# fault_free_2

## config.mk

```make
export PLATFORM = sky130hd
export DESIGN_NAME = fault_free_2
export DESIGN_NICKNAME = d
export VERILOG_FILES = /design/src/rtl/fault_free_2.sv
export SDC_FILE = /design/constraint.sdc
export NUM_CORES = 1
export LEC_CHECK = 0
export CORE_MARGIN = 8
export CORE_UTILIZATION = 45
export CTS_BUF_LIST = sky130_fd_sc_hd__clkbuf_4 sky130_fd_sc_hd__clkbuf_8
export CTS_CLUSTER_SIZE = 16
export DETAILED_ROUTE_END_ITERATION = 10
export PLACE_DENSITY = 0.76
export SLEW_MARGIN = 20
export SYNTH_ARGS = -nofsm -noshare
export SYNTH_HDL_FRONTEND = slang
export SYNTH_SLANG_ARGS = --single-unit
```

## constraint.sdc

```tcl
create_clock -name clk -period 2 [get_ports clk]
set_input_delay 0.2 -clock clk [delete_from_list [all_inputs] [get_ports clk]]
set_output_delay 0.2 -clock clk [all_outputs]
set_load 0.02 [all_outputs]
```

## src/rtl/fault_free_2.sv

```systemverilog
// -----------------------------------------------------------------------------
// fault_free_2
//
// Purpose:
//   Small gate-level circuit K = f(A,B,C,D) with fault-injection controls on
//   the internal nets E, G and J. A clocked self-test sequencer evaluates one
//   latched test vector under four configurations:
//     - fault-free
//     - E stuck-at-0
//     - G stuck-at-0
//     - J stuck-at-1
//   It reports the four responses and per-fault detect flags.
//
// Ports:
//   clk            in   1  system clock, rising edge
//   rst_n          in   1  asynchronous active-low reset
//   A, B, C, D     in   1  primary inputs, test vector {A,B,C,D} (A = MSB)
//   G0             in   1  G control: 1 = normal, 0 = G forced to 0
//   E0             in   1  E control: 1 = normal, 0 = E forced to 0
//   J1             in   1  J control: 0 = normal, 1 = J forced to 1
//   K              out  1  combinational circuit output (external controls)
//   start          in   1  self-test request, sampled at rising edge
//   busy           out  1  self-test in progress
//   done           out  1  one-cycle pulse when word/flags are updated
//   word           out  4  [3] fault-free, [2] E s-a-0, [1] G s-a-0, [0] J s-a-1
//   det_e          out  1  word[3] != word[2]
//   det_g          out  1  word[3] != word[1]
//   det_j          out  1  word[3] != word[0]
// -----------------------------------------------------------------------------
module fault_free_2 (
  input  logic       clk,
  input  logic       rst_n,
  input  logic       A,
  input  logic       B,
  input  logic       C,
  input  logic       D,
  input  logic       G0,
  input  logic       E0,
  input  logic       J1,
  output logic       K,
  input  logic       start,
  output logic       busy,
  output logic       done,
  output logic [3:0] word,
  output logic       det_e,
  output logic       det_g,
  output logic       det_j
);

  typedef enum logic [2:0] {
    ST_IDLE = 3'd0,
    ST_FF   = 3'd1,
    ST_E    = 3'd2,
    ST_G    = 3'd3,
    ST_J    = 3'd4,
    ST_DONE = 3'd5
  } state_t;

  // Netlist evaluation shared by the external K path and the self-test copy.
  function automatic logic netlist_k(input logic [3:0] vec,
                                     input logic       e0,
                                     input logic       g0,
                                     input logic       j1);
    logic e_net;
    logic g_net;
    logic j_net;
    logic h_net;
    e_net = vec[3] & vec[2] & e0;
    g_net = vec[1] & ~vec[0] & g0;
    j_net = (vec[2] & vec[0]) | j1;
    h_net = e_net & g_net;
    return h_net & ~j_net;
  endfunction

  state_t     state_q, state_d;
  logic [3:0] vec_q, vec_d;
  logic [3:0] word_q, word_d;
  logic [2:0] det_q, det_d;    // {e, g, j}
  logic       busy_q, busy_d;
  logic       done_q, done_d;

  logic       int_e0_s;
  logic       int_g0_s;
  logic       int_j1_s;
  logic       int_k_s;

  // External K path: purely combinational, independent of clock and reset.
  assign K = netlist_k({A, B, C, D}, E0, G0, J1);

  // Fault configuration of the internal copy, selected by the sequencer state.
  always_comb begin
    int_e0_s = 1'b1;
    int_g0_s = 1'b1;
    int_j1_s = 1'b0;
    case (state_q)
      ST_E:    int_e0_s = 1'b0;
      ST_G:    int_g0_s = 1'b0;
      ST_J:    int_j1_s = 1'b1;
      default: int_j1_s = 1'b0;
    endcase
  end

  assign int_k_s = netlist_k(vec_q, int_e0_s, int_g0_s, int_j1_s);

  // Sequencer next-state, vector latch, response capture and detect flags.
  always_comb begin
    state_d = state_q;
    vec_d   = vec_q;
    word_d  = word_q;
    det_d   = det_q;
    case (state_q)
      ST_IDLE: begin
        if (start) begin
          vec_d   = {A, B, C, D};
          state_d = ST_FF;
        end else begin
          state_d = ST_IDLE;
        end
      end
      ST_FF: begin
        word_d[3] = int_k_s;
        state_d   = ST_E;
      end
      ST_E: begin
        word_d[2] = int_k_s;
        state_d   = ST_G;
      end
      ST_G: begin
        word_d[1] = int_k_s;
        state_d   = ST_J;
      end
      ST_J: begin
        word_d[0] = int_k_s;
        // The last response bit is not yet in word_q, so use it directly.
        det_d     = {word_q[3] ^ word_q[2],
                     word_q[3] ^ word_q[1],
                     word_q[3] ^ int_k_s};
        state_d   = ST_DONE;
      end
      ST_DONE: begin
        state_d = ST_IDLE;
      end
      default: begin
        state_d = ST_IDLE;
      end
    endcase
    // Status flags are decoded from the next state so they come straight off flops.
    busy_d = (state_d != ST_IDLE);
    done_d = (state_d == ST_DONE);
  end

  // Sequencer state and result registers.
  always_ff @(posedge clk or negedge rst_n) begin
    if (!rst_n) begin
      state_q <= ST_IDLE;
      vec_q   <= 4'b0000;
      word_q  <= 4'b0000;
      det_q   <= 3'b000;
      busy_q  <= 1'b0;
      done_q  <= 1'b0;
    end else begin
      state_q <= state_d;
      vec_q   <= vec_d;
      word_q  <= word_d;
      det_q   <= det_d;
      busy_q  <= busy_d;
      done_q  <= done_d;
    end
  end

  assign busy  = busy_q;
  assign done  = done_q;
  assign word  = word_q;
  assign det_e = det_q[2];
  assign det_g = det_q[1];
  assign det_j = det_q[0];

endmodule

```

# oled_power_sequencer

## src/rtl/oled_power_sequencer.sv

```systemverilog
// Power-up / init / power-down sequencer for the SSD1331 PMOD OLED.
// Drives the supply enables and the panel reset. Streams the fixed init command list to the
// SPI buffer over a valid/ready byte handshake. o_READY marks the window in which the display
// may be drawn to.
// Build option: define OLED_POWER_DOWN_EN to enable the i_POWER_OFF power-down sequence.
// Without it, S_READY is terminal until i_RST.
module oled_power_sequencer #(
  parameter int unsigned CLK_HZ   = 100_000_000,
  parameter int unsigned T_VDD_MS = 20,
  parameter int unsigned T_RES_US = 3,
  parameter int unsigned T_VCC_MS = 25,
  parameter int unsigned T_ON_MS  = 100,
  parameter int unsigned T_OFF_MS = 400
) (
  input  logic       i_CLK,
  input  logic       i_RST,
  input  logic       i_POWER_ON,
  input  logic       i_POWER_OFF,
  input  logic       i_CMD_READY,
  output logic       o_CMD_VALID,
  output logic [7:0] o_CMD_BYTE,
  output logic       o_CMD_DC,
  output logic       o_RES,
  output logic       o_VCCEN,
  output logic       o_PMODEN,
  output logic       o_READY,
  output logic       o_BUSY
);

  function automatic int unsigned max_u(input int unsigned a, input int unsigned b);
    return (a > b) ? a : b;
  endfunction

  localparam int unsigned NVdd = CLK_HZ / 1000 * T_VDD_MS;
  localparam int unsigned NRes = CLK_HZ / 1_000_000 * T_RES_US;
  localparam int unsigned NVcc = CLK_HZ / 1000 * T_VCC_MS;
  localparam int unsigned NOn  = CLK_HZ / 1000 * T_ON_MS;

`ifdef OLED_POWER_DOWN_EN
  localparam int unsigned NOff = CLK_HZ / 1000 * T_OFF_MS;
  localparam int unsigned NMax = max_u(max_u(max_u(NVdd, NRes), max_u(NVcc, NOn)), NOff);
`else
  localparam int unsigned unused_t_off = T_OFF_MS;
  localparam int unsigned NMax = max_u(max_u(NVdd, NRes), max_u(NVcc, NOn));
`endif

  localparam int unsigned CW = (NMax > 1) ? $clog2(NMax) : 1;

  // A wait of N cycles leaves on the edge where the counter reads N-1.
  localparam logic [CW-1:0] LastVdd = CW'(NVdd - 1);
  localparam logic [CW-1:0] LastRes = CW'(NRes - 1);
  localparam logic [CW-1:0] LastVcc = CW'(NVcc - 1);
  localparam logic [CW-1:0] LastOn  = CW'(NOn - 1);
`ifdef OLED_POWER_DOWN_EN
  localparam logic [CW-1:0] LastOff = CW'(NOff - 1);
`endif

  localparam logic [5:0] LastIdx = 6'd38;

  localparam logic [3:0] S_OFF      = 4'd0;
  localparam logic [3:0] S_VDD_WAIT = 4'd1;
  localparam logic [3:0] S_RES_LOW  = 4'd2;
  localparam logic [3:0] S_RES_HIGH = 4'd3;
  localparam logic [3:0] S_INIT_CMD = 4'd4;
  localparam logic [3:0] S_VCC_WAIT = 4'd5;
  localparam logic [3:0] S_DISP_ON  = 4'd6;
  localparam logic [3:0] S_ON_WAIT  = 4'd7;
  localparam logic [3:0] S_READY    = 4'd8;
`ifdef OLED_POWER_DOWN_EN
  localparam logic [3:0] S_OFF_CMD  = 4'd9;
  localparam logic [3:0] S_OFF_WAIT = 4'd10;
`endif

  // SSD1331 init command list, sent in index order.
  function automatic logic [7:0] rom_byte(input logic [5:0] idx);
    case (idx)
      6'd0:  return 8'hFD;
      6'd1:  return 8'h12;
      6'd2:  return 8'hAE;
      6'd3:  return 8'hA0;
      6'd4:  return 8'h72;
      6'd5:  return 8'hA1;
      6'd6:  return 8'h00;
      6'd7:  return 8'hA2;
      6'd8:  return 8'h00;
      6'd9:  return 8'hA4;
      6'd10: return 8'hA8;
      6'd11: return 8'h3F;
      6'd12: return 8'hAD;
      6'd13: return 8'h8E;
      6'd14: return 8'hB0;
      6'd15: return 8'h0B;
      6'd16: return 8'hB1;
      6'd17: return 8'h31;
      6'd18: return 8'hB3;
      6'd19: return 8'hF0;
      6'd20: return 8'h8A;
      6'd21: return 8'h64;
      6'd22: return 8'h8B;
      6'd23: return 8'h78;
      6'd24: return 8'h8C;
      6'd25: return 8'h64;
      6'd26: return 8'hBB;
      6'd27: return 8'h3A;
      6'd28: return 8'hBE;
      6'd29: return 8'h3E;
      6'd30: return 8'h87;
      6'd31: return 8'h06;
      6'd32: return 8'h81;
      6'd33: return 8'h91;
      6'd34: return 8'h82;
      6'd35: return 8'h50;
      6'd36: return 8'h83;
      6'd37: return 8'h7D;
      6'd38: return 8'h2E;
      default: return 8'h00;
    endcase
  endfunction

  logic [3:0]    state_q, state_d;
  logic [CW-1:0] cnt_q, cnt_d;
  logic [5:0]    idx_q, idx_d;
  logic          valid_q, valid_d;
  logic [7:0]    byte_q, byte_d;
  logic          res_q, res_d;
  logic          vccen_q, vccen_d;
  logic          pmoden_q, pmoden_d;
  logic          accept;

`ifndef OLED_POWER_DOWN_EN
  logic unused_power_off;
  assign unused_power_off = i_POWER_OFF;
`endif

  assign accept = valid_q & i_CMD_READY;

  // Next-state logic: sequence steps, delay counter and handshake bookkeeping.
  always_comb begin
    state_d  = state_q;
    cnt_d    = '0;
    idx_d    = idx_q;
    valid_d  = valid_q;
    byte_d   = byte_q;
    res_d    = res_q;
    vccen_d  = vccen_q;
    pmoden_d = pmoden_q;
    case (state_q)
      S_OFF: begin
        if (i_POWER_ON) begin
          state_d  = S_VDD_WAIT;
          pmoden_d = 1'b1;
        end
      end
      S_VDD_WAIT: begin
        if (cnt_q == LastVdd) begin
          state_d = S_RES_LOW;
          res_d   = 1'b0;
        end else begin
          cnt_d = cnt_q + 1'b1;
        end
      end
      S_RES_LOW: begin
        if (cnt_q == LastRes) begin
          state_d = S_RES_HIGH;
          res_d   = 1'b1;
        end else begin
          cnt_d = cnt_q + 1'b1;
        end
      end
      S_RES_HIGH: begin
        if (cnt_q == LastRes) begin
          state_d = S_INIT_CMD;
          idx_d   = '0;
          valid_d = 1'b1;
          byte_d  = rom_byte(6'd0);
        end else begin
          cnt_d = cnt_q + 1'b1;
        end
      end
      S_INIT_CMD: begin
        if (accept) begin
          if (idx_q == LastIdx) begin
            state_d = S_VCC_WAIT;
            valid_d = 1'b0;
            vccen_d = 1'b1;
          end else begin
            // Next byte follows immediately; VALID stays high.
            idx_d  = idx_q + 6'd1;
            byte_d = rom_byte(idx_q + 6'd1);
          end
        end
      end
      S_VCC_WAIT: begin
        if (cnt_q == LastVcc) begin
          state_d = S_DISP_ON;
          valid_d = 1'b1;
          byte_d  = 8'hAF;
        end else begin
          cnt_d = cnt_q + 1'b1;
        end
      end
      S_DISP_ON: begin
        if (accept) begin
          state_d = S_ON_WAIT;
          valid_d = 1'b0;
        end
      end
      S_ON_WAIT: begin
        if (cnt_q == LastOn) begin
          state_d = S_READY;
        end else begin
          cnt_d = cnt_q + 1'b1;
        end
      end
      S_READY: begin
`ifdef OLED_POWER_DOWN_EN
        if (i_POWER_OFF) begin
          state_d = S_OFF_CMD;
          valid_d = 1'b1;
          byte_d  = 8'hAE;
        end
`endif
      end
`ifdef OLED_POWER_DOWN_EN
      S_OFF_CMD: begin
        if (accept) begin
          state_d = S_OFF_WAIT;
          valid_d = 1'b0;
          vccen_d = 1'b0;
        end
      end
      S_OFF_WAIT: begin
        if (cnt_q == LastOff) begin
          state_d  = S_OFF;
          pmoden_d = 1'b0;
        end else begin
          cnt_d = cnt_q + 1'b1;
        end
      end
`endif
      default: state_d = S_OFF;
    endcase
  end

  // State and output registers; reset drops both supplies at once.
  always_ff @(posedge i_CLK or posedge i_RST) begin
    if (i_RST) begin
      state_q  <= S_OFF;
      cnt_q    <= '0;
      idx_q    <= '0;
      valid_q  <= 1'b0;
      byte_q   <= 8'h00;
      res_q    <= 1'b1;
      vccen_q  <= 1'b0;
      pmoden_q <= 1'b0;
    end else begin
      state_q  <= state_d;
      cnt_q    <= cnt_d;
      idx_q    <= idx_d;
      valid_q  <= valid_d;
      byte_q   <= byte_d;
      res_q    <= res_d;
      vccen_q  <= vccen_d;
      pmoden_q <= pmoden_d;
    end
  end

  assign o_CMD_VALID = valid_q;
  assign o_CMD_BYTE  = byte_q;
  assign o_CMD_DC    = 1'b0;
  assign o_RES       = res_q;
  assign o_VCCEN     = vccen_q;
  assign o_PMODEN    = pmoden_q;
  assign o_READY     = (state_q == S_READY);
  assign o_BUSY      = (state_q != S_OFF) && (state_q != S_READY);

endmodule

```

## config.mk

```make
export PLATFORM = sky130hd
export DESIGN_NAME = oled_power_sequencer
export DESIGN_NICKNAME = d
export VERILOG_FILES = /design/src/rtl/oled_power_sequencer.sv
export SDC_FILE = /design/constraint.sdc
export NUM_CORES = 1
export LEC_CHECK = 0
export CAP_MARGIN = 0
export CELL_PAD_IN_SITES_DETAIL_PLACEMENT = 1
export CELL_PAD_IN_SITES_GLOBAL_PLACEMENT = 2
export CORE_MARGIN = 3
export CORE_UTILIZATION = 40
export CTS_BUF_LIST = sky130_fd_sc_hd__clkbuf_8 sky130_fd_sc_hd__clkbuf_16
export DETAILED_ROUTE_END_ITERATION = 10
export HOLD_SLACK_MARGIN = 0.08
export PLACE_DENSITY_LB_ADDON = 0.08
export SETUP_SLACK_MARGIN = 0.4
export SYNTH_ARGS = -nofsm -noshare
export SYNTH_HDL_FRONTEND = slang
export SYNTH_SLANG_ARGS = --single-unit
```

## constraint.sdc

```tcl
create_clock -name i_CLK -period 3.9 [get_ports i_CLK]
set_input_delay 0.585 -clock i_CLK [delete_from_list [all_inputs] [get_ports i_CLK]]
set_output_delay 0.585 -clock i_CLK [all_outputs]
set_load 0.05 [all_outputs]
```

# signed_mul_host

## src/rtl/signed_mul_host.sv

```systemverilog
// Host-side initiator for a bit-serial signed multiplier: shifts two operands out
// MSB first, triggers the multiply, then shifts the 2W-bit product back in.
module signed_mul_host #(
   parameter int W       = 12,
   parameter int OUT_LAT = 1,
   parameter int TIMEOUT = 255
) (
   input  logic             clk,
   input  logic             rst,
   input  logic             start,
   input  logic [W-1:0]     x_par,
   input  logic [W-1:0]     y_par,
   output logic             busy,
   output logic [2*W-1:0]   result,
   output logic             result_valid,
   output logic             error,
   output logic             x_in,
   output logic             y_in,
   output logic             sx,
   output logic             sy,
   input  logic             fx,
   input  logic             fy,
   output logic             mul,
   input  logic             done,
   output logic             sz,
   input  logic             z_out,
   input  logic             fz
);

   localparam int PW      = 2 * W;
   localparam int ULEN    = PW + OUT_LAT;
   localparam int CW      = $clog2(ULEN + 1);
   localparam int TW      = $clog2(TIMEOUT + 1);

   typedef enum logic [2:0] {
      S_IDLE, S_LOAD, S_WAIT_F, S_MUL, S_WAIT_DONE, S_UNLOAD, S_WAIT_FZ, S_RESULT
   } state_t;

   state_t          state_q, state_d;
   logic [CW-1:0]   bitCnt_q, bitCnt_d;
   logic [TW-1:0]   toCnt_q, toCnt_d;
   logic [W-1:0]    xSh_q, xSh_d;
   logic [W-1:0]    ySh_q, ySh_d;
   logic [PW-1:0]   prod_q, prod_d;
   logic [PW-1:0]   result_q, result_d;
   logic            error_q, error_d;
   logic            toHit;

   always_ff @(posedge clk) begin
      if (rst) begin
         state_q  <= S_IDLE;
         bitCnt_q <= '0;
         toCnt_q  <= '0;
         xSh_q    <= '0;
         ySh_q    <= '0;
         prod_q   <= '0;
         result_q <= '0;
         error_q  <= 1'b0;
      end else begin
         state_q  <= state_d;
         bitCnt_q <= bitCnt_d;
         toCnt_q  <= toCnt_d;
         xSh_q    <= xSh_d;
         ySh_q    <= ySh_d;
         prod_q   <= prod_d;
         result_q <= result_d;
         error_q  <= error_d;
      end
   end

   // One shared timeout counter; it is zeroed on the transition into every wait state.
   assign toHit = (toCnt_q == TW'(TIMEOUT - 1));

   always_comb begin
      state_d  = state_q;
      bitCnt_d = bitCnt_q;
      toCnt_d  = toCnt_q;
      xSh_d    = xSh_q;
      ySh_d    = ySh_q;
      prod_d   = prod_q;
      result_d = result_q;
      error_d  = error_q;
      case (state_q)
         S_IDLE: begin
            if (start) begin
               xSh_d    = x_par;
               ySh_d    = y_par;
               error_d  = 1'b0;
               bitCnt_d = '0;
               state_d  = S_LOAD;
            end
         end
         S_LOAD: begin
            xSh_d = {xSh_q[W-2:0], 1'b0};
            ySh_d = {ySh_q[W-2:0], 1'b0};
            if (bitCnt_q == CW'(W - 1)) begin
               bitCnt_d = '0;
               toCnt_d  = '0;
               state_d  = S_WAIT_F;
            end else begin
               bitCnt_d = bitCnt_q + 1'b1;
            end
         end
         S_WAIT_F: begin
            if (fx && fy) begin
               state_d = S_MUL;
            end else if (toHit) begin
               error_d = 1'b1;
               state_d = S_IDLE;
            end else begin
               toCnt_d = toCnt_q + 1'b1;
            end
         end
         S_MUL: begin
            toCnt_d = '0;
            state_d = S_WAIT_DONE;
         end
         S_WAIT_DONE: begin
            if (done) begin
               bitCnt_d = '0;
               state_d  = S_UNLOAD;
            end else if (toHit) begin
               error_d = 1'b1;
               state_d = S_IDLE;
            end else begin
               toCnt_d = toCnt_q + 1'b1;
            end
         end
         S_UNLOAD: begin
            // The first OUT_LAT strobe cycles only prime the multiplier's output.
            if (bitCnt_q >= CW'(OUT_LAT)) begin
               prod_d = {prod_q[PW-2:0], z_out};
            end
            if (bitCnt_q == CW'(ULEN - 1)) begin
               toCnt_d = '0;
               state_d = S_WAIT_FZ;
            end else begin
               bitCnt_d = bitCnt_q + 1'b1;
            end
         end
         S_WAIT_FZ: begin
            if (fz) begin
               result_d = prod_q;
               state_d  = S_RESULT;
            end else if (toHit) begin
               error_d = 1'b1;
               state_d = S_IDLE;
            end else begin
               toCnt_d = toCnt_q + 1'b1;
            end
         end
         S_RESULT: begin
            state_d = S_IDLE;
         end
         default: begin
            state_d = S_IDLE;
         end
      endcase
   end

   assign busy         = (state_q != S_IDLE);
   assign sx           = (state_q == S_LOAD);
   assign sy           = (state_q == S_LOAD);
   assign x_in         = sx & xSh_q[W-1];
   assign y_in         = sy & ySh_q[W-1];
   assign mul          = (state_q == S_MUL);
   assign sz           = (state_q == S_UNLOAD);
   assign result_valid = (state_q == S_RESULT);
   assign result       = result_q;
   assign error        = error_q;

endmodule
```

## config.mk

```make
export PLATFORM = sky130hd
export DESIGN_NAME = signed_mul_host
export DESIGN_NICKNAME = d
export VERILOG_FILES = /design/src/rtl/signed_mul_host.sv
export SDC_FILE = /design/constraint.sdc
export NUM_CORES = 1
export LEC_CHECK = 0
export CORE_ASPECT_RATIO = 1.2
export CORE_MARGIN = 3
export CORE_UTILIZATION = 30
export CTS_CLUSTER_DIAMETER = 30
export DETAILED_ROUTE_END_ITERATION = 10
export HOLD_SLACK_MARGIN = 0.12
export PLACE_DENSITY = 0.51
export SKIP_LAST_GASP = 1
export SYNTH_ARGS = -nofsm -noshare
export SYNTH_HDL_FRONTEND = slang
export SYNTH_SLANG_ARGS = --single-unit
```

## constraint.sdc

```tcl
create_clock -name clk -period 2.1 [get_ports clk]
set_input_delay 0.315 -clock clk [delete_from_list [all_inputs] [get_ports clk]]
set_output_delay 0.315 -clock clk [all_outputs]
set_load 0.02 [all_outputs]
```

==> fault_free_2/flops_by_reg.png <==
Drawn at 8 px/micron. Other sequential cells in the stronger gray, the rest of the logic in the fainter gray.
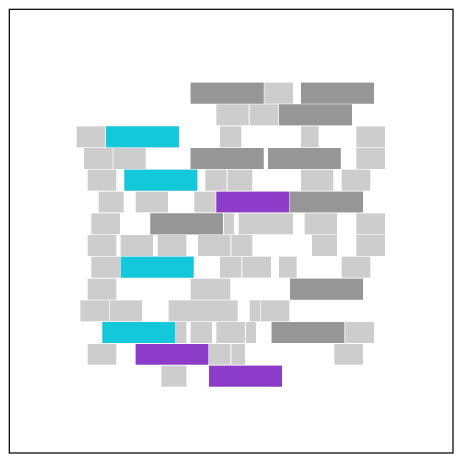
signal	color	placed flops
vec_q	cyan	4
state_q	purple	3
not colored	9
FF/Latch Area: 400 sq um
P_seq: 0.565 mW
final core utilization: 0.623
sequential share of cell area: 0.437

==> fault_free_2/layer_met1.png <==
Drawn at 4 px/micron.
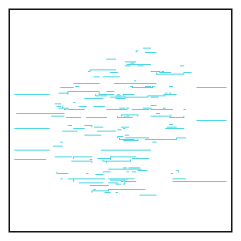
nets with wire on the layer	65
longest straight run	13.3 microns
wire length on this layer	476 microns
main direction	horizontal
share of all routed wire	43%
met1 GRT Util: 0.0930
WL final: 1100 microns

==> flow_summary.yaml, fault_free_2 <==
# physical design summary
placement:
  place_inst: 80
logic_synthesis:
  synth.most_common_cell: "dfrtp_1"
  yosys_warnings: 0
  synth-adder-area-share: 0
  seq_area_frac_synth: 0.577
  top_area_frac: 0.577
clock_network:
  cts_tree: "yes"
  insertion_delay_ns: 0.28
sta:
  hold_slack_ns: 0.337
  tns_ns: 0
detailed_routing:
  postRouteAntennaNets: 0
die:
  tapcell.inserted: 16
cells_and_area:
  layout.cells.non_filler: 84
  area_growth_syn_to_layout_pct: 32.1
setup_path:
  cp-start-kind: "input port"
status:
  status: "finished, final reports clean"
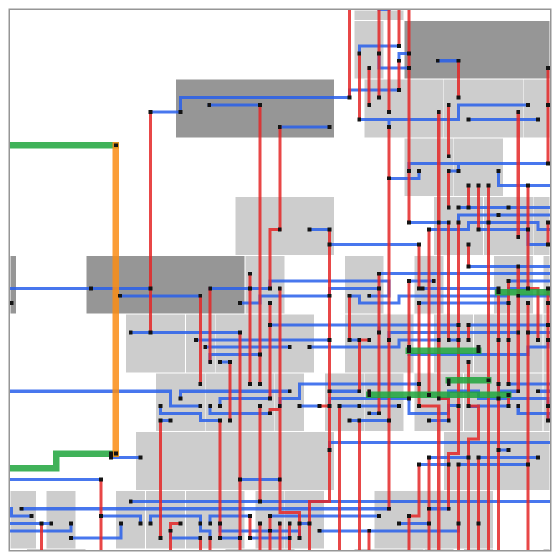
(signed_mul_host/detail.png)
Region (71, 87) to (96, 112) microns. Cells in gray, sequential cells in the stronger gray; small squares are vias.
layer	color
metal 1	blue
metal 2	red
metal 3	green
metal 4	orange
netlist names of flops here include	toCnt_q (3)
most frequent	nand2_1 (6), nand3_1 (4)
sequential cells in the window	3
cells with their middle in the window	38

==> flow_summary.yaml, signed_mul_host <==
# physical design summary
sta:
  period_minus_slack_ns: 2.05
  slew_headroom: 0.645
  tightest_slew_ns: 0.527
setup_path:
  cp_max_fo: 9
  cp.required_ns: 1.78
  cp.depth: 4
  path_buffers: 2
detailed_routing:
  dr_wl_met2_microns: 4360
  wl_met1_microns: 4720
  vias: 3503
power:
  finalPower_mw: 4.06
  seq_cell_power_mw: 1.77
  switching_share: 0.218
logic_synthesis:
  synth.most_common_cell: "nor2_1"
  ys_sh_xor: 0.00660
placement:
  place.gp.congestion: 0.801
cells_and_area:
  n_antenna_cell: 0
  layout.cells.non_filler: 722
  signal_buffers: 86
die:
  die_w_microns: 111
  num_rows: 45
  tapcell.inserted: 164
  die_area_sq_mm: 0.0147
grt:
  grt_pass1_vias: 3500
  use_met3: 0.0367
status:
  status: "finished, final reports clean"
run:
  warnings: 31
  drv_cap: 0
clock_network:
  insertion_delay_ns: 0.34
  ctsResizeCount: 5
==> oled_power_sequencer/detail.png <==
Region (62, 62) to (87, 87) microns. Cells in gray, sequential cells in the stronger gray; small squares are vias.
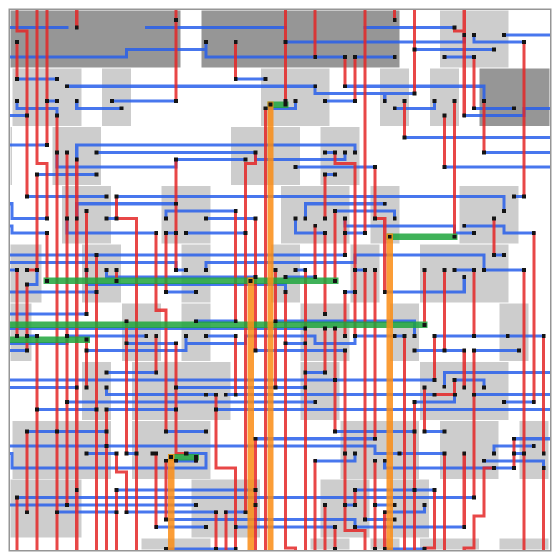
layer	color
metal 4	orange
metal 1	blue
metal 3	green
metal 2	red
netlist names of flops here include	o_CMD_BYTE (2)
sequential cells in the window	2
cells with their middle in the window	39
most frequent	nand2_1 (7), nor2_1 (3), ha_1 (3)

==> flow_summary.yaml, oled_power_sequencer <==
# physical design summary
cells_and_area:
  comb.multi_input.count: 326
  drive_above_1_share: 0.0986
  final_cell_area_sq_mm: 0.00383
  fin_nets: 431
setup_path:
  critPathCaptureType: "primary output"
  cp_data_arrival_time_ns: 2.38
  rr_worst_depth: 7
  cpPeakStageDelay_ns: 0.81
logic_synthesis:
  synth-adder-area-share: 0.0392
  aoi_share: 0.197
  ys_sh_simple: 0.286
  largest_area_cell: "dfrtp_1"
  ys_sh_xor: 0.0837
  top_logic_kind: "simple AND/OR/NAND/NOR gates"
  flop_cell: "dfrtp_1"
  yosys_warnings: 0
  synth_cell_type_count: 79
clock_network:
  ctsResizeCount: 0
  numCtsBuffers: 5
  cts-root-buf: "clkbuf_8"
  clk_pin_slew_ns: 0.10
grt:
  grt_max_degree: 47
  antenna_found_initial: 0
power:
  power.internal_mw: 1.36
  p_comb_frac: 0.611
  finalPower_mw: 2.80
  p_switching_mw: 1.44
detailed_routing:
  dr_wl_met2_microns: 5020
  postRouteAntennaNets: 0
  wl_met1_microns: 4620
  firstDrtPassIters: 4
  top_layer_used: "met4"
die:
  fp_util: 0.419
  die_area_sq_mm: 0.00994
  die_w_microns: 99.7
  tapcell.inserted: 105
  core-area_sq_mm: 0.00838
  io_pins: 20
sta:
  max_freq_mhz: 337
  period_minus_slack_ns: 2.97
  hold_slack_ns: 0.454
status:
  status: "finished, final reports clean"
hold_path:
  hold_depth: 1
placement:
  portBuffers: 17
  post_dp_cell_area_sq_mm: 0.00373

# win_banner_object

==> win_banner_object/detail.png <==
Region (62, 62) to (87, 87) microns. Cells in gray, sequential cells in the stronger gray; small squares are vias.
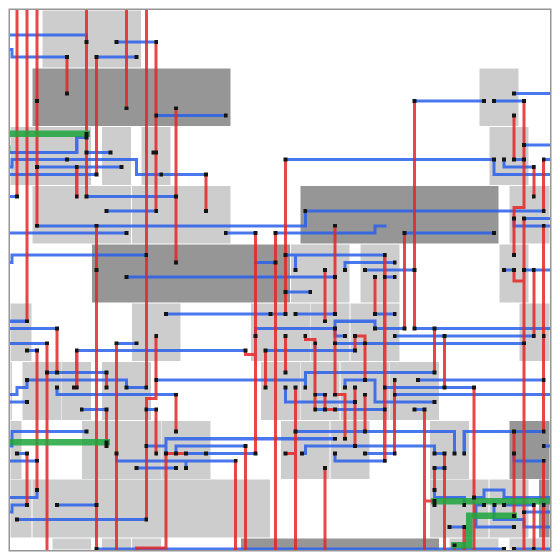

`config.mk`:
```
export PLATFORM = sky130hd
export DESIGN_NAME = win_banner_object
export DESIGN_NICKNAME = d
export VERILOG_FILES = /design/src/rtl/win_banner_object.sv
export SDC_FILE = /design/constraint.sdc
export NUM_CORES = 1
export LEC_CHECK = 0
export CAP_MARGIN = 25
export CORE_MARGIN = 3
export CORE_UTILIZATION = 45
export DETAILED_ROUTE_END_ITERATION = 7
export PLACE_DENSITY = 0.67
export SLEW_MARGIN = 20
export SYNTH_ARGS = -nofsm -noshare
export SYNTH_HDL_FRONTEND = slang
export SYNTH_SLANG_ARGS = --single-unit
```
`constraint.sdc`:
```
create_clock -name clk -period 4.9 [get_ports clk]
set_input_delay 0.735 -clock clk [delete_from_list [all_inputs] [get_ports clk]]
set_output_delay 0.735 -clock clk [all_outputs]
set_load 0.005 [all_outputs]
```
`src/rtl/win_banner_object.sv`:
```
// rtl/win_banner_object.sv - slide-in/hold/slide-out position and per-pixel geometry for the win banner
// Optional blink in HOLD: define WIN_BANNER_BLINK_EN.
module win_banner_object #(
    parameter int OBJECT_WIDTH  = 140,
    parameter int OBJECT_HEIGHT = 24,
    parameter int TOP_LEFT_X    = 250,
    parameter int TARGET_Y      = 200,
    parameter int SLIDE_SPEED   = 4,
    parameter int HOLD_FRAMES   = 180
) (
    input  logic        clk,
    input  logic        resetN,
    input  logic [10:0] pixelX,
    input  logic [10:0] pixelY,
    input  logic        startOfFrame,
    input  logic        show_req,
    input  logic        hide_req,
    output logic [10:0] offsetX,
    output logic [10:0] offsetY,
    output logic        InsideRectangle,
    output logic        bannerActive,
    output logic        bannerBusy
);

    typedef enum logic [1:0] {IDLE, SLIDE_IN, HOLD, SLIDE_OUT} state_t;

    localparam logic signed [11:0] X0    = 12'(TOP_LEFT_X);
    localparam logic signed [11:0] X_END = 12'(TOP_LEFT_X + OBJECT_WIDTH);
    localparam logic signed [11:0] H     = 12'(OBJECT_HEIGHT);
    localparam logic signed [11:0] TY    = 12'(TARGET_Y);
    localparam logic signed [11:0] SPD   = 12'(SLIDE_SPEED);
    localparam logic signed [11:0] Y_OFF = 12'(-OBJECT_HEIGHT);
    localparam logic [15:0]        HOLD_LAST = 16'(HOLD_FRAMES - 1);
    localparam logic [10:0]        X0_U  = 11'(TOP_LEFT_X);

    state_t             state;
    logic signed [11:0] top_y;
    logic [15:0]        hold_cnt;
    logic signed [11:0] px, py, y_end, next_in, next_out;
    logic [10:0]        dx, dy;
    logic               show_eff, visible, inside_now;

`ifdef WIN_BANNER_BLINK_EN
    logic       blink_phase;
    logic [3:0] blink_cnt;
    assign visible = !((state == HOLD) && blink_phase);
`else
    assign visible = 1'b1;
`endif

    // hide always dominates, so a simultaneous show is dropped entirely
    assign show_eff = show_req && !hide_req;
    assign px       = $signed({1'b0, pixelX});
    assign py       = $signed({1'b0, pixelY});
    assign y_end    = top_y + H;
    assign next_in  = top_y + SPD;
    assign next_out = top_y - SPD;
    assign dx       = pixelX - X0_U;
    assign dy       = pixelY - top_y[10:0];

    always_comb begin
        inside_now = (state != IDLE) && (px >= X0) && (px < X_END) &&
                     (py >= top_y) && (py < y_end) && visible;
    end

    assign bannerActive = (state == HOLD);
    assign bannerBusy   = (state != IDLE);

    always_ff @(posedge clk or negedge resetN) begin
        if (!resetN) begin
            InsideRectangle <= 1'b0;
            offsetX         <= '0;
            offsetY         <= '0;
        end else begin
            InsideRectangle <= inside_now;
            offsetX         <= inside_now ? dx : 11'd0;
            offsetY         <= inside_now ? dy : 11'd0;
        end
    end

    // a request taken in a startOfFrame cycle pre-empts that frame's position step
    always_ff @(posedge clk or negedge resetN) begin
        if (!resetN) begin
            state    <= IDLE;
            top_y    <= Y_OFF;
            hold_cnt <= '0;
`ifdef WIN_BANNER_BLINK_EN
            blink_phase <= 1'b0;
            blink_cnt   <= '0;
`endif
        end else begin
            case (state)
                IDLE: begin
                    if (show_eff) begin
                        state <= SLIDE_IN;
                        top_y <= Y_OFF;
                    end
                end
                SLIDE_IN: begin
                    if (hide_req) begin
                        state <= SLIDE_OUT;
                    end else if (startOfFrame) begin
                        if (next_in >= TY) begin
                            top_y    <= TY;
                            state    <= HOLD;
                            hold_cnt <= '0;
`ifdef WIN_BANNER_BLINK_EN
                            blink_phase <= 1'b0;
                            blink_cnt   <= '0;
`endif
                        end else begin
                            top_y <= next_in;
                        end
                    end
                end
                HOLD: begin
                    if (hide_req) begin
                        state <= SLIDE_OUT;
                    end else if (show_eff) begin
                        hold_cnt <= '0;
                    end else if (startOfFrame) begin
                        if ((HOLD_FRAMES != 0) && (hold_cnt == HOLD_LAST)) begin
                            state <= SLIDE_OUT;
                        end else begin
                            hold_cnt <= hold_cnt + 16'd1;
                        end
`ifdef WIN_BANNER_BLINK_EN
                        blink_cnt <= blink_cnt + 4'd1;
                        if (blink_cnt == 4'd15) begin
                            blink_phase <= ~blink_phase;
                        end
`endif
                    end
                end
                SLIDE_OUT: begin
                    if (show_eff) begin
                        state <= SLIDE_IN;
                    end else if (startOfFrame) begin
                        if (next_out <= Y_OFF) begin
                            top_y <= Y_OFF;
                            state <= IDLE;
                        end else begin
                            top_y <= next_out;
                        end
                    end
                end
                default: state <= IDLE;
            endcase
        end
    end

endmodule
```
# seven_segment_capture

### config.mk
export PLATFORM = sky130hd
export DESIGN_NAME = seven_segment_capture
export DESIGN_NICKNAME = d
export VERILOG_FILES = /design/src/rtl/seven_segment_capture.sv
export SDC_FILE = /design/constraint.sdc
export NUM_CORES = 1
export LEC_CHECK = 0
export CAP_MARGIN = 5
export CORE_ASPECT_RATIO = 1.2
export CORE_MARGIN = 3
export CORE_UTILIZATION = 40
export CTS_CLUSTER_SIZE = 14
export DETAILED_ROUTE_END_ITERATION = 16
export REMOVE_ABC_BUFFERS = 1
export SETUP_SLACK_MARGIN = 0.15
export SLEW_MARGIN = 20
export SYNTH_ARGS = -nofsm -noshare
export SYNTH_HDL_FRONTEND = slang
export SYNTH_SLANG_ARGS = --single-unit
### constraint.sdc
create_clock -name clk -period 4.95 [get_ports clk]
set_input_delay 0.7425 -clock clk [delete_from_list [all_inputs] [get_ports clk]]
set_output_delay 0.7425 -clock clk [all_outputs]
set_load 0.02 [all_outputs]
### src/rtl/seven_segment_capture.sv
// Seven-segment display snooper: watches a multiplexed segment/anode bus,
// waits for each digit pattern to settle, decodes it to a hex nibble and
// publishes a complete frame once every digit position has been captured.
//
// state    | meaning
// ---------+-------------------------------------------------------------
// WAIT     | dwell = 0; input register just (re)loaded, nothing settled
// SETTLING | 0 < dwell < STABLE_CYCLES; pattern repeating, not yet trusted
// HELD     | dwell = STABLE_CYCLES; pattern captured once, waiting for change
module seven_segment_capture #(
  parameter int NUM_DIGITS    = 4,
  parameter int STABLE_CYCLES = 4
) (
  input  logic                      clk,
  input  logic                      reset,
  input  logic [6:0]                seg_in,
  input  logic [NUM_DIGITS-1:0]     an_in,
  output logic [4*NUM_DIGITS-1:0]   value_out,
  output logic [NUM_DIGITS-1:0]     err_out,
  output logic                      frame_valid
);

  localparam int             DW        = $clog2(STABLE_CYCLES + 1);
  localparam logic [DW-1:0]  DWELL_MAX = DW'(STABLE_CYCLES);
  localparam logic [DW-1:0]  DWELL_PRE = DW'(STABLE_CYCLES - 1);
  localparam logic [NUM_DIGITS-1:0] AN_ONE = {{(NUM_DIGITS-1){1'b0}}, 1'b1};

  typedef enum logic [1:0] {
    ST_WAIT     = 2'd0,
    ST_SETTLING = 2'd1,
    ST_HELD     = 2'd2
  } dwell_state_t;

  dwell_state_t state_q, state_d;
  logic [DW-1:0]            dwell_q, dwell_d;
  logic [NUM_DIGITS-1:0]    an_q;
  logic [6:0]               seg_q;
  logic                     an_onehot;
  logic                     match;
  logic                     capture;
  logic [4:0]               dec;

  logic [4*NUM_DIGITS-1:0]  shadow_val;
  logic [NUM_DIGITS-1:0]    shadow_err;
  logic [NUM_DIGITS-1:0]    seen_q, seen_d;
  logic                     publish;

  // Returns {err, nibble}; anything outside the hex font (blank included) is an error.
  function automatic logic [4:0] decode_seg(input logic [6:0] seg);
    logic [4:0] r;
    case (seg)
      7'h7E:   r = 5'h00;
      7'h30:   r = 5'h01;
      7'h6D:   r = 5'h02;
      7'h79:   r = 5'h03;
      7'h33:   r = 5'h04;
      7'h5B:   r = 5'h05;
      7'h5F:   r = 5'h06;
      7'h70:   r = 5'h07;
      7'h7F:   r = 5'h08;
      7'h7B:   r = 5'h09;
      7'h77:   r = 5'h0A;
      7'h1F:   r = 5'h0B;
      7'h0D:   r = 5'h0C;
      7'h3D:   r = 5'h0D;
      7'h4F:   r = 5'h0E;
      7'h47:   r = 5'h0F;
      default: r = 5'h10;
    endcase
    return r;
  endfunction

  // Only a single active anode that repeats the registered pattern counts as dwell.
  always_comb begin
    an_onehot = (an_in != '0) && ((an_in & (an_in - AN_ONE)) == '0);
    match     = an_onehot && ({an_in, seg_in} == {an_q, seg_q});
  end

  // Dwell state register plus the input snapshot it compares against.
  always_ff @(posedge clk) begin
    if (reset) begin
      state_q <= ST_WAIT;
      dwell_q <= '0;
      an_q    <= '0;
      seg_q   <= '0;
    end else begin
      state_q <= state_d;
      dwell_q <= dwell_d;
      if (!match) begin
        an_q  <= an_in;
        seg_q <= seg_in;
      end
    end
  end

  // Next dwell state: any change or non-one-hot anode restarts, otherwise count up and saturate.
  always_comb begin
    state_d = state_q;
    dwell_d = dwell_q;
    if (!match) begin
      state_d = ST_WAIT;
      dwell_d = '0;
    end else if (dwell_q != DWELL_MAX) begin
      dwell_d = dwell_q + 1'b1;
      state_d = (dwell_q == DWELL_PRE) ? ST_HELD : ST_SETTLING;
    end else begin
      state_d = ST_HELD;
    end
  end

  // Capture strobe fires only on the edge that enters HELD, so one capture per dwell.
  always_comb begin
    capture = match && (state_q != ST_HELD) && (dwell_q == DWELL_PRE);
    dec     = decode_seg(seg_q);
  end

  // Seen mask: a publish empties it, but a capture on that same edge starts the next frame.
  always_comb begin
    publish = &seen_q;
    seen_d  = publish ? '0 : seen_q;
    if (capture) seen_d = seen_d | an_q;
  end

  // Shadow frame, seen mask and published outputs.
  always_ff @(posedge clk) begin
    if (reset) begin
      shadow_val  <= '0;
      shadow_err  <= '0;
      seen_q      <= '0;
      value_out   <= '0;
      err_out     <= '0;
      frame_valid <= 1'b0;
    end else begin
      seen_q      <= seen_d;
      frame_valid <= publish;
      if (publish) begin
        value_out <= shadow_val;
        err_out   <= shadow_err;
      end
      for (int i = 0; i < NUM_DIGITS; i++) begin
        if (capture && an_q[i]) begin
          shadow_val[4*i +: 4] <= dec[3:0];
          shadow_err[i]        <= dec[4];
        end
      end
    end
  end

endmodule

# jk_seq_ctrl

===== src/rtl/jk_seq_pkg.sv =====
// jk_seq_pkg: shared mode encodings and FSM state constants for jk_seq_ctrl
package jk_seq_pkg;
  localparam logic [1:0] MODE_UP      = 2'b00;
  localparam logic [1:0] MODE_DOWN    = 2'b01;
  localparam logic [1:0] MODE_RING    = 2'b10;
  localparam logic [1:0] MODE_JOHNSON = 2'b11;
  // RUN and DONE each own one bit so busy/done come straight off a flop.
  typedef logic [1:0] state_t;
  localparam state_t IDLE = 2'b00;
  localparam state_t RUN  = 2'b01;
  localparam state_t DONE = 2'b10;
endpackage


===== src/rtl/jk_excite.sv =====
// jk_excite: per-bit JK excitation that moves a bank from q to n
//   q_i : current bank state
//   n_i : desired next state
//   j_o : J inputs (set where 0 -> 1)
//   k_o : K inputs (clear where 1 -> 0); the 11 toggle code never appears
module jk_excite #(
  parameter int WIDTH = 4
) (
  input  logic [WIDTH-1:0] q_i,
  input  logic [WIDTH-1:0] n_i,
  output logic [WIDTH-1:0] j_o,
  output logic [WIDTH-1:0] k_o
);
  assign j_o = n_i & ~q_i;
  assign k_o = q_i & ~n_i;
endmodule


===== src/rtl/jk_seq_ctrl.sv =====
// jk_seq_ctrl: sequencing controller driving J/K of an external JK flip-flop bank
//   clk      : rising-edge clock shared with the bank
//   clr      : asynchronous active-low reset
//   start    : begin a run (IDLE only); mode/len latched here
//   mode     : 00 up, 01 down, 10 ring rotate-left, 11 Johnson
//   len      : number of steps in the run
//   step_en  : RUN advance enable, abort terminates RUN without done
//   load     : IDLE load of load_val into the bank (beats start)
//   q_fb     : bank Q feedback
//   J, K     : bank excitation (combinational)
//   busy     : high in RUN; done: one-cycle completion pulse
//   wrap     : registered up/down wrap pulse, only when JK_SEQ_WRAP_FLAG_EN is defined
module jk_seq_ctrl
  import jk_seq_pkg::*;
#(
  parameter int WIDTH = 4,
  parameter int LEN_W = 8
) (
  input  logic             clk,
  input  logic             clr,
  input  logic             start,
  input  logic [1:0]       mode,
  input  logic [LEN_W-1:0] len,
  input  logic             step_en,
  input  logic             abort,
  input  logic             load,
  input  logic [WIDTH-1:0] load_val,
  input  logic [WIDTH-1:0] q_fb,
  output logic [WIDTH-1:0] J,
  output logic [WIDTH-1:0] K,
  output logic             busy,
  output logic             done,
  output logic             wrap
);
  localparam logic [WIDTH-1:0] Q_ONE = WIDTH'(1);
  localparam logic [LEN_W-1:0] L_ONE = LEN_W'(1);
  state_t           state_q, state_d;
  logic [1:0]       mode_q, mode_d;
  logic [LEN_W-1:0] cnt_q, cnt_d;
  logic             step, ld_en;
  logic [WIDTH-1:0] succ, n;
  always_comb begin
    succ = (mode_q == MODE_UP)   ? q_fb + Q_ONE :
           (mode_q == MODE_DOWN) ? q_fb - Q_ONE :
           (mode_q == MODE_RING) ? {q_fb[WIDTH-2:0], q_fb[WIDTH-1]} :
                                   {q_fb[WIDTH-2:0], ~q_fb[WIDTH-1]};
  end
  // clr gates the enables so J/K are held at zero throughout reset.
  assign step  = clr && state_q == RUN && !abort && step_en;
  assign ld_en = clr && state_q == IDLE && load;
  // Targeting the current value yields J=K=0, i.e. the bank holds.
  assign n = ld_en ? load_val : step ? succ : q_fb;
  jk_excite #(.WIDTH(WIDTH)) u_excite (
    .q_i(q_fb),
    .n_i(n),
    .j_o(J),
    .k_o(K)
  );
  always_comb begin
    state_d = state_q;
    mode_d  = mode_q;
    cnt_d   = cnt_q;
    if (state_q == IDLE) begin
      if (start && !load) begin
        mode_d  = mode;
        cnt_d   = len;
        state_d = (len == '0) ? DONE : RUN;
      end
    end else if (state_q == RUN) begin
      if (abort) begin
        cnt_d   = '0;
        state_d = IDLE;
      end else if (step_en) begin
        cnt_d   = cnt_q - L_ONE;
        state_d = (cnt_q == L_ONE) ? DONE : RUN;
      end
    end else begin
      // DONE, or the unused encoding, always falls back to IDLE.
      state_d = IDLE;
    end
  end
  always_ff @(posedge clk or negedge clr) begin
    if (!clr) begin
      state_q <= IDLE;
      mode_q  <= MODE_UP;
      cnt_q   <= '0;
    end else begin
      state_q <= state_d;
      mode_q  <= mode_d;
      cnt_q   <= cnt_d;
    end
  end
  assign busy = state_q[0];
  assign done = state_q[1];
`ifdef JK_SEQ_WRAP_FLAG_EN
  logic wrap_q;
  always_ff @(posedge clk or negedge clr) begin
    if (!clr) wrap_q <= 1'b0;
    else wrap_q <= step && ((mode_q == MODE_UP && &q_fb) || (mode_q == MODE_DOWN && ~|q_fb));
  end
  assign wrap = wrap_q;
`else
  assign wrap = 1'b0;
`endif
endmodule


===== config.mk =====
export PLATFORM = sky130hd
export DESIGN_NAME = jk_seq_ctrl
export DESIGN_NICKNAME = d
export VERILOG_FILES = /design/src/rtl/jk_seq_pkg.sv /design/src/rtl/jk_excite.sv /design/src/rtl/jk_seq_ctrl.sv
export SDC_FILE = /design/constraint.sdc
export NUM_CORES = 1
export LEC_CHECK = 0
export ABC_CLOCK_PERIOD_IN_PS = 2700
export CELL_PAD_IN_SITES_DETAIL_PLACEMENT = 1
export CELL_PAD_IN_SITES_GLOBAL_PLACEMENT = 2
export CORE_ASPECT_RATIO = 0.7
export CORE_UTILIZATION = 24
export CTS_CLUSTER_DIAMETER = 40
export DETAILED_ROUTE_END_ITERATION = 7
export GPL_TIMING_DRIVEN = 0
export HOLD_SLACK_MARGIN = 0.02
export PLACE_DENSITY = 0.85
export SLEW_MARGIN = 30
export SYNTH_ARGS = -nofsm -noshare
export SYNTH_HDL_FRONTEND = slang
export SYNTH_SLANG_ARGS = --single-unit

===== constraint.sdc =====
create_clock -name clk -period 2.7 [get_ports clk]
set_input_delay 0.675 -clock clk [delete_from_list [all_inputs] [get_ports clk]]
set_output_delay 0.675 -clock clk [all_outputs]
set_load 0.005 [all_outputs]

==> seven_segment_capture/congestion.png <==
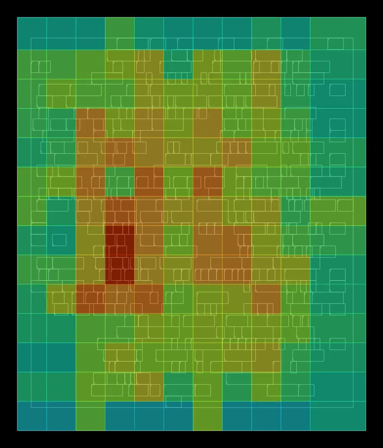
GR Util met2: 0.250
GRT busiest layer: met2
final core utilization: 0.516

==> flow_summary.yaml, seven_segment_capture <==
# physical design summary
status:
  status: "finished, final reports clean"
clock_network:
  cts_htree_levels: 3
  clockBufferDepth: 2
  clk_pin_slew_ns: 0.08
  insertion_delay_ns: 0.34
  ctsResizeCount: 0
  cts_tree: "yes"
  cts-root-buf: "clkbuf_8"
  cts_setup_buffers: 0
logic_synthesis:
  ys_sh_simple: 0.250
  flop_cell: "dfxtp_1"
  synth_cell_type_count: 55
  syn_inst: 323
  common_cells: "dfxtp_1, nand2_1, a21oi_1, nor2b_1, o21ai_0"
  aoi_share: 0.219
  ys_sh_xor: 0.0346
  synth-adder-area-share: 0.0135
  area_leaders: "dfxtp_1, a21oi_1, nand2_1, nor2b_1, o21ai_0"
  netlist_area_sq_mm: 0.00278
  largest_area_cell: "dfxtp_1"
  yosys-stat-cells: 323
  ys_ff: 61
cells_and_area:
  reg_top3: "shadow_val (16), value_out (16), seg_q (7)"
  area_growth_syn_to_layout_pct: 22.6
  clkCellAreaFrac: 0.0789
  biggestCellCategory: "multi-input combinational cells"
  n_antenna_cell: 0
  seq_share: 0.358
power:
  seq_power_share: 0.437
  power.internal_mw: 0.908
  power.leakage_nw: 1.11
  finalPower_mw: 1.16
grt:
  antenna_found_initial: 0
  grt_max_degree: 58
  gr-total-overflow: 0
  grt_pass1_vias: 2073
sta:
  tns_ns: 0
  slew_headroom: 0.534
  rsz0062_at_grt: "false"
  finClkSkew_ns: 0.00779
setup_path:
  critPathSlowestCell: "or4_1"
  cp_max_fo: 13
  cp-start-kind: "input port"
  crit_end: "dwell_q[2]$_SDFFE_PP0N_"
  rr_worst_depth: 5
  worstPathCellList: "clkdlybuf4s50_1 > and4bb_1 > a21oi_1 > or4_1 > or3_4 > a21oi_2"
  path_buffers: 1
  cp_data_arrival_time_ns: 3.01
detailed_routing:
  wl_met3_microns: 314
  wl_per_cell_microns: 14.1
  vias_per_cell: 5.32
  route.detailed.drc: 0
  top_layer_used: "met4"
  drt_iter0_drc: 118
  firstDrtPassIters: 5
  postRouteAntennaNets: 0
  wirelength_microns: 6160
placement:
  place_inst: 421
  dp_slack_ns: 1.86
  place.gp.congestion: 0.801
  hpwlAfterDp_microns: 4250
die:
  core-area_sq_mm: 0.00661
  num_rows: 32
  die_w_microns: 82.1
  tapcell.inserted: 85
hold_path:
  hold_end: "err_out[2]$_SDFFE_PP0P_"
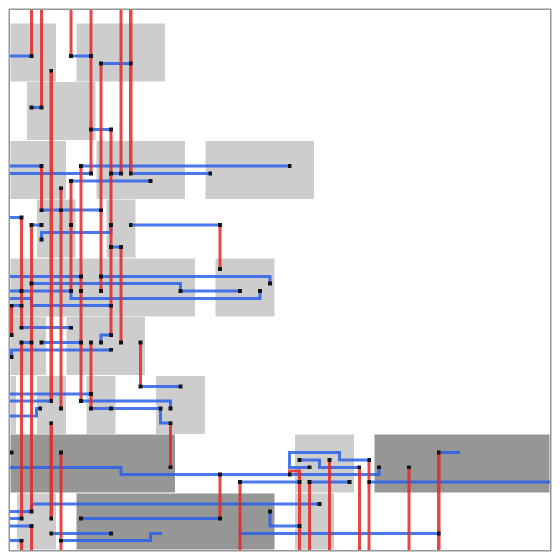
(jk_seq_ctrl/detail.png)
Region (48, 30) to (73, 55) microns. Cells in gray, sequential cells in the stronger gray; small squares are vias.
layer	color
metal 2	red
metal 1	blue
most frequent	dfrtp_1 (3)
sequential cells in the window	3
cells with their middle in the window	21
netlist names of flops here include	mode_q (2), cnt_q (1)

==> flow_summary.yaml, jk_seq_ctrl <==
# physical design summary
status:
  status: "finished, final reports clean"
power:
  power_frac_clock: 0.250
  switching_share: 0.386
cells_and_area:
  layout.cells.non_filler: 232
  biggestCellCategory: "multi-input combinational cells"
  layout_top_cell: "clkdlybuf4s50_1"
  clkCellAreaFrac: 0.0343
  logic_area_sq_um: 716
  nNonClkInverters: 6
logic_synthesis:
  seq_area_frac_synth: 0.293
  synth.mux.area_fraction: 0.0220
  yosys-stat-cells: 132
  fp_nets: 160
sta:
  finClkSkew_ns: 0.00265
  period_used_share: 0.969
grt:
  grt_pass1_vias: 1320
  grt_max_degree: 16
  use_met2: 0.324
detailed_routing:
  route.detailed.drc: 0
  dr_wl_met2_microns: 2000
clock_network:
  cts.sinks: 12
setup_path:
  cp_max_fo: 9
  cp.required_ns: 2.03
  cp-start-kind: "input port"
  reg2reg_to: "state_q[0]$_DFFE_PN0P_"
placement:
  place_inst: 216
==> win_banner_object/flops_by_reg.png <==
Drawn at 4 px/micron. Other sequential cells in the stronger gray, the rest of the logic in the fainter gray.
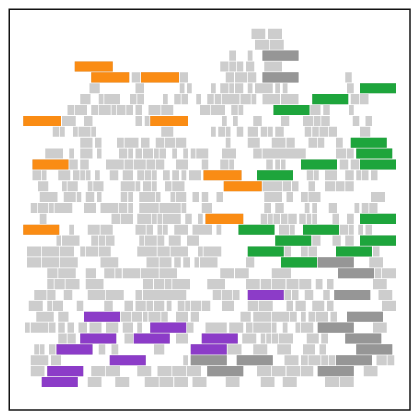
signal	color	placed flops
hold_cnt	green	16
top_y	orange	10
offsetY	purple	11
not colored	14

==> win_banner_object/logic_types.png <==
Drawn at 3 px/micron.
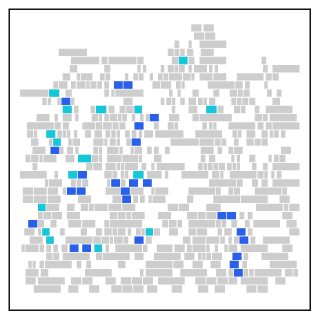
family	color	cells
XOR/XNOR gates	blue	26
AND-OR and OR-AND gates	cyan	16
combinational fraction of the cell area: 0.531
Finished Layout Cells: 617
most frequent logic cell in the layout: clkdlybuf4s50_1

Notes on win_banner_object/detail.png above:
layer	color
metal 3	green
metal 2	red
metal 1	blue
netlist names of flops here include	hold_cnt (2), state (1)
most frequent	o21ai_0 (5), nand3_1 (4), ha_1 (4)
cells with their middle in the window	35
sequential cells in the window	3

==> flow_summary.yaml, win_banner_object <==
# physical design summary
cells_and_area:
  largest_reg_flops: 16
  comb.multi_input.count: 373
  regMostFlops: "hold_cnt"
  final_cell_area_sq_mm: 0.00466
  nNonClkInverters: 25
  area_growth_syn_to_layout_pct: 17.7
  n_antenna_cell: 0
sta:
  slew_headroom: 0.505
  setup_viol: 0
  tns_ns: 0
  finClkSkew_ns: 0.00972
logic_synthesis:
  ys_async_sr_fraction: 1.00
  synth.mux.area_fraction: 0.00506
  syn_inst: 473
  synth.most_common_cell: "o21ai_0"
  ys_sh_xor: 0.0575
  aoi_share: 0.211
  netlist_area_sq_mm: 0.00396
  top_logic_kind: "simple AND/OR/NAND/NOR gates"
  fp_nets: 533
  area_leaders: "dfrtp_1, ha_1, o21ai_0, dfstp_2, xnor2_1"
die:
  num_rows: 33
  core-area_sq_mm: 0.00838
setup_path:
  cpPeakStageDelay_ns: 0.64
  rrSetupSlack_ns: 1.41
  crit_top_cell: "o41ai_1"
  rr_worst_depth: 8
  worstSetupPathType: "flip-flop to flip-flop"
  cp.depth: 8
  path_delay_family: "simple AND/OR/NAND/NOR gates"
  reg2reg_to: "hold_cnt[6]$_DFFE_PN0P_"
power:
  p_clk_mw: 0.365
  power_density_mw_per_mm2: 455
  power.group.top: "combinational cells"
  seq_cell_power_mw: 0.575
  seq_power_share: 0.271
status:
  status: "finished, final reports clean"
detailed_routing:
  firstDrtPassIters: 6
  route.detailed.drc: 0
clock_network:
  cts.sinks: 51
  cts-root-buf: "clkbuf_8"
  clockBufferDepth: 2
grt:
  busiest_layer: "met2"
  grt.total_usage: 0.210
  grtUsageMet1: 0.281
placement:
  place.gp.congestion: 1.01

==> gallery <==
Metal 1.
Drawn at 3 px/micron.
panel A
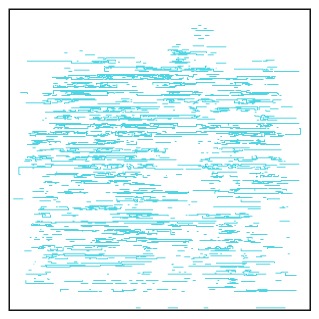
panel B
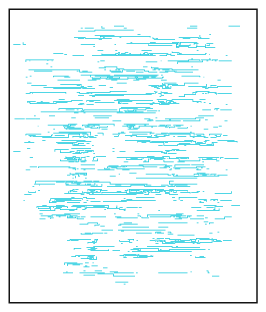
panel C
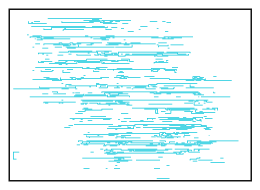
win_banner_object is panel A.
jk_seq_ctrl is panel C.
seven_segment_capture is panel B.
- smallest die: panel C
- largest die: panel A


# regfile_param_flat

==> regfile_param_flat/flops_by_reg.png <==
Drawn at 4 px/micron. Other sequential cells in the stronger gray, the rest of the logic in the fainter gray.
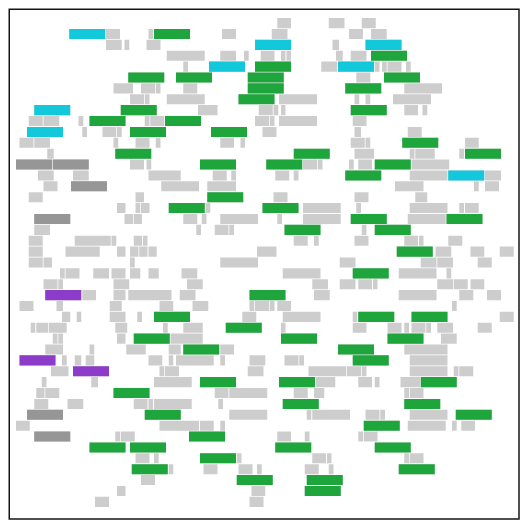

$ cat config.mk
export PLATFORM = sky130hd
export DESIGN_NAME = regfile_param_flat
export DESIGN_NICKNAME = d
export VERILOG_FILES = /design/src/rtl/regfile_pkg.sv /design/src/rtl/regfile_if.sv /design/src/rtl/regfile_clear_seq.sv /design/src/rtl/regfile_param.sv /design/src/flat_wrapper.sv
export SDC_FILE = /design/constraint.sdc
export NUM_CORES = 1
export LEC_CHECK = 0
export CORE_UTILIZATION = 29
export CTS_BUF_LIST = sky130_fd_sc_hd__clkbuf_8
export CTS_CLUSTER_SIZE = 25
export DETAILED_ROUTE_END_ITERATION = 7
export GPL_TIMING_DRIVEN = 0
export PLACE_DENSITY_LB_ADDON = 0.05
export SYNTH_ARGS = -nofsm -noshare
export SYNTH_HDL_FRONTEND = slang
export SYNTH_SLANG_ARGS = --single-unit
$ cat constraint.sdc
create_clock -name clk -period 3.4 [get_ports clk]
set_clock_uncertainty 0.15 [all_clocks]
set_input_delay 0.34 -clock clk [delete_from_list [all_inputs] [get_ports clk]]
set_output_delay 0.34 -clock clk [all_outputs]
set_load 0.05 [all_outputs]
$ cat src/rtl/regfile_pkg.sv
// Shared definitions for the parametrised register file.
//   DefDataW / DefAddrW : default register width and select width
//   clr_state_e         : bulk-clear sequencer states
// Optional build macro used by regfile_param: REGFILE_BYPASS_EN.
package regfile_pkg;

  localparam int unsigned DefDataW = 8;
  localparam int unsigned DefAddrW = 3;

  typedef enum logic {
    StIdle,
    StClear
  } clr_state_e;

endpackage

$ cat src/rtl/regfile_if.sv
// Bus between control unit / ALU (master) and the register file (slave).
//   cload, csel, cin : write request, address, data
//   asel, bsel       : read addresses
//   aout, bout       : read data
//   clr_req          : bulk clear request
//   busy, clr_done   : clear sequencer status
interface regfile_if
  import regfile_pkg::*;
#(
  parameter int unsigned DATA_W = DefDataW,
  parameter int unsigned ADDR_W = DefAddrW
) ();

  logic              cload;
  logic [ADDR_W-1:0] csel;
  logic [DATA_W-1:0] cin;
  logic [ADDR_W-1:0] asel;
  logic [ADDR_W-1:0] bsel;
  logic [DATA_W-1:0] aout;
  logic [DATA_W-1:0] bout;
  logic              clr_req;
  logic              busy;
  logic              clr_done;

  modport master (
    output cload, csel, cin, asel, bsel, clr_req,
    input  aout, bout, busy, clr_done
  );

  modport slave (
    input  cload, csel, cin, asel, bsel, clr_req,
    output aout, bout, busy, clr_done
  );

endinterface

$ cat src/rtl/regfile_clear_seq.sv
// Bulk-clear sequencer: sweeps every register to zero, one per cycle.
//   clk, rst  : clock, async active-high reset
//   clr_req   : start a sweep (sampled only in idle)
//   busy      : high for the DEPTH sweep cycles
//   clr_done  : one-cycle pulse after the last register is cleared
//   clr_we    : zero-write enable to the array
//   clr_addr  : register being cleared this cycle
module regfile_clear_seq
  import regfile_pkg::*;
#(
  parameter int unsigned ADDR_W = DefAddrW
) (
  input  logic              clk,
  input  logic              rst,
  input  logic              clr_req,
  output logic              busy,
  output logic              clr_done,
  output logic              clr_we,
  output logic [ADDR_W-1:0] clr_addr
);

  localparam logic [ADDR_W-1:0] LastAddr = {ADDR_W{1'b1}};

  clr_state_e        state_q, state_d;
  logic [ADDR_W-1:0] cnt_q, cnt_d;
  logic              done_q, done_d;

  always_ff @(posedge clk or posedge rst) begin
    if (rst) begin
      state_q <= StIdle;
      cnt_q   <= '0;
      done_q  <= 1'b0;
    end else begin
      state_q <= state_d;
      cnt_q   <= cnt_d;
      done_q  <= done_d;
    end
  end

  always_comb begin
    state_d = state_q;
    cnt_d   = cnt_q;
    done_d  = 1'b0;
    case (state_q)
      StIdle: begin
        if (clr_req) begin
          state_d = StClear;
          cnt_d   = '0;
        end
      end
      StClear: begin
        // clr_req is ignored here; a held request restarts from idle next edge
        if (cnt_q == LastAddr) begin
          state_d = StIdle;
          cnt_d   = '0;
          done_d  = 1'b1;
        end else begin
          cnt_d = cnt_q + 1'b1;
        end
      end
      default: state_d = StIdle;
    endcase
  end

  assign busy     = (state_q == StClear);
  assign clr_we   = busy;
  assign clr_addr = cnt_q;
  assign clr_done = done_q;

endmodule

$ cat src/rtl/regfile_param.sv
// Parametrised register file: DATA_W x 2**ADDR_W, two combinational read
// ports, one write port committed through a one-stage pending register, and
// a hardware bulk-clear sweep.
//   clk, rst : clock, async active-high reset
//   bus      : regfile_if.slave (write, read, clear request/status)
// Build option: define REGFILE_BYPASS_EN to forward the pending write to the
// read ports, hiding the one-cycle commit latency.
module regfile_param
  import regfile_pkg::*;
#(
  parameter int unsigned DATA_W = DefDataW,
  parameter int unsigned ADDR_W = DefAddrW
) (
  input  logic      clk,
  input  logic      rst,
  regfile_if.slave  bus
);

  localparam int unsigned DEPTH = 1 << ADDR_W;

  logic [DATA_W-1:0] mem_q [DEPTH];
  logic              pend_v_q;
  logic [ADDR_W-1:0] pend_addr_q;
  logic [DATA_W-1:0] pend_data_q;

  logic              busy;
  logic              clr_we;
  logic [ADDR_W-1:0] clr_addr;
  logic              wr_take;
  logic              commit;

  regfile_clear_seq #(
    .ADDR_W (ADDR_W)
  ) u_clear_seq (
    .clk      (clk),
    .rst      (rst),
    .clr_req  (bus.clr_req),
    .busy     (busy),
    .clr_done (bus.clr_done),
    .clr_we   (clr_we),
    .clr_addr (clr_addr)
  );

  assign bus.busy = busy;

  // A clear request in idle wins: the new write is dropped and the pending
  // one is discarded rather than committed.
  assign wr_take = bus.cload & ~busy & ~bus.clr_req;
  assign commit  = pend_v_q & ~busy & ~bus.clr_req;

  always_ff @(posedge clk or posedge rst) begin
    if (rst) begin
      pend_v_q    <= 1'b0;
      pend_addr_q <= '0;
      pend_data_q <= '0;
    end else begin
      pend_v_q <= wr_take;
      if (wr_take) begin
        pend_addr_q <= bus.csel;
        pend_data_q <= bus.cin;
      end
    end
  end

  // pend_v is never set while busy, so the two write sources are exclusive.
  always_ff @(posedge clk or posedge rst) begin
    if (rst) begin
      for (int unsigned i = 0; i < DEPTH; i++) begin
        mem_q[i] <= '0;
      end
    end else if (clr_we) begin
      mem_q[clr_addr] <= '0;
    end else if (commit) begin
      mem_q[pend_addr_q] <= pend_data_q;
    end
  end

  logic [DATA_W-1:0] rd_a, rd_b;

  always_comb begin
    rd_a = mem_q[bus.asel];
    rd_b = mem_q[bus.bsel];
`ifdef REGFILE_BYPASS_EN
    if (pend_v_q && (bus.asel == pend_addr_q)) rd_a = pend_data_q;
    if (pend_v_q && (bus.bsel == pend_addr_q)) rd_b = pend_data_q;
`endif
  end

  assign bus.aout = rd_a;
  assign bus.bout = rd_b;

endmodule

$ cat src/flat_wrapper.sv
// flat-port wrapper written by rule: the top's interface ports become plain ports
module regfile_param_flat import regfile_pkg::*;
#(
  parameter int unsigned DATA_W = DefDataW,
  parameter int unsigned ADDR_W = DefAddrW
)
  (clk, rst, bus_cload, bus_csel, bus_cin, bus_asel, bus_bsel, bus_clr_req, bus_aout, bus_bout, bus_busy, bus_clr_done);
  regfile_if #(.DATA_W(DATA_W), .ADDR_W(ADDR_W)) bus_i ();
  input  logic clk;
  input  logic rst;
  input wire logic [$bits(bus_i.cload)-1:0] bus_cload;
  input wire logic [$bits(bus_i.csel)-1:0] bus_csel;
  input wire logic [$bits(bus_i.cin)-1:0] bus_cin;
  input wire logic [$bits(bus_i.asel)-1:0] bus_asel;
  input wire logic [$bits(bus_i.bsel)-1:0] bus_bsel;
  input wire logic [$bits(bus_i.clr_req)-1:0] bus_clr_req;
  output wire logic [$bits(bus_i.aout)-1:0] bus_aout;
  output wire logic [$bits(bus_i.bout)-1:0] bus_bout;
  output wire logic [$bits(bus_i.busy)-1:0] bus_busy;
  output wire logic [$bits(bus_i.clr_done)-1:0] bus_clr_done;
  assign bus_i.cload = bus_cload;
  assign bus_i.csel = bus_csel;
  assign bus_i.cin = bus_cin;
  assign bus_i.asel = bus_asel;
  assign bus_i.bsel = bus_bsel;
  assign bus_i.clr_req = bus_clr_req;
  assign bus_aout = bus_i.aout;
  assign bus_bout = bus_i.bout;
  assign bus_busy = bus_i.busy;
  assign bus_clr_done = bus_i.clr_done;
  regfile_param #(.DATA_W(DATA_W), .ADDR_W(ADDR_W)) u_core (.clk(clk), .rst(rst), .bus(bus_i));
endmodule
# axi4l_uart_feeder

<file path="src/rtl/uart_pkg.sv">
// Types and constants shared by the UART block and its AXI4-lite feeder.
package uart_pkg;

    typedef enum logic [2:0] {IDLE, AR, R, WAIT, AW_W, B} feeder_state_t;

    localparam logic [1:0]  AXI_RESP_OKAY       = 2'b00;
    localparam logic [2:0]  AXI_PROT_DEFAULT    = 3'b000;
    localparam logic [31:0] UART_STATUS_OFFSET  = 32'h0000_0008;
    localparam logic [31:0] UART_TX_DATA_OFFSET = 32'h0000_0004;

    function automatic logic [15:0] sat_inc16(input logic [15:0] v);
        return (v == 16'hFFFF) ? v : v + 16'd1;
    endfunction

endpackage

</file>
<file path="src/rtl/axi4l_wr_chan.sv">
// AW/W channel tracker: both valids rise together, each drops on its own
// handshake, and done_o pulses in the cycle the last one completes.
module axi4l_wr_chan (
    input  logic clk,
    input  logic rst,
    input  logic start_i,
    input  logic abort_i,
    input  logic awready_i,
    input  logic wready_i,
    output logic awvalid_o,
    output logic wvalid_o,
    output logic done_o
);

    logic aw_pend_q, aw_pend_d;
    logic w_pend_q,  w_pend_d;

    always_comb begin
        aw_pend_d = aw_pend_q;
        w_pend_d  = w_pend_q;
        if (abort_i) begin
            aw_pend_d = 1'b0;
            w_pend_d  = 1'b0;
        end else if (start_i) begin
            aw_pend_d = 1'b1;
            w_pend_d  = 1'b1;
        end else begin
            if (awready_i) aw_pend_d = 1'b0;
            if (wready_i)  w_pend_d  = 1'b0;
        end
    end

    always_ff @(posedge clk) begin
        if (rst) begin
            aw_pend_q <= 1'b0;
            w_pend_q  <= 1'b0;
        end else begin
            aw_pend_q <= aw_pend_d;
            w_pend_q  <= w_pend_d;
        end
    end

    assign awvalid_o = aw_pend_q;
    assign wvalid_o  = w_pend_q;
    // Something was outstanding and every outstanding channel handshakes now.
    assign done_o = (aw_pend_q | w_pend_q) & (~aw_pend_q | awready_i) & (~w_pend_q | wready_i);

endmodule

</file>
<file path="src/rtl/axi4l_uart_feeder.sv">
// Byte-stream to AXI4-lite UART feeder: polls TX-full status, then writes the byte.
// Optional AXI wait timeout enabled by defining UART_FEEDER_TIMEOUT_EN.
module axi4l_uart_feeder
    import uart_pkg::*;
#(
    parameter logic [31:0] BASE_ADDR      = 32'h0000_0000,
    parameter logic [31:0] STATUS_OFFSET  = UART_STATUS_OFFSET,
    parameter logic [31:0] TX_DATA_OFFSET = UART_TX_DATA_OFFSET,
    parameter int          TX_FULL_BIT    = 1,
    parameter int          POLL_DELAY     = 16,
    parameter int          TIMEOUT_CYCLES = 1024
) (
    input  logic        clk,
    input  logic        rst,
    input  logic [7:0]  s_data,
    input  logic        s_valid,
    output logic        s_ready,
    output logic [31:0] axi4l_awaddr,
    output logic        axi4l_awvalid,
    input  logic        axi4l_awready,
    output logic [2:0]  axi4l_awprot,
    output logic [31:0] axi4l_wdata,
    output logic [3:0]  axi4l_wstrb,
    output logic        axi4l_wvalid,
    input  logic        axi4l_wready,
    input  logic [1:0]  axi4l_bresp,
    input  logic        axi4l_bvalid,
    output logic        axi4l_bready,
    output logic [31:0] axi4l_araddr,
    output logic        axi4l_arvalid,
    input  logic        axi4l_arready,
    output logic [2:0]  axi4l_arprot,
    input  logic [31:0] axi4l_rdata,
    input  logic [1:0]  axi4l_rresp,
    input  logic        axi4l_rvalid,
    output logic        axi4l_rready,
    output logic        busy,
    output logic [15:0] err_count
);

    feeder_state_t state_q, state_d;
    logic          arvalid_q, arvalid_d;
    logic          rready_q, rready_d;
    logic          bready_q, bready_d;
    logic [31:0]   araddr_q, araddr_d;
    logic [31:0]   awaddr_q, awaddr_d;
    logic [7:0]    byte_q, byte_d;
    logic [15:0]   dly_q, dly_d;
    logic [15:0]   err_q, err_d;
    logic          wr_start, wr_abort, wr_done;
    logic          unused_ok;

    assign unused_ok = ^axi4l_rdata;

`ifdef UART_FEEDER_TIMEOUT_EN
    localparam logic [31:0] TMO_LAST = 32'(TIMEOUT_CYCLES - 1);
    logic [31:0] tmo_q, tmo_d;
    logic        waiting;
`else
    logic unused_tmo;
    assign unused_tmo = ^32'(TIMEOUT_CYCLES);
`endif

    always_comb begin
        state_d   = state_q;
        arvalid_d = arvalid_q;
        rready_d  = rready_q;
        bready_d  = bready_q;
        araddr_d  = araddr_q;
        awaddr_d  = awaddr_q;
        byte_d    = byte_q;
        dly_d     = dly_q;
        err_d     = err_q;
        wr_start  = 1'b0;
        wr_abort  = 1'b0;
        case (state_q)
            IDLE: if (s_valid) begin
                byte_d    = s_data;
                araddr_d  = BASE_ADDR + STATUS_OFFSET;
                arvalid_d = 1'b1;
                state_d   = AR;
            end
            AR: if (axi4l_arready) begin
                arvalid_d = 1'b0;
                rready_d  = 1'b1;
                state_d   = R;
            end
            R: if (axi4l_rvalid) begin
                rready_d = 1'b0;
                if (axi4l_rresp != AXI_RESP_OKAY) begin
                    err_d   = sat_inc16(err_q);
                    state_d = IDLE;
                end else if (axi4l_rdata[TX_FULL_BIT]) begin
                    dly_d   = 16'(POLL_DELAY);
                    state_d = WAIT;
                end else begin
                    awaddr_d = BASE_ADDR + TX_DATA_OFFSET;
                    wr_start = 1'b1;
                    state_d  = AW_W;
                end
            end
            // Counter reaching zero costs one cycle, so POLL_DELAY=0 still spends a cycle here.
            WAIT: if (dly_q == 16'd0) begin
                arvalid_d = 1'b1;
                state_d   = AR;
            end else begin
                dly_d = dly_q - 16'd1;
            end
            AW_W: if (wr_done) begin
                bready_d = 1'b1;
                state_d  = B;
            end
            B: if (axi4l_bvalid) begin
                bready_d = 1'b0;
                if (axi4l_bresp != AXI_RESP_OKAY) err_d = sat_inc16(err_q);
                state_d = IDLE;
            end
            default: state_d = IDLE;
        endcase
`ifdef UART_FEEDER_TIMEOUT_EN
        waiting = ((state_q == AR)   && !axi4l_arready) ||
                  ((state_q == R)    && !axi4l_rvalid)  ||
                  ((state_q == AW_W) && !wr_done)       ||
                  ((state_q == B)    && !axi4l_bvalid);
        tmo_d = (state_d != state_q || !waiting) ? 32'd0 : tmo_q + 32'd1;
        // Bail out of a hung slave: drops valids mid-transaction, deliberately non-AXI.
        if (waiting && tmo_q == TMO_LAST) begin
            arvalid_d = 1'b0;
            rready_d  = 1'b0;
            bready_d  = 1'b0;
            wr_abort  = 1'b1;
            err_d     = sat_inc16(err_q);
            state_d   = IDLE;
            tmo_d     = 32'd0;
        end
`endif
    end

    always_ff @(posedge clk) begin
        if (rst) begin
            state_q   <= IDLE;
            arvalid_q <= 1'b0;
            rready_q  <= 1'b0;
            bready_q  <= 1'b0;
            araddr_q  <= 32'd0;
            awaddr_q  <= 32'd0;
            byte_q    <= 8'd0;
            dly_q     <= 16'd0;
            err_q     <= 16'd0;
        end else begin
            state_q   <= state_d;
            arvalid_q <= arvalid_d;
            rready_q  <= rready_d;
            bready_q  <= bready_d;
            araddr_q  <= araddr_d;
            awaddr_q  <= awaddr_d;
            byte_q    <= byte_d;
            dly_q     <= dly_d;
            err_q     <= err_d;
        end
    end

`ifdef UART_FEEDER_TIMEOUT_EN
    always_ff @(posedge clk) begin
        if (rst) tmo_q <= 32'd0;
        else     tmo_q <= tmo_d;
    end
`endif

    axi4l_wr_chan u_wr_chan (
        .clk       (clk),
        .rst       (rst),
        .start_i   (wr_start),
        .abort_i   (wr_abort),
        .awready_i (axi4l_awready),
        .wready_i  (axi4l_wready),
        .awvalid_o (axi4l_awvalid),
        .wvalid_o  (axi4l_wvalid),
        .done_o    (wr_done)
    );

    assign s_ready       = (state_q == IDLE);
    assign busy          = (state_q != IDLE);
    assign axi4l_araddr  = araddr_q;
    assign axi4l_arvalid = arvalid_q;
    assign axi4l_arprot  = AXI_PROT_DEFAULT;
    assign axi4l_rready  = rready_q;
    assign axi4l_awaddr  = awaddr_q;
    assign axi4l_awprot  = AXI_PROT_DEFAULT;
    assign axi4l_wdata   = {24'h0, byte_q};
    assign axi4l_wstrb   = 4'b0001;
    assign axi4l_bready  = bready_q;
    assign err_count     = err_q;

endmodule
</file>
<file path="config.mk">
export PLATFORM = sky130hd
export DESIGN_NAME = axi4l_uart_feeder
export DESIGN_NICKNAME = d
export VERILOG_FILES = /design/src/rtl/uart_pkg.sv /design/src/rtl/axi4l_wr_chan.sv /design/src/rtl/axi4l_uart_feeder.sv
export SDC_FILE = /design/constraint.sdc
export NUM_CORES = 1
export LEC_CHECK = 0
export ABC_AREA = 1
export CAP_MARGIN = 15
export CORE_UTILIZATION = 37
export CTS_CLUSTER_SIZE = 8
export DETAILED_ROUTE_END_ITERATION = 6
export GPL_TIMING_DRIVEN = 0
export PLACE_DENSITY = 0.78
export SLEW_MARGIN = 0
export SYNTH_ARGS = -nofsm -noshare
export SYNTH_HDL_FRONTEND = slang
export SYNTH_HIERARCHICAL = 1
export SYNTH_SLANG_ARGS = --single-unit
</file>
<file path="constraint.sdc">
create_clock -name clk -period 1.35 [get_ports clk]
set_input_delay 0.27 -clock clk [delete_from_list [all_inputs] [get_ports clk]]
set_output_delay 0.27 -clock clk [all_outputs]
set_load 0.1 [all_outputs]
</file>
==> axi4l_uart_feeder/flops_by_reg.png <==
Drawn at 4 px/micron. Other sequential cells in the stronger gray, the rest of the logic in the fainter gray.
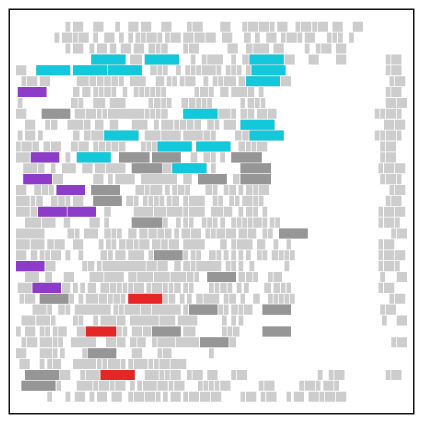
signal	color	placed flops
err_count	cyan	16
byte_q	purple	8
state_q	red	3

==> flow_summary.yaml, axi4l_uart_feeder <==
# physical design summary
run:
  warnings: 60
die:
  num_rows: 35
  core-area_sq_mm: 0.00933
  die-height_microns: 101
  io_pins: 181
  die_w_microns: 101
placement:
  place_inst: 837
cells_and_area:
  final_cell_area_sq_mm: 0.00524
  buf_share: 0.278
  signal_buffers: 179
  layout_top_cell: "buf_4"
  area_growth_syn_to_layout_pct: 45.2
logic_synthesis:
  synth.mux.area_fraction: 0
  area_leaders: "dfxtp_1, buf_4, nand2_1, nor2_1, a21oi_1"
  netlist_area_sq_mm: 0.00361
  edf_count: 0
  syn_inst: 561
  synth_cell_type_count: 33
  top_area_frac: 0.277
status:
  violations: "negative setup slack"
  status: "finished with violations"
grt:
  grtUsageMet1: 0.184
  gr-total-overflow: 0
  grt_pass1_vias: 3300
sta:
  setup_viol: 36
  tightest_slew_ns: 0.520
  finalMaxSlewViolations: 0
  fin_ws_ns: -0.266
power:
  power_frac_clock: 0.135
  power.group.top: "combinational cells"
  finalPower_mw: 8.49
  powerComb_mw: 5.48
  switching_share: 0.545
hold_path:
  min_path_type: "input port to flip-flop"
detailed_routing:
  route.detailed.drc: 0
  top_layer_used: "met4"
setup_path:
  cpPeakStageDelay_ns: 0.38
  path_delay_family: "buffers and inverters"
  regToRegStartpoint: "state_q[0]$_SDFFE_PP0P_"
clock_network:
  numCtsBuffers: 5
  ctsResizeCount: 225
  cts_htree_levels: 2
==> regfile_param_flat/layer_met1.png <==
Drawn at 2 px/micron.
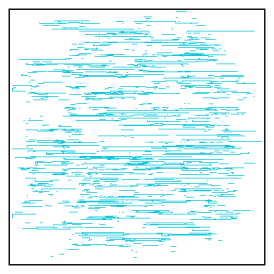
share of all routed wire	46%
nets with wire on the layer	364
WL final: 12,400 microns
vias: 2,856

Notes on regfile_param_flat/flops_by_reg.png above:
signal	color	placed flops
u_core.mem_q	green	64
u_core.u_clear_seq.clr_addr	purple	3
u_core.pend_data_q	cyan	8
not colored	6

==> flow_summary.yaml, regfile_param_flat <==
# physical design summary
cells_and_area:
  seq_share: 0.378
  area_growth_syn_to_layout_pct: 18.3
  n_antenna_cell: 0
  regArea_sq_mm: 0.00203
  nNonClkInverters: 11
  layout.cells.non_filler: 597
  drive_above_1_share: 0.168
  logic_area_sq_mm: 0.00232
  fin_util: 0.352
  mostFrequentLayoutCells: "dfrtp_1, nand2_1, mux2i_1, clkdlybuf4s50_1, mux4_1"
  buf_share: 0.0928
grt:
  use_met2: 0.282
  use_met3: 0.0423
  antenna_found_initial: 0
  grt_max_degree: 46
  grt.total_usage: 0.168
clock_network:
  cts_tree: "yes"
  insertion_delay_ns: 0.37
  clockBufferDepth: 2
  cts_setup_buffers: 0
  numCtsBuffers: 9
sta:
  hold_slack_ns: 0.211
  finalMaxSlewViolations: 0
  tightest_slew_ns: 0.714
power:
  power.group.top: "registers"
  power.leakage_nw: 2.70
  seq_power_share: 0.398
  power_frac_clock: 0.236
  p_switching_mw: 1.29
setup_path:
  critPathSlowestCell: "clkdlybuf4s50_1"
  reg2reg_to: "u_core.mem_q[20]$_DFFE_PP0P_"
  critPathCaptureType: "primary output"
  cp.required_ns: 2.91
logic_synthesis:
  syn_inst: 337
  yosys_warnings: 0
  flop_cell: "dfrtp_1"
  ys_async_sr_fraction: 1.00
  netlist_area_sq_mm: 0.00453
  synth.most_common_cell: "dfrtp_1"
  top_area_frac: 0.447
die:
  num_rows: 45
  die-height_microns: 127
  die_area_sq_mm: 0.0161
run:
  drv_cap: 0
  warnings: 27
detailed_routing:
  firstDrtPassIters: 6
  dr_wl_met2_microns: 6150
status:
  status: "finished, final reports clean"
placement:
  post_dp_cell_area_sq_mm: 0.00515

# seq_detector_param

==> seq_detector_param/logic_types.png <==
Drawn at 4 px/micron.
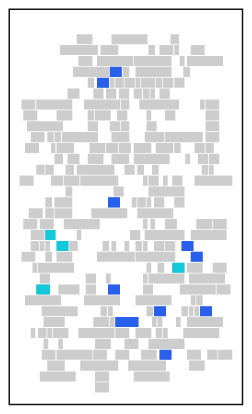

--- config.mk ---
export PLATFORM = sky130hd
export DESIGN_NAME = seq_detector_param
export DESIGN_NICKNAME = d
export VERILOG_FILES = /design/src/rtl/seq_detector_param.sv
export SDC_FILE = /design/constraint.sdc
export NUM_CORES = 1
export LEC_CHECK = 0
export ABC_AREA = 0
export CAP_MARGIN = 30
export CELL_PAD_IN_SITES_DETAIL_PLACEMENT = 0
export CELL_PAD_IN_SITES_GLOBAL_PLACEMENT = 1
export CORE_ASPECT_RATIO = 1.75
export CORE_MARGIN = 2
export CORE_UTILIZATION = 35
export CTS_BUF_LIST = sky130_fd_sc_hd__clkbuf_4
export DETAILED_ROUTE_END_ITERATION = 6
export PLACE_DENSITY_LB_ADDON = 0.1
export SYNTH_ARGS = -nofsm -noshare
export SYNTH_HDL_FRONTEND = slang
export SYNTH_SLANG_ARGS = --single-unit
--- constraint.sdc ---
create_clock -name clk -period 2.16 [get_ports clk]
set_input_delay 0.216 -clock clk [delete_from_list [all_inputs] [get_ports clk]]
set_output_delay 0.216 -clock clk [all_outputs]
set_load 0.01 [all_outputs]
--- src/rtl/seq_detector_param.sv ---
// seq_detector_param: runtime-programmable serial pattern detector with a registered
// one-cycle match pulse, overlap control and a saturating match counter.
module seq_detector_param #(
    parameter int MAX_LEN = 8,
    parameter int CNT_W = 8,
    parameter logic [MAX_LEN-1:0] DEF_PATTERN = 8'b0001_0101,
    parameter int DEF_LEN = 5,
    parameter bit DEF_OVERLAP = 1'b1,
    localparam int LW = $clog2(MAX_LEN + 1)
) (
    input  logic               clk,
    input  logic               resetn,
    input  logic               ip,
    input  logic               ip_valid,
    input  logic               cfg_load,
    input  logic [MAX_LEN-1:0] cfg_pattern,
    input  logic [LW-1:0]      cfg_len,
    input  logic               cfg_overlap,
    input  logic               cnt_clr,
    output logic               op,
    output logic [CNT_W-1:0]   match_cnt,
    output logic               active
);
    typedef enum logic {ACTIVE, DISABLED} state_t;

    state_t             state, state_next;
    logic [MAX_LEN-1:0] pattern, hist, cand, mask;
    logic [LW-1:0]      len, fill, len_new;
    logic               overlap, sample, match;

    always_comb begin
        mask = '0;
        for (int i = 0; i < MAX_LEN; i++) mask[i] = i < int'(len);
        cand = {hist[MAX_LEN-2:0], ip};
        sample = state == ACTIVE && ip_valid && !cfg_load;
        // fill counts bits already held, so the incoming bit completes len when fill+1 >= len
        match = sample && ({1'b0, fill} + (LW+1)'(1) >= {1'b0, len}) && ((cand ^ pattern) & mask) == '0;
        len_new = cfg_len > LW'(MAX_LEN) ? LW'(MAX_LEN) : cfg_len;
        state_next = cfg_load ? (cfg_len == '0 ? DISABLED : ACTIVE) : state;
    end

    always_ff @(posedge clk or negedge resetn)
        if (!resetn) state <= DEF_LEN == 0 ? DISABLED : ACTIVE;
        else state <= state_next;

    always_ff @(posedge clk or negedge resetn) begin
        if (!resetn) begin
            pattern   <= DEF_PATTERN;
            len       <= LW'(DEF_LEN);
            overlap   <= DEF_OVERLAP;
            hist      <= '0;
            fill      <= '0;
            op        <= 1'b0;
            match_cnt <= '0;
        end else begin
            op <= match;
            match_cnt <= cnt_clr ? CNT_W'(match) : (match && !(&match_cnt)) ? match_cnt + 1'b1 : match_cnt;
            if (cfg_load) begin
                pattern <= cfg_pattern;
                len     <= len_new;
                overlap <= cfg_overlap;
                hist    <= '0;
                fill    <= '0;
            end else if (sample) begin
                hist <= cand;
                fill <= (match && !overlap) ? '0 : fill == LW'(MAX_LEN) ? fill : fill + 1'b1;
            end
        end
    end

    assign active = state == ACTIVE;
endmodule

# a_burst_collect

--- src/rtl/a_burst_collect_pkg.sv ---
// Shared types and default widths for the burst-collect block.
package a_burst_collect_pkg;

  localparam int unsigned DefDataW = 32;
  localparam int unsigned DefAddrW = 16;
  localparam int unsigned DefLenW  = 16;

  typedef enum logic [1:0] {
    StIdle    = 2'd0,
    StCollect = 2'd1,
    StAbort   = 2'd2
  } state_e;

endpackage

--- src/rtl/a_burst_collect_addr_gen.sv ---
// Burst address generator: latches base/length, counts received words, forms base + count.
module a_burst_collect_addr_gen #(
  parameter int unsigned ADDR_W = 16,
  parameter int unsigned LEN_W  = 16
) (
  input  logic              clk_i,
  input  logic              rst_ni,
  input  logic              load_i,
  input  logic [ADDR_W-1:0] base_i,
  input  logic [LEN_W-1:0]  len_i,
  input  logic              inc_i,
  output logic [ADDR_W-1:0] addr_o,
  output logic [LEN_W-1:0]  cnt_o,
  output logic              last_o
);

  logic [ADDR_W-1:0] base_q;
  logic [LEN_W-1:0]  len_q;
  logic [LEN_W-1:0]  cnt_q;

  always_ff @(posedge clk_i) begin
    if (!rst_ni) begin
      base_q <= '0;
      len_q  <= '0;
      cnt_q  <= '0;
    end else if (load_i) begin
      base_q <= base_i;
      len_q  <= len_i;
      cnt_q  <= '0;
    end else if (inc_i && (cnt_q != len_q)) begin
      cnt_q <= cnt_q + 1'b1;
    end
  end

  // Offset wraps modulo 2^ADDR_W
  assign addr_o = base_q + ADDR_W'(cnt_q);
  assign cnt_o  = cnt_q;
  assign last_o = ((cnt_q + 1'b1) == len_q);

endmodule

--- src/rtl/a_burst_collect.sv ---
// Burst-write collector: accepts a command, writes N data words to consecutive addresses.
module a_burst_collect
  import a_burst_collect_pkg::*;
#(
  parameter int unsigned DATA_W = DefDataW,
  parameter int unsigned ADDR_W = DefAddrW,
  parameter int unsigned LEN_W  = DefLenW
) (
  input  logic              clk_ref,
  input  logic              rst_n,
  input  logic              cmd_valid_i,
  output logic              cmd_ready_o,
  input  logic [ADDR_W-1:0] cmd_addr_i,
  input  logic [LEN_W-1:0]  cmd_len_i,
  input  logic              dat_valid_i,
  input  logic [DATA_W-1:0] dat_i,
  input  logic              timeout_i,
  output logic              tmo_start_o,
  output logic              tmo_stop_o,
  output logic              mem_we_o,
  output logic [ADDR_W-1:0] mem_addr_o,
  output logic [DATA_W-1:0] mem_dat_o,
  output logic              done_o,
  output logic              err_o,
  output logic [LEN_W-1:0]  rcv_cnt_o,
  input  logic              err_clr_i
);

  state_e state_q, state_d;

  logic              accept, len_zero, word_acc, cnt_last, last_word;
  logic [ADDR_W-1:0] wr_addr;

  logic              cmd_ready_q, cmd_ready_d;
  logic              tmo_start_q, tmo_start_d;
  logic              tmo_stop_q, tmo_stop_d;
  logic              mem_we_q, mem_we_d;
  logic [ADDR_W-1:0] mem_addr_q, mem_addr_d;
  logic [DATA_W-1:0] mem_dat_q, mem_dat_d;
  logic              done_q, done_d;
  logic              err_q, err_d;

  // Ready is registered so it reads 0 during reset and 1 whenever the FSM sits in IDLE
  assign accept    = (state_q == StIdle) && cmd_valid_i && cmd_ready_q;
  assign len_zero  = (cmd_len_i == '0);
  assign word_acc  = (state_q == StCollect) && dat_valid_i;
  assign last_word = word_acc && cnt_last;

  a_burst_collect_addr_gen #(
    .ADDR_W(ADDR_W),
    .LEN_W (LEN_W)
  ) u_addr_gen (
    .clk_i (clk_ref),
    .rst_ni(rst_n),
    .load_i(accept),
    .base_i(cmd_addr_i),
    .len_i (cmd_len_i),
    .inc_i (word_acc),
    .addr_o(wr_addr),
    .cnt_o (rcv_cnt_o),
    .last_o(cnt_last)
  );

  always_ff @(posedge clk_ref) begin
    if (!rst_n) begin
      state_q <= StIdle;
    end else begin
      state_q <= state_d;
    end
  end

  // Last word beats a simultaneous timeout
  always_comb begin
    state_d = state_q;
    unique case (state_q)
      StIdle:    if (accept) state_d = len_zero ? StAbort : StCollect;
      StCollect: begin
        if (last_word) begin
          state_d = StIdle;
        end else if (timeout_i) begin
          state_d = StAbort;
        end
      end
      StAbort:   if (err_clr_i) state_d = StIdle;
      default:   state_d = StIdle;
    endcase
  end

  always_comb begin
    cmd_ready_d = (state_d == StIdle);
    tmo_start_d = accept && !len_zero;
    tmo_stop_d  = last_word;
    done_d      = last_word;
    mem_we_d    = word_acc;
    mem_addr_d  = word_acc ? wr_addr : mem_addr_q;
    mem_dat_d   = word_acc ? dat_i : mem_dat_q;
    err_d       = err_q;
    if (accept && len_zero) begin
      err_d = 1'b1;
    end else if ((state_q == StCollect) && timeout_i && !last_word) begin
      err_d = 1'b1;
    end else if ((state_q == StAbort) && err_clr_i) begin
      err_d = 1'b0;
    end
  end

  always_ff @(posedge clk_ref) begin
    if (!rst_n) begin
      cmd_ready_q <= 1'b0;
      tmo_start_q <= 1'b0;
      tmo_stop_q  <= 1'b0;
      mem_we_q    <= 1'b0;
      mem_addr_q  <= '0;
      mem_dat_q   <= '0;
      done_q      <= 1'b0;
      err_q       <= 1'b0;
    end else begin
      cmd_ready_q <= cmd_ready_d;
      tmo_start_q <= tmo_start_d;
      tmo_stop_q  <= tmo_stop_d;
      mem_we_q    <= mem_we_d;
      mem_addr_q  <= mem_addr_d;
      mem_dat_q   <= mem_dat_d;
      done_q      <= done_d;
      err_q       <= err_d;
    end
  end

  assign cmd_ready_o = cmd_ready_q;
  assign tmo_start_o = tmo_start_q;
  assign tmo_stop_o  = tmo_stop_q;
  assign mem_we_o    = mem_we_q;
  assign mem_addr_o  = mem_addr_q;
  assign mem_dat_o   = mem_dat_q;
  assign done_o      = done_q;
  assign err_o       = err_q;

endmodule

--- config.mk ---
export PLATFORM = sky130hd
export DESIGN_NAME = a_burst_collect
export DESIGN_NICKNAME = d
export VERILOG_FILES = /design/src/rtl/a_burst_collect_pkg.sv /design/src/rtl/a_burst_collect_addr_gen.sv /design/src/rtl/a_burst_collect.sv
export SDC_FILE = /design/constraint.sdc
export NUM_CORES = 1
export LEC_CHECK = 0
export CORE_UTILIZATION = 40
export DETAILED_ROUTE_END_ITERATION = 10
export PLACE_DENSITY = 0.8
export SLEW_MARGIN = 0
export SYNTH_ARGS = -nofsm -noshare
export SYNTH_HDL_FRONTEND = slang
export SYNTH_SLANG_ARGS = --single-unit
--- constraint.sdc ---
create_clock -name clk_ref -period 4.6 [get_ports clk_ref]
set_input_delay 0.69 -clock clk_ref [delete_from_list [all_inputs] [get_ports clk_ref]]
set_output_delay 0.69 -clock clk_ref [all_outputs]
set_load 0.01 [all_outputs]
# reg_file_sb

## config.mk

```make
export PLATFORM = sky130hd
export DESIGN_NAME = reg_file_sb
export DESIGN_NICKNAME = d
export VERILOG_FILES = /design/src/rtl/reg_file_sb_pkg.sv /design/src/rtl/reg_file_sb_scoreboard.sv /design/src/rtl/reg_file_sb.sv
export SDC_FILE = /design/constraint.sdc
export NUM_CORES = 2
export LEC_CHECK = 0
export ABC_CLOCK_PERIOD_IN_PS = 38500
export CAP_MARGIN = 15
export CELL_PAD_IN_SITES_DETAIL_PLACEMENT = 0
export CELL_PAD_IN_SITES_GLOBAL_PLACEMENT = 2
export CORE_MARGIN = 2
export CORE_UTILIZATION = 38
export CTS_BUF_LIST = sky130_fd_sc_hd__clkbuf_8
export DETAILED_ROUTE_END_ITERATION = 10
export DONT_BUFFER_PORTS = 1
export GPL_TIMING_DRIVEN = 0
export PLACE_DENSITY = 0.8
export SETUP_SLACK_MARGIN = 0.4
export SLEW_MARGIN = 5
export SYNTH_ARGS = -nofsm -noshare
export SYNTH_HDL_FRONTEND = slang
export SYNTH_HIERARCHICAL = 1
export SYNTH_SLANG_ARGS = --single-unit
```

## constraint.sdc

```tcl
create_clock -name clk -period 38.5 [get_ports clk]
set_input_delay 11.55 -clock clk [delete_from_list [all_inputs] [get_ports clk]]
set_output_delay 11.55 -clock clk [all_outputs]
set_load 0.05 [all_outputs]
```

## src/rtl/reg_file_sb_pkg.sv

```systemverilog
// Shared types and constants for the register file and its scoreboard.
//   rf_addr_t / rf_data_t : register address / data at the core-wide width
//   RF_ZERO_ADDR          : address of the optional hardwired-zero register
package reg_file_sb_pkg;

   localparam int CORE_DATA_W = 32;
   localparam int CORE_ADDR_W = 5;

   typedef logic [CORE_DATA_W-1:0] rf_data_t;
   typedef logic [CORE_ADDR_W-1:0] rf_addr_t;

   localparam rf_addr_t RF_ZERO_ADDR = '0;

endpackage

```

## src/rtl/reg_file_sb_scoreboard.sv

```systemverilog
// Pending-write scoreboard: one busy bit per register, a count of busy
// registers, and the reservation accept decision.
//   clk, rst            : clock, async active-high reset
//   rd_addr / rd_busy   : per read port address in, busy bit out (combinational)
//   we, wr_addr         : writeback, retires the pending producer
//   resv_req, resv_addr : reservation request from issue
//   resv_ok             : reservation accepted this cycle (combinational)
//   busy_cnt            : number of registers currently pending
module rf_scoreboard
   import reg_file_sb_pkg::*;
#(
   parameter int ADDR_W   = 5,
   parameter int NUM_RD   = 2,
   parameter int ZERO_REG = 1,
   parameter int BYPASS   = 1
) (
   input  logic                     clk,
   input  logic                     rst,
   input  logic [NUM_RD*ADDR_W-1:0] rd_addr,
   output logic [NUM_RD-1:0]        rd_busy,
   input  logic                     we,
   input  logic [ADDR_W-1:0]        wr_addr,
   input  logic                     resv_req,
   input  logic [ADDR_W-1:0]        resv_addr,
   output logic                     resv_ok,
   output logic [ADDR_W:0]          busy_cnt
);

   localparam int DEPTH = 2**ADDR_W;

   logic [DEPTH-1:0] busy_q, busy_d;
   logic [ADDR_W:0]  cnt_q, cnt_d;
   logic             wr_clr, ok, inc, dec;

   function automatic logic is_zero(input logic [ADDR_W-1:0] a);
      return (ZERO_REG != 0) && (a == ADDR_W'(RF_ZERO_ADDR));
   endfunction

   always_comb begin
      wr_clr = we && !is_zero(wr_addr);
      // A busy target is still acceptable if its producer retires this cycle.
      ok     = resv_req && !is_zero(resv_addr) &&
               (!busy_q[resv_addr] || (we && (wr_addr == resv_addr)));
      inc    = ok && !busy_q[resv_addr];
      // Same-address write+reservation keeps the bit set, so no decrement.
      dec    = wr_clr && busy_q[wr_addr] && !(ok && (resv_addr == wr_addr));

      busy_d = busy_q;
      if (wr_clr) busy_d[wr_addr] = 1'b0;
      if (ok)     busy_d[resv_addr] = 1'b1;

      cnt_d = cnt_q + (ADDR_W+1)'(inc) - (ADDR_W+1)'(dec);
   end

   always_comb begin
      rd_busy = '0;
      for (int i = 0; i < NUM_RD; i++) begin
         rd_busy[i] = busy_q[rd_addr[i*ADDR_W +: ADDR_W]];
         if (is_zero(rd_addr[i*ADDR_W +: ADDR_W])) begin
            rd_busy[i] = 1'b0;
         end else if ((BYPASS != 0) && wr_clr &&
                      (wr_addr == rd_addr[i*ADDR_W +: ADDR_W]) &&
                      !(ok && (resv_addr == wr_addr))) begin
            rd_busy[i] = 1'b0;
         end
      end
   end

   always_ff @(posedge clk or posedge rst) begin
      if (rst) begin
         busy_q <= '0;
         cnt_q  <= '0;
      end else begin
         busy_q <= busy_d;
         cnt_q  <= cnt_d;
      end
   end

   assign resv_ok  = ok;
   assign busy_cnt = cnt_q;

endmodule

```

## src/rtl/reg_file_sb.sv

```systemverilog
// Register file with NUM_RD combinational read ports, one synchronous write
// port, optional write-to-read bypass and a pending-write scoreboard.
//   clk, rst            : clock, async active-high reset (clears all state)
//   rd_addr / rd_data   : read ports, data combinational
//   rd_busy             : busy bit per read port
//   we, wr_addr, wr_data: writeback port
//   resv_req, resv_addr, resv_ok : reservation handshake
//   busy_cnt            : pending register count
//   dbg_addr / dbg_data : stored-value debug read, never bypassed
module reg_file_sb
   import reg_file_sb_pkg::*;
#(
   parameter int DATA_W   = 32,
   parameter int ADDR_W   = 5,
   parameter int NUM_RD   = 2,
   parameter int ZERO_REG = 1,
   parameter int BYPASS   = 1
) (
   input  logic                     clk,
   input  logic                     rst,
   input  logic [NUM_RD*ADDR_W-1:0] rd_addr,
   output logic [NUM_RD*DATA_W-1:0] rd_data,
   output logic [NUM_RD-1:0]        rd_busy,
   input  logic                     we,
   input  logic [ADDR_W-1:0]        wr_addr,
   input  logic [DATA_W-1:0]        wr_data,
   input  logic                     resv_req,
   input  logic [ADDR_W-1:0]        resv_addr,
   output logic                     resv_ok,
   output logic [ADDR_W:0]          busy_cnt,
   input  logic [ADDR_W-1:0]        dbg_addr,
   output logic [DATA_W-1:0]        dbg_data
);

   localparam int DEPTH = 2**ADDR_W;

   logic [DATA_W-1:0] mem_q [DEPTH];
   logic              wr_en;

   function automatic logic is_zero(input logic [ADDR_W-1:0] a);
      return (ZERO_REG != 0) && (a == ADDR_W'(RF_ZERO_ADDR));
   endfunction

   assign wr_en = we && !is_zero(wr_addr);

   always_ff @(posedge clk or posedge rst) begin
      if (rst) begin
         for (int i = 0; i < DEPTH; i++) mem_q[i] <= '0;
      end else if (wr_en) begin
         mem_q[wr_addr] <= wr_data;
      end
   end

   always_comb begin
      rd_data = '0;
      for (int i = 0; i < NUM_RD; i++) begin
         if (is_zero(rd_addr[i*ADDR_W +: ADDR_W])) begin
            rd_data[i*DATA_W +: DATA_W] = '0;
         end else if ((BYPASS != 0) && wr_en &&
                      (wr_addr == rd_addr[i*ADDR_W +: ADDR_W])) begin
            rd_data[i*DATA_W +: DATA_W] = wr_data;
         end else begin
            rd_data[i*DATA_W +: DATA_W] = mem_q[rd_addr[i*ADDR_W +: ADDR_W]];
         end
      end
   end

   assign dbg_data = is_zero(dbg_addr) ? '0 : mem_q[dbg_addr];

   rf_scoreboard #(
      .ADDR_W   (ADDR_W),
      .NUM_RD   (NUM_RD),
      .ZERO_REG (ZERO_REG),
      .BYPASS   (BYPASS)
   ) u_sb (
      .clk       (clk),
      .rst       (rst),
      .rd_addr   (rd_addr),
      .rd_busy   (rd_busy),
      .we        (we),
      .wr_addr   (wr_addr),
      .resv_req  (resv_req),
      .resv_addr (resv_addr),
      .resv_ok   (resv_ok),
      .busy_cnt  (busy_cnt)
   );

endmodule

```

# eight_bit_unsigned_array_multiplier

## src/rtl/eight_bit_unsigned_array_multiplier.sv

```systemverilog
// 8x8 unsigned carry-save array multiplier with an 8-bit addend: mul = multiplicand*multiplier + c_in.
// Define PIPE_STAGE_EN to register the array after adder row 4 (latency 2 instead of 1).
module eight_bit_unsigned_array_multiplier (
    input  logic        clk,
    input  logic        rst_n,
    input  logic [7:0]  multiplicand,
    input  logic [7:0]  multiplier,
    input  logic [7:0]  c_in,
    input  logic        in_valid,
    output logic [15:0] mul,
    output logic        out_valid
);

    // One carry-save row: folds partial-product row pp into the (sum, carry) vectors.
    // Column 0 sees no shifted partial product, so it degenerates to a half adder.
    // Returns {retired result bit, next sum vector, next carry vector}.
    function automatic logic [16:0] csa_row(input logic [7:0] s,
                                            input logic [7:0] c,
                                            input logic [7:0] pp);
        logic [7:0] x;
        logic [7:0] sum;
        logic [7:0] cy;
        x   = {pp[6:0], 1'b0};
        sum = s ^ c ^ x;
        cy  = (s & c) | (s & x) | (c & x);
        return {sum[0], pp[7], sum[7:1], cy};
    endfunction

    logic [7:0] a_q;
    logic [7:0] b_q;
    logic [7:0] c_q;
    logic       v_q;

    // NOTE: state is updated with non-blocking assignments so every register samples pre-edge values.
    always_ff @(posedge clk) begin
        if (!rst_n) begin
            a_q <= '0;
            b_q <= '0;
            c_q <= '0;
            v_q <= 1'b0;
        end else begin
            v_q <= in_valid;
            if (in_valid) begin
                a_q <= multiplicand;
                b_q <= multiplier;
                c_q <= c_in;
            end
        end
    end

    // Rows 1..4; c_in enters as the carry vector of the first row.
    logic [7:0] f_s;
    logic [7:0] f_c;
    logic [3:0] f_lo;

    // NOTE: every always_comb output gets a default first, so no path can infer a latch.
    always_comb begin
        f_s  = a_q & {8{b_q[0]}};
        f_c  = c_q;
        f_lo = '0;
        for (int i = 1; i <= 4; i++) begin
            {f_lo[i-1], f_s, f_c} = csa_row(f_s, f_c, a_q & {8{b_q[i]}});
        end
    end

    logic [7:0] m_s;
    logic [7:0] m_c;
    logic [7:0] m_a;
    logic [2:0] m_b;
    logic [3:0] m_lo;
    logic       m_v;

`ifdef PIPE_STAGE_EN
    always_ff @(posedge clk) begin
        if (!rst_n) begin
            m_s  <= '0;
            m_c  <= '0;
            m_a  <= '0;
            m_b  <= '0;
            m_lo <= '0;
            m_v  <= 1'b0;
        end else begin
            m_s  <= f_s;
            m_c  <= f_c;
            m_a  <= a_q;
            m_b  <= b_q[7:5];
            m_lo <= f_lo;
            m_v  <= v_q;
        end
    end
`else
    always_comb begin
        m_s  = f_s;
        m_c  = f_c;
        m_a  = a_q;
        m_b  = b_q[7:5];
        m_lo = f_lo;
        m_v  = v_q;
    end
`endif

    // Rows 5..7, then a ripple-carry row resolves the remaining sum/carry vectors into bits 15:7.
    logic [7:0]  b_s;
    logic [7:0]  b_c;
    logic [2:0]  b_lo;
    logic [8:0]  hi;
    logic        rc;
    logic [15:0] product;

    always_comb begin
        b_s  = m_s;
        b_c  = m_c;
        b_lo = '0;
        for (int i = 0; i < 3; i++) begin
            {b_lo[i], b_s, b_c} = csa_row(b_s, b_c, m_a & {8{m_b[i]}});
        end
        rc = 1'b0;
        hi = '0;
        for (int k = 0; k < 8; k++) begin
            hi[k] = b_s[k] ^ b_c[k] ^ rc;
            rc    = (b_s[k] & b_c[k]) | (rc & (b_s[k] ^ b_c[k]));
        end
        hi[8] = rc;
    end

    assign product = {hi, b_lo, m_lo};

    always_ff @(posedge clk) begin
        if (!rst_n) begin
            mul       <= '0;
            out_valid <= 1'b0;
        end else begin
            out_valid <= m_v;
            if (m_v) begin
                mul <= product;
            end
        end
    end

endmodule

```

## config.mk

```make
export PLATFORM = sky130hd
export DESIGN_NAME = eight_bit_unsigned_array_multiplier
export DESIGN_NICKNAME = d
export VERILOG_FILES = /design/src/rtl/eight_bit_unsigned_array_multiplier.sv
export SDC_FILE = /design/constraint.sdc
export NUM_CORES = 1
export LEC_CHECK = 0
export CELL_PAD_IN_SITES_DETAIL_PLACEMENT = 1
export CELL_PAD_IN_SITES_GLOBAL_PLACEMENT = 1
export CORE_ASPECT_RATIO = 1.1
export CORE_UTILIZATION = 55
export CTS_CLUSTER_DIAMETER = 60
export DETAILED_ROUTE_END_ITERATION = 10
export DONT_BUFFER_PORTS = 1
export GPL_TIMING_DRIVEN = 0
export PLACE_DENSITY = 0.88
export SYNTH_ARGS = -nofsm -noshare
export SYNTH_HDL_FRONTEND = slang
export SYNTH_SLANG_ARGS = --single-unit
```

## constraint.sdc

```tcl
create_clock -name clk -period 15.98 [get_ports clk]
set_clock_uncertainty 0.15 [all_clocks]
set_input_delay 3.995 -clock clk [delete_from_list [all_inputs] [get_ports clk]]
set_output_delay 3.995 -clock clk [all_outputs]
set_load 0.005 [all_outputs]
```

==> a_burst_collect/detail.png <==
Region (72, 72) to (97, 97) microns. Cells in gray, sequential cells in the stronger gray; small squares are vias.
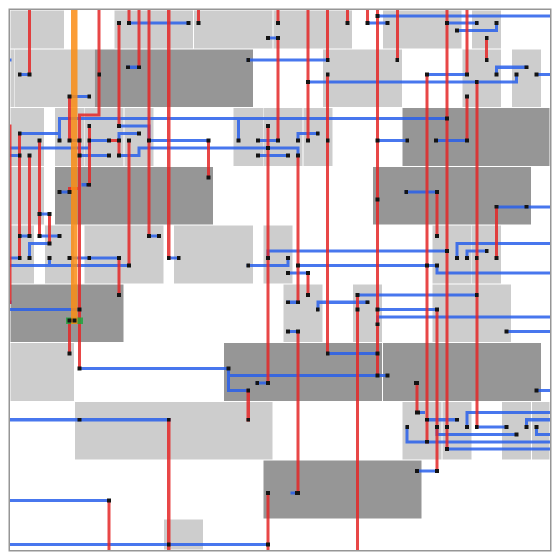
layer	color
metal 1	blue
metal 3	green
metal 4	orange
metal 2	red
sequential cells in the window	8
cells with their middle in the window	41
most frequent	nand2_1 (13), clkdlybuf4s50_1 (11), dfxtp_1 (8)
netlist names of flops here include	mem_dat_o (8)

==> flow_summary.yaml, a_burst_collect <==
# physical design summary
status:
  status: "finished, final reports clean"
cells_and_area:
  buf_share: 0.213
  nNonClkInverters: 12
  logic_area_sq_mm: 0.00265
  layout.cells.non_filler: 896
  mostFrequentLayoutCells: "nand2_1, clkdlybuf4s50_1, dfxtp_1, a21oi_1, nor2_1"
  largest_reg_flops: 32
  fin_nets: 831
  comb.multi_input.count: 474
detailed_routing:
  top_layer_used: "met4"
  drt_iter0_drc: 416
  vias_per_cell: 5.18
grt:
  grt_max_degree: 56
  grt_pass1_vias: 4353
  busiest_layer: "met2"
  use_met3: 0.0552
  grt.total_usage: 0.207
hold_path:
  min_from: "mem_dat_o[16]$_SDFFE_PN0P_"
  min_path_type: "flip-flop to flip-flop"
  hold_depth: 2
die:
  die-height_microns: 113
  num_rows: 40
  tapcell.inserted: 147
clock_network:
  insertion_delay_ns: 0.35
  numCtsBuffers: 9
  ctsResizeCount: 0
  cts_setup_buffers: 0
logic_synthesis:
  synth.most_common_cell: "nand2_1"
  area_leaders: "dfxtp_1, nand2_1, a21oi_1, xnor2_1, ha_1"
  fp_nets: 712
  yosys_warnings: 0
  yosys-stat-cells: 625
  synth.mux.area_fraction: 0.0122
  ys_async_sr_fraction: 0
  syn_area_per_cell_sq_um: 7.85
setup_path:
  critical_path.startpoint: "u_addr_gen.cnt_o[0]$_SDFFE_PP0P_"
  crit_end: "err_o$_SDFFE_PN0P_"
  cp.required_ns: 4.83
  cp_max_fo: 7
  critPathSlowestCell: "or4_1"
  rrSetupSlack_ns: 1.74
  critPathCaptureType: "flip-flop"
  cpPeakStageDelay_ns: 0.53
sta:
  finClkSkew_ns: 0.0107
  period_minus_slack_ns: 2.86
  rsz0062_at_grt: "false"
  period_used_share: 0.622
  hold_slack_ns: 0.452
  max_freq_mhz: 349
  setup_viol: 0
  fin_ws_ns: 1.74
  finalHoldViolCount: 0
  tns_ns: 0
power:
  power.leakage_nw: 2.41
  finalPower_mw: 1.99
placement:
  portBuffers: 139
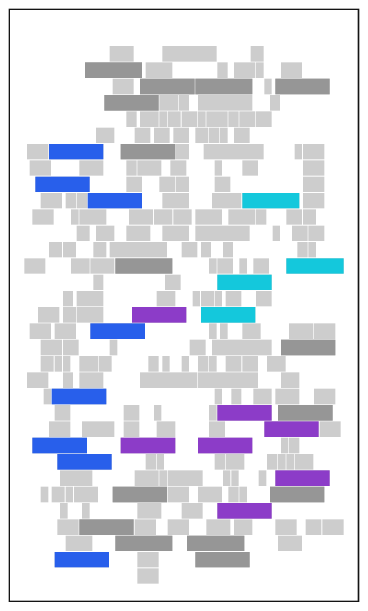
(seq_detector_param/flops_by_reg.png)
Drawn at 6 px/micron. Other sequential cells in the stronger gray, the rest of the logic in the fainter gray.
signal	color	placed flops
hist	purple	7
len	cyan	4
match_cnt	blue	8

==> seq_detector_param/congestion.png <==
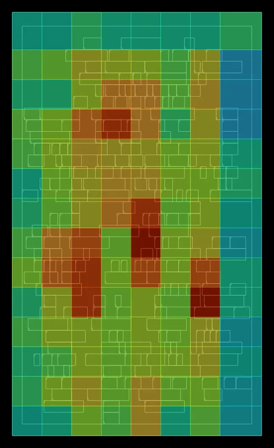
GR Util met2: 0.306
met3 Use GR: 0.0367
drt wl/cell: 16.6 microns
final core utilization: 0.511

## Picture notes: seq_detector_param/logic_types.png
family	color	cells
AND-OR and OR-AND gates	cyan	4
XOR/XNOR gates	blue	10
Finished Layout Cells: 280
combinational fraction of the cell area: 0.426
most frequent logic cell in the layout: clkdlybuf4s50_1

==> flow_summary.yaml, seq_detector_param <==
# physical design summary
logic_synthesis:
  yosys-stat-cells: 175
  netlist_area_sq_mm: 0.00178
  seq_area_frac_synth: 0.481
  syn_area_per_cell_sq_um: 10.2
  area_leaders: "dfrtp_1, dfstp_2, mux2_2, nand2_1, ha_1"
  top_logic_kind: "AND-OR/OR-AND gates"
  yosys_warnings: 0
sta:
  setup_viol: 6
  fin_ws_ns: -0.133
  hold_slack_ns: 0.291
status:
  violations: "negative setup slack"
  status: "finished with violations"
placement:
  post_dp_cell_area_sq_mm: 0.00222
  hpwlAfterDp_microns: 3120
  dp_slack_ns: -0.414
  portBuffers: 28
clock_network:
  cts_htree_levels: 2
  clk_pin_slew_ns: 0.11
power:
  seq_power_share: 0.523
  seq_cell_power_mw: 0.706
setup_path:
  crit_top_cell: "o21ai_2"
  cp-start-kind: "flip-flop"
hold_path:
  min_path_type: "input port to async pin"
die:
  tapcell.inserted: 54
  die_area_sq_mm: 0.00570
detailed_routing:
  dr_wl_met2_microns: 2620
cells_and_area:
  final_cell_area_sq_mm: 0.00252
grt:
  grt_max_degree: 35
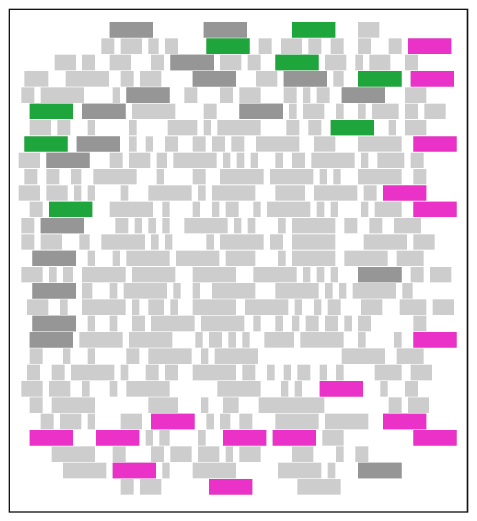
(eight_bit_unsigned_array_multiplier/flops_by_reg.png)
Drawn at 6 px/micron. Other sequential cells in the stronger gray, the rest of the logic in the fainter gray.
signal	color	placed flops
mul	magenta	16
c_q	green	8
not colored	18
FF/Latch Area: 841 sq um
final core utilization: 0.608
P_seq: 0.115 mW

==> flow_summary.yaml, eight_bit_unsigned_array_multiplier <==
# physical design summary
status:
  status: "finished, final reports clean"
sta:
  finalHoldViolCount: 0
  rsz0062_at_grt: "false"
  tightest_slew_ns: 0.487
  hold_slack_ns: 0.366
placement:
  post_dp_cell_area_sq_mm: 0.00342
  hpwlAfterDp_microns: 5230
  place.gp.congestion: 0.752
cells_and_area:
  logic_area_sq_mm: 0.00219
  fin_nets: 414
  clkCellAreaFrac: 0.0312
  comb.multi_input.count: 210
  n_antenna_cell: 0
  comb_area_frac: 0.619
setup_path:
  critPathCaptureType: "flip-flop"
detailed_routing:
  postRouteAntennaNets: 0
logic_synthesis:
  ys_async_sr_fraction: 0
  synth.mux.area_fraction: 0.111
  yosys_warnings: 0
  aoi_share: 0.00903
hold_path:
  min_from: "mul[9]$_SDFFE_PN0P_"
power:
  p_switching_mw: 0.0676
grt:
  gr-total-overflow: 0
clock_network:
  numCtsBuffers: 5
==> reg_file_sb/detail.png <==
Region (304, 304) to (329, 329) microns. Cells in gray, sequential cells in the stronger gray; small squares are vias.
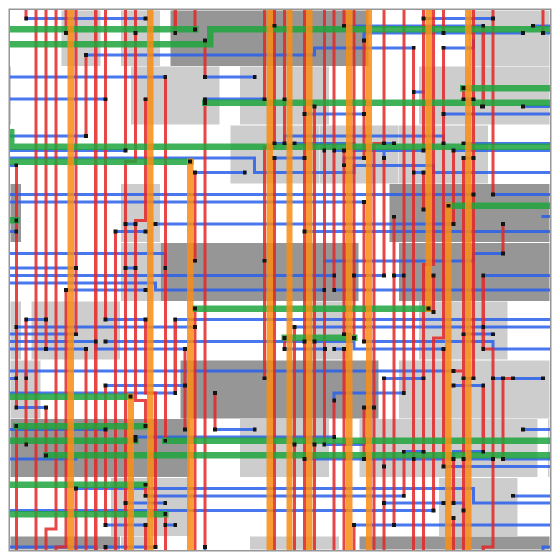
layer	color
metal 2	red
metal 3	green
metal 1	blue
metal 4	orange
netlist names of flops here include	mem_q (6)
sequential cells in the window	6
most frequent	mux2_2 (6), dfrtp_1 (6), clkbuf_2 (5)
cells with their middle in the window	25

==> flow_summary.yaml, reg_file_sb <==
# physical design summary
logic_synthesis:
  flop_cell: "dfrtp_1"
  syn_inst: 4676
  ys_sh_simple: 0.0300
  largest_area_cell: "dfrtp_1"
  fp_nets: 4744
sta:
  finalMaxSlewViolations: 33
  finalHoldViolCount: 0
  finClkSkew_ns: 0.00984
  period_used_share: 0.749
  hold_slack_ns: 0.505
placement:
  hpwlAfterDp_microns: 259000
  dp_slack_ns: 10.54
  portBuffers: 0
detailed_routing:
  wl_met1_microns: 128000
  route.detailed.drc: 2
clock_network:
  cts-root-buf: "clkbuf_8"
  clk_pin_slew_ns: 0.06
  hold_buffers: 0
grt:
  grtUsageMet1: 0.480
  use_met2: 0.549
power:
  irDropWorstVdd_mv: 0.0269
  p_switching_mw: 1.38
  power.leakage_nw: 31.7
  p_clk_mw: 1.14
cells_and_area:
  fin_nets: 5050
  buf_share: 0.0569
  regMostFlops: "mem_q"
die:
  fp_util: 0.383
run:
  drv_cap: 4
status:
  violations: "design-rule violations, max-capacitance violations, max-slew violations"
  status: "finished with violations"
hold_path:
  min_from: "mem_q[1010]$_DFFE_PP0P_"
  hold_depth: 1
setup_path:
  critPathCaptureType: "primary output"
  cp.required_ns: 26.95
  cp_max_fo: 10

# mem_port_arbiter

===== src/rtl/mem_port_arbiter.sv =====
// Three-port memory arbiter: host (strict priority), datapath and
// instruction fetch (round-robin between them) share one memory port.
module mem_port_arbiter #(
    parameter int unsigned DATA_W  = 28,
    parameter int unsigned ADDR_W  = 8,
    parameter int unsigned MEM_LAT = 1
) (
    input  logic              clk,
    input  logic              reset,
    input  logic              h_req,
    input  logic              h_we,
    input  logic [ADDR_W-1:0] h_addr,
    input  logic [DATA_W-1:0] h_wdata,
    input  logic              d_req,
    input  logic              d_we,
    input  logic [ADDR_W-1:0] d_addr,
    input  logic [DATA_W-1:0] d_wdata,
    input  logic              f_req,
    input  logic [ADDR_W-1:0] f_addr,
    output logic              h_ack,
    output logic              d_ack,
    output logic              f_ack,
    output logic [DATA_W-1:0] rdata,
    output logic              mem_en,
    output logic              mem_we,
    output logic [ADDR_W-1:0] mem_addr,
    output logic [DATA_W-1:0] mem_wdata,
    input  logic [DATA_W-1:0] mem_rdata,
    output logic              busy,
    output logic [1:0]        gnt_id
);

    localparam int unsigned CNT_W     = 2;
    localparam int unsigned WAIT_LOAD = (MEM_LAT > 1) ? MEM_LAT - 2 : 0;

    localparam logic [1:0] ID_NONE  = 2'd0;
    localparam logic [1:0] ID_HOST  = 2'd1;
    localparam logic [1:0] ID_DATA  = 2'd2;
    localparam logic [1:0] ID_FETCH = 2'd3;

    typedef enum logic [1:0] {
        IDLE   = 2'd0,
        ACCESS = 2'd1,
        WAIT   = 2'd2,
        RESP   = 2'd3
    } state_t;

    state_t             state;
    state_t             state_nxt;
    logic               last_dataside;
    logic               last_dataside_nxt;
    logic [CNT_W-1:0]   wait_cnt;
    logic [CNT_W-1:0]   wait_cnt_nxt;
    logic               acc_we;

    logic [1:0]         win_id;
    logic               win_we;
    logic [ADDR_W-1:0]  win_addr;
    logic [DATA_W-1:0]  win_wdata;

    // Next-state logic and winner selection; a grant can only happen in IDLE.
    always_comb begin
        state_nxt         = state;
        last_dataside_nxt = last_dataside;
        wait_cnt_nxt      = wait_cnt;
        win_id            = ID_NONE;
        win_we            = 1'b0;
        win_addr          = mem_addr;
        win_wdata         = mem_wdata;
        case (state)
            IDLE: begin
                if (h_req) begin
                    win_id    = ID_HOST;
                    win_we    = h_we;
                    win_addr  = h_addr;
                    win_wdata = h_wdata;
                end else if (d_req && (!f_req || !last_dataside)) begin
                    win_id            = ID_DATA;
                    win_we            = d_we;
                    win_addr          = d_addr;
                    win_wdata         = d_wdata;
                    last_dataside_nxt = 1'b1;
                end else if (f_req) begin
                    win_id            = ID_FETCH;
                    win_addr          = f_addr;
                    last_dataside_nxt = 1'b0;
                end
                if (win_id != ID_NONE) begin
                    state_nxt = ACCESS;
                end
            end
            ACCESS: begin
                if (MEM_LAT <= 1) begin
                    state_nxt = RESP;
                end else begin
                    state_nxt    = WAIT;
                    wait_cnt_nxt = CNT_W'(WAIT_LOAD);
                end
            end
            WAIT: begin
                if (wait_cnt == '0) begin
                    state_nxt = RESP;
                end else begin
                    wait_cnt_nxt = wait_cnt - CNT_W'(1);
                end
            end
            RESP: begin
                state_nxt = IDLE;
            end
            default: begin
                state_nxt = IDLE;
            end
        endcase
    end

    // State, round-robin pointer and wait counter.
    always_ff @(posedge clk or posedge reset) begin
        if (reset) begin
            state         <= IDLE;
            last_dataside <= 1'b0;
            wait_cnt      <= '0;
        end else begin
            state         <= state_nxt;
            last_dataside <= last_dataside_nxt;
            wait_cnt      <= wait_cnt_nxt;
        end
    end

    // Registered outputs; address/data latched at the grant and held afterwards.
    always_ff @(posedge clk or posedge reset) begin
        if (reset) begin
            acc_we    <= 1'b0;
            gnt_id    <= ID_NONE;
            h_ack     <= 1'b0;
            d_ack     <= 1'b0;
            f_ack     <= 1'b0;
            mem_en    <= 1'b0;
            mem_we    <= 1'b0;
            busy      <= 1'b0;
            rdata     <= '0;
            mem_addr  <= '0;
            mem_wdata <= '0;
        end else begin
            busy   <= (state_nxt != IDLE);
            mem_en <= (win_id != ID_NONE);
            mem_we <= (win_id != ID_NONE) && win_we;
            h_ack  <= (state_nxt == RESP) && (gnt_id == ID_HOST);
            d_ack  <= (state_nxt == RESP) && (gnt_id == ID_DATA);
            f_ack  <= (state_nxt == RESP) && (gnt_id == ID_FETCH);
            if (win_id != ID_NONE) begin
                gnt_id    <= win_id;
                acc_we    <= win_we;
                mem_addr  <= win_addr;
                mem_wdata <= win_wdata;
            end else if (state_nxt == IDLE) begin
                gnt_id <= ID_NONE;
            end
            if ((state_nxt == RESP) && !acc_we) begin
                rdata <= mem_rdata;
            end
        end
    end

endmodule

===== config.mk =====
export PLATFORM = sky130hd
export DESIGN_NAME = mem_port_arbiter
export DESIGN_NICKNAME = d
export VERILOG_FILES = /design/src/rtl/mem_port_arbiter.sv
export SDC_FILE = /design/constraint.sdc
export NUM_CORES = 1
export LEC_CHECK = 0
export ABC_AREA = 0
export ABC_CLOCK_PERIOD_IN_PS = 5100
export CORE_MARGIN = 10
export CORE_UTILIZATION = 25
export CTS_CLUSTER_SIZE = 24
export DETAILED_ROUTE_END_ITERATION = 10
export GPL_TIMING_DRIVEN = 0
export HOLD_SLACK_MARGIN = 0.02
export PLACE_DENSITY = 0.55
export SETUP_SLACK_MARGIN = 0.2
export SYNTH_ARGS = -nofsm -noshare
export SYNTH_HDL_FRONTEND = slang
export SYNTH_SLANG_ARGS = --single-unit

===== constraint.sdc =====
create_clock -name clk -period 5.1 [get_ports clk]
set_input_delay 1.02 -clock clk [delete_from_list [all_inputs] [get_ports clk]]
set_output_delay 1.02 -clock clk [all_outputs]
set_load 0.01 [all_outputs]

==> mem_port_arbiter/layer_met1.png <==
Drawn at 2 px/micron.
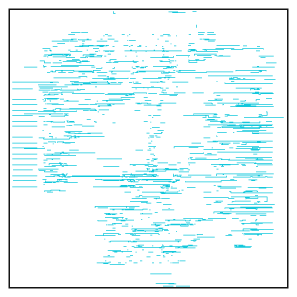
nets with wire on the layer	540
main direction	horizontal

==> mem_port_arbiter/congestion.png <==
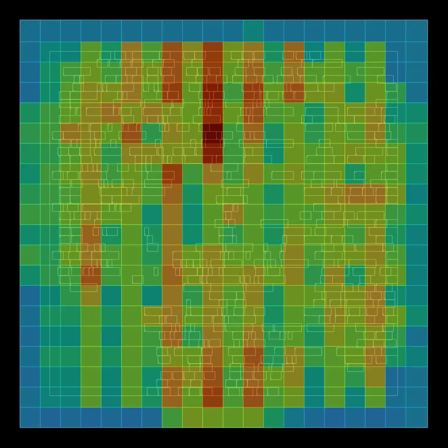
GR Util met2: 0.199
drt wl/cell: 17.0 microns

==> flow_summary.yaml <==
# physical design summary
sta:
  setup_viol: 0
  finalHoldViolCount: 0
  slew_headroom: 0.446
  period_minus_slack_ns: 2.71
  tns_ns: 0
  rsz0062_at_grt: "false"
power:
  p_switching_mw: 1.10
  seq_power_share: 0.305
  p_comb_frac: 0.487
  power.leakage_nw: 2.59
  power_density_mw_per_mm2: 587
  switching_share: 0.315
  power.group.top: "combinational cells"
die:
  die_area_sq_mm: 0.0192
  num_rows: 43
  die-height_microns: 139
setup_path:
  cp-start-kind: "input port"
  cp.depth: 6
  worstSetupPathType: "input port to flip-flop"
  crit_end: "mem_wdata[7]$_DFFE_PP0P_"
  path_delay_family: "buffers and inverters"
  reg2reg_to: "rdata[16]$_DFFE_PP0P_"
  rr_worst_depth: 8
  critPathCaptureType: "flip-flop"
  cp_data_arrival_time_ns: 2.95
  cp.required_ns: 5.34
cells_and_area:
  n_antenna_cell: 0
  seq_share: 0.328
  regArea_sq_mm: 0.00195
  comb.multi_input.count: 180
  reg_top3: "mem_wdata (28), rdata (28), mem_addr (8)"
  final_cell_area_sq_mm: 0.00596
  logic_area_sq_mm: 0.00141
  nNonClkInverters: 9
  seq_cell_count: 78
  drive_above_1_share: 0.134
detailed_routing:
  wl_met3_microns: 1130
  wl_met1_microns: 4490
  drt_iter0_drc: 112
  top_layer_used: "met4"
  wirelength_microns: 11300
placement:
  portBuffers: 185
  dp_slack_ns: 1.96
  hpwlAfterDp_microns: 9150
logic_synthesis:
  edf_count: 0
  ys_ff: 78
  largest_area_cell: "dfrtp_1"
  seq_area_frac_synth: 0.556
  common_cells: "dfrtp_1, o21ai_0, nand2_1, mux2i_1, mux2_4"
  syn_area_per_cell_sq_um: 12.4
  synth.mux.area_fraction: 0.239
  synth-adder-area-share: 0.0178
  synth_chip_area_sq_mm: 0.00351
  ys_async_sr_fraction: 1.00
  area_leaders: "dfrtp_1, mux2i_1, mux2_4, o21ai_0, mux2_2"
  synth.most_common_cell: "dfrtp_1"
grt:
  grt_pass1_vias: 3246
  antenna_found_initial: 0
  grt_max_degree: 61
  grt_pass1_wl_microns: 18300
  grtUsageMet1: 0.130
hold_path:
  hold_depth: 1
  min_path_type: "flip-flop to flip-flop"
status:
  status: "finished, final reports clean"
clock_network:
  cts_tree: "yes"
  ctsResizeCount: 0
  cts_setup_buffers: 0
==> mem_port_arbiter/logic_types.png <==
Drawn at 2 px/micron.
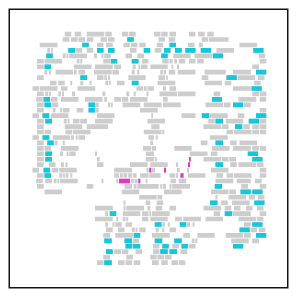
family	color	cells	where
NOR gates	magenta	7	middle
multiplexers	cyan	72	widely spread
Finished Layout Cells: 665
most frequent logic cell in the layout: clkdlybuf4s50_1



==> screenshots <==
Gate-type map.
Plate I
Drawn at 4 px/micron.
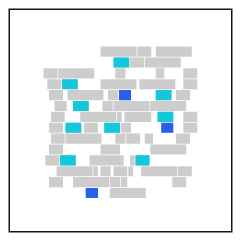
Plate II
Drawn at 3 px/micron.
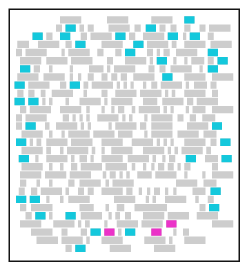
Plate III
Drawn at 3 px/micron.
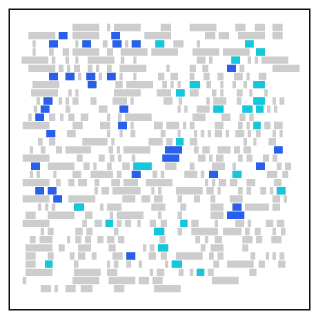
Plate IV
Drawn at 2 px/micron.
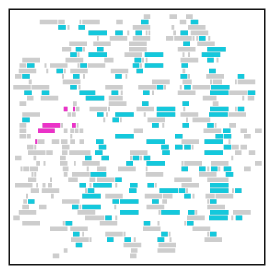
Plate V
Drawn at 3 px/micron.
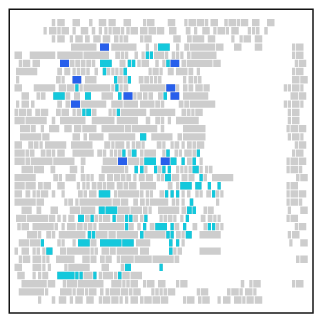
Plate VI
Drawn at 3 px/micron.
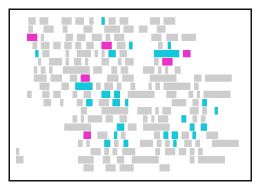
- Plate I = fault_free_2
- Plate IV = regfile_param_flat
- Plate II = eight_bit_unsigned_array_multiplier
- Plate V = axi4l_uart_feeder
- Plate III = oled_power_sequencer
- Plate VI = jk_seq_ctrl
The one with the most cells is Plate V.
The one with the fewest cells is Plate I.


==> layout pictures side by side <==
A small window of the routed layout.
shot_01.png
Region (45, 50) to (70, 75) microns. Cells in gray, sequential cells in the stronger gray; small squares are vias.
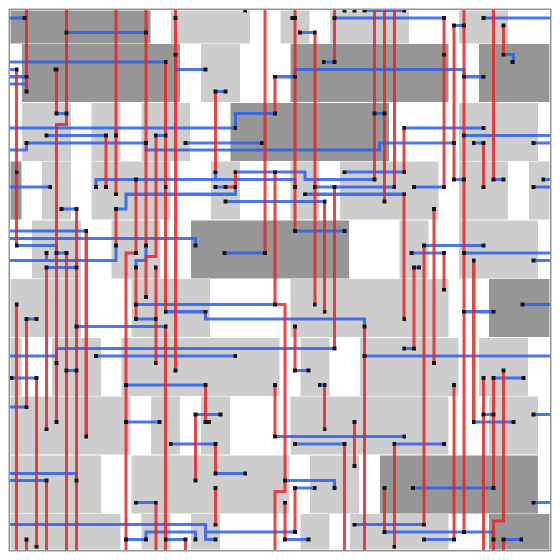
shot_02.png
Region (91, 91) to (116, 116) microns. Cells in gray, sequential cells in the stronger gray; small squares are vias.
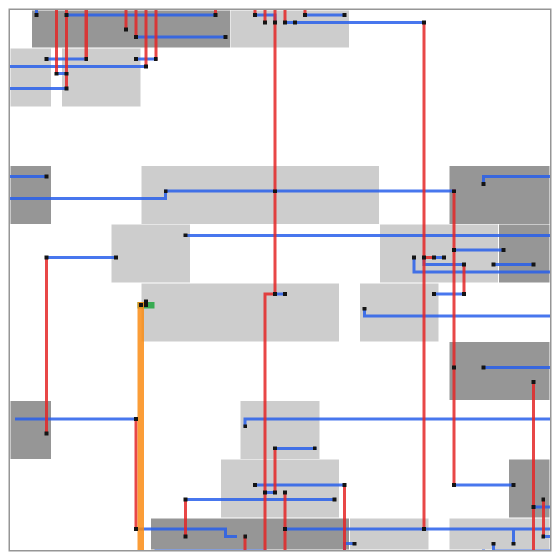
shot_03.png
Region (31, 61) to (56, 86) microns. Cells in gray, sequential cells in the stronger gray; small squares are vias.
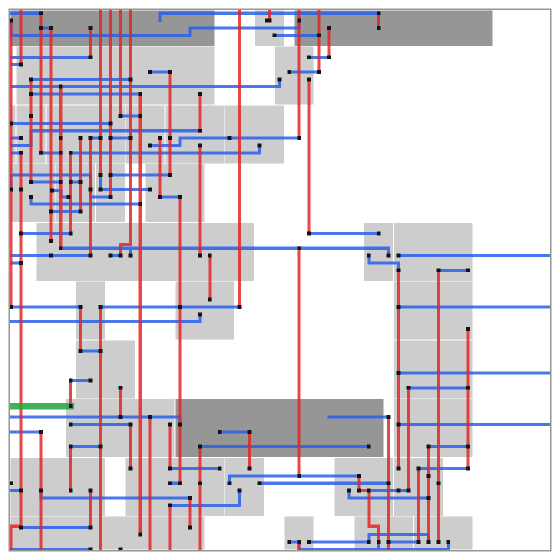
shot_04.png
Region (83, 83) to (108, 108) microns. Cells in gray, sequential cells in the stronger gray; small squares are vias.
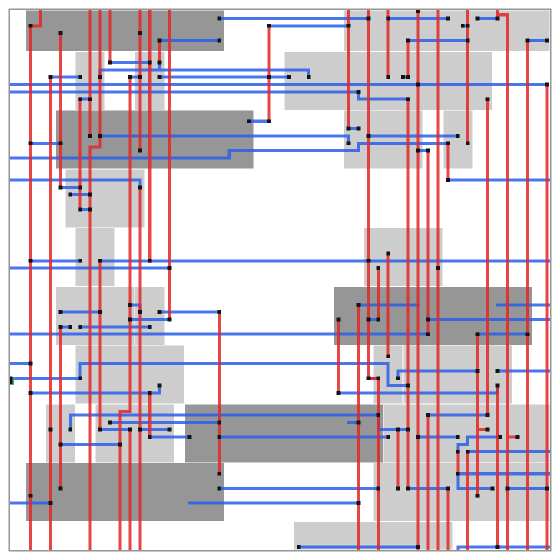
shot_05.png
Region (63, 63) to (88, 88) microns. Cells in gray, sequential cells in the stronger gray; small squares are vias.
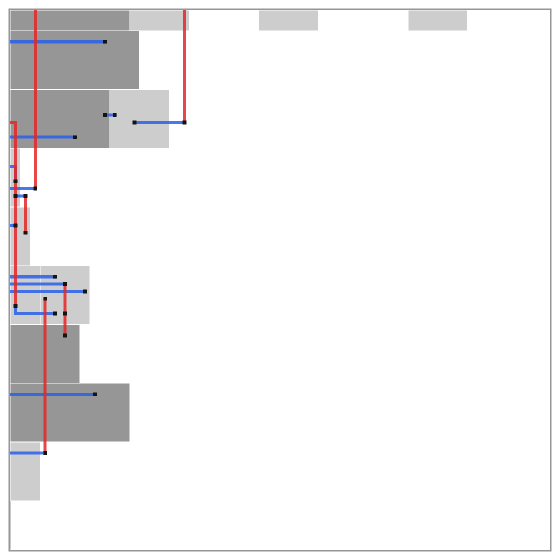
shot_06.png
Region (49, 61) to (74, 86) microns. Cells in gray, sequential cells in the stronger gray; small squares are vias.
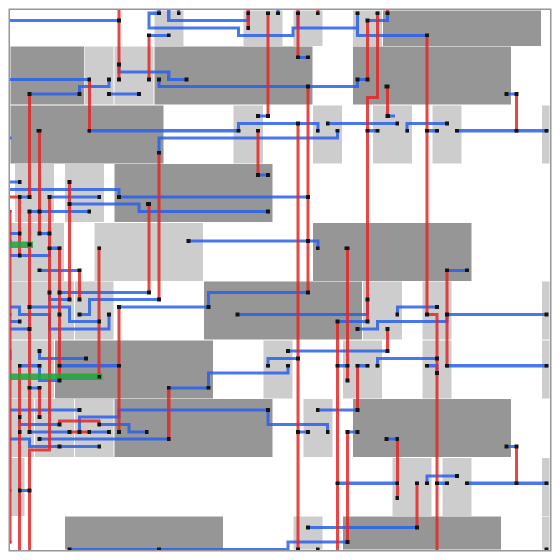
regfile_param_flat -> shot_04.png
axi4l_uart_feeder -> shot_05.png
seq_detector_param -> shot_03.png
mem_port_arbiter -> shot_02.png
seven_segment_capture -> shot_06.png
eight_bit_unsigned_array_multiplier -> shot_01.png

Key to shot_02.png:
layer	color
metal 2	red
metal 4	orange
metal 1	blue
metal 3	green
cells with their middle in the window	16
netlist names of flops here include	rdata (4)
most frequent	clkdlybuf4s50_1 (6), mux2_4 (4), dfrtp_1 (4)
sequential cells in the window	4

No activity file was given, so power comes from the tool's default toggle rates.
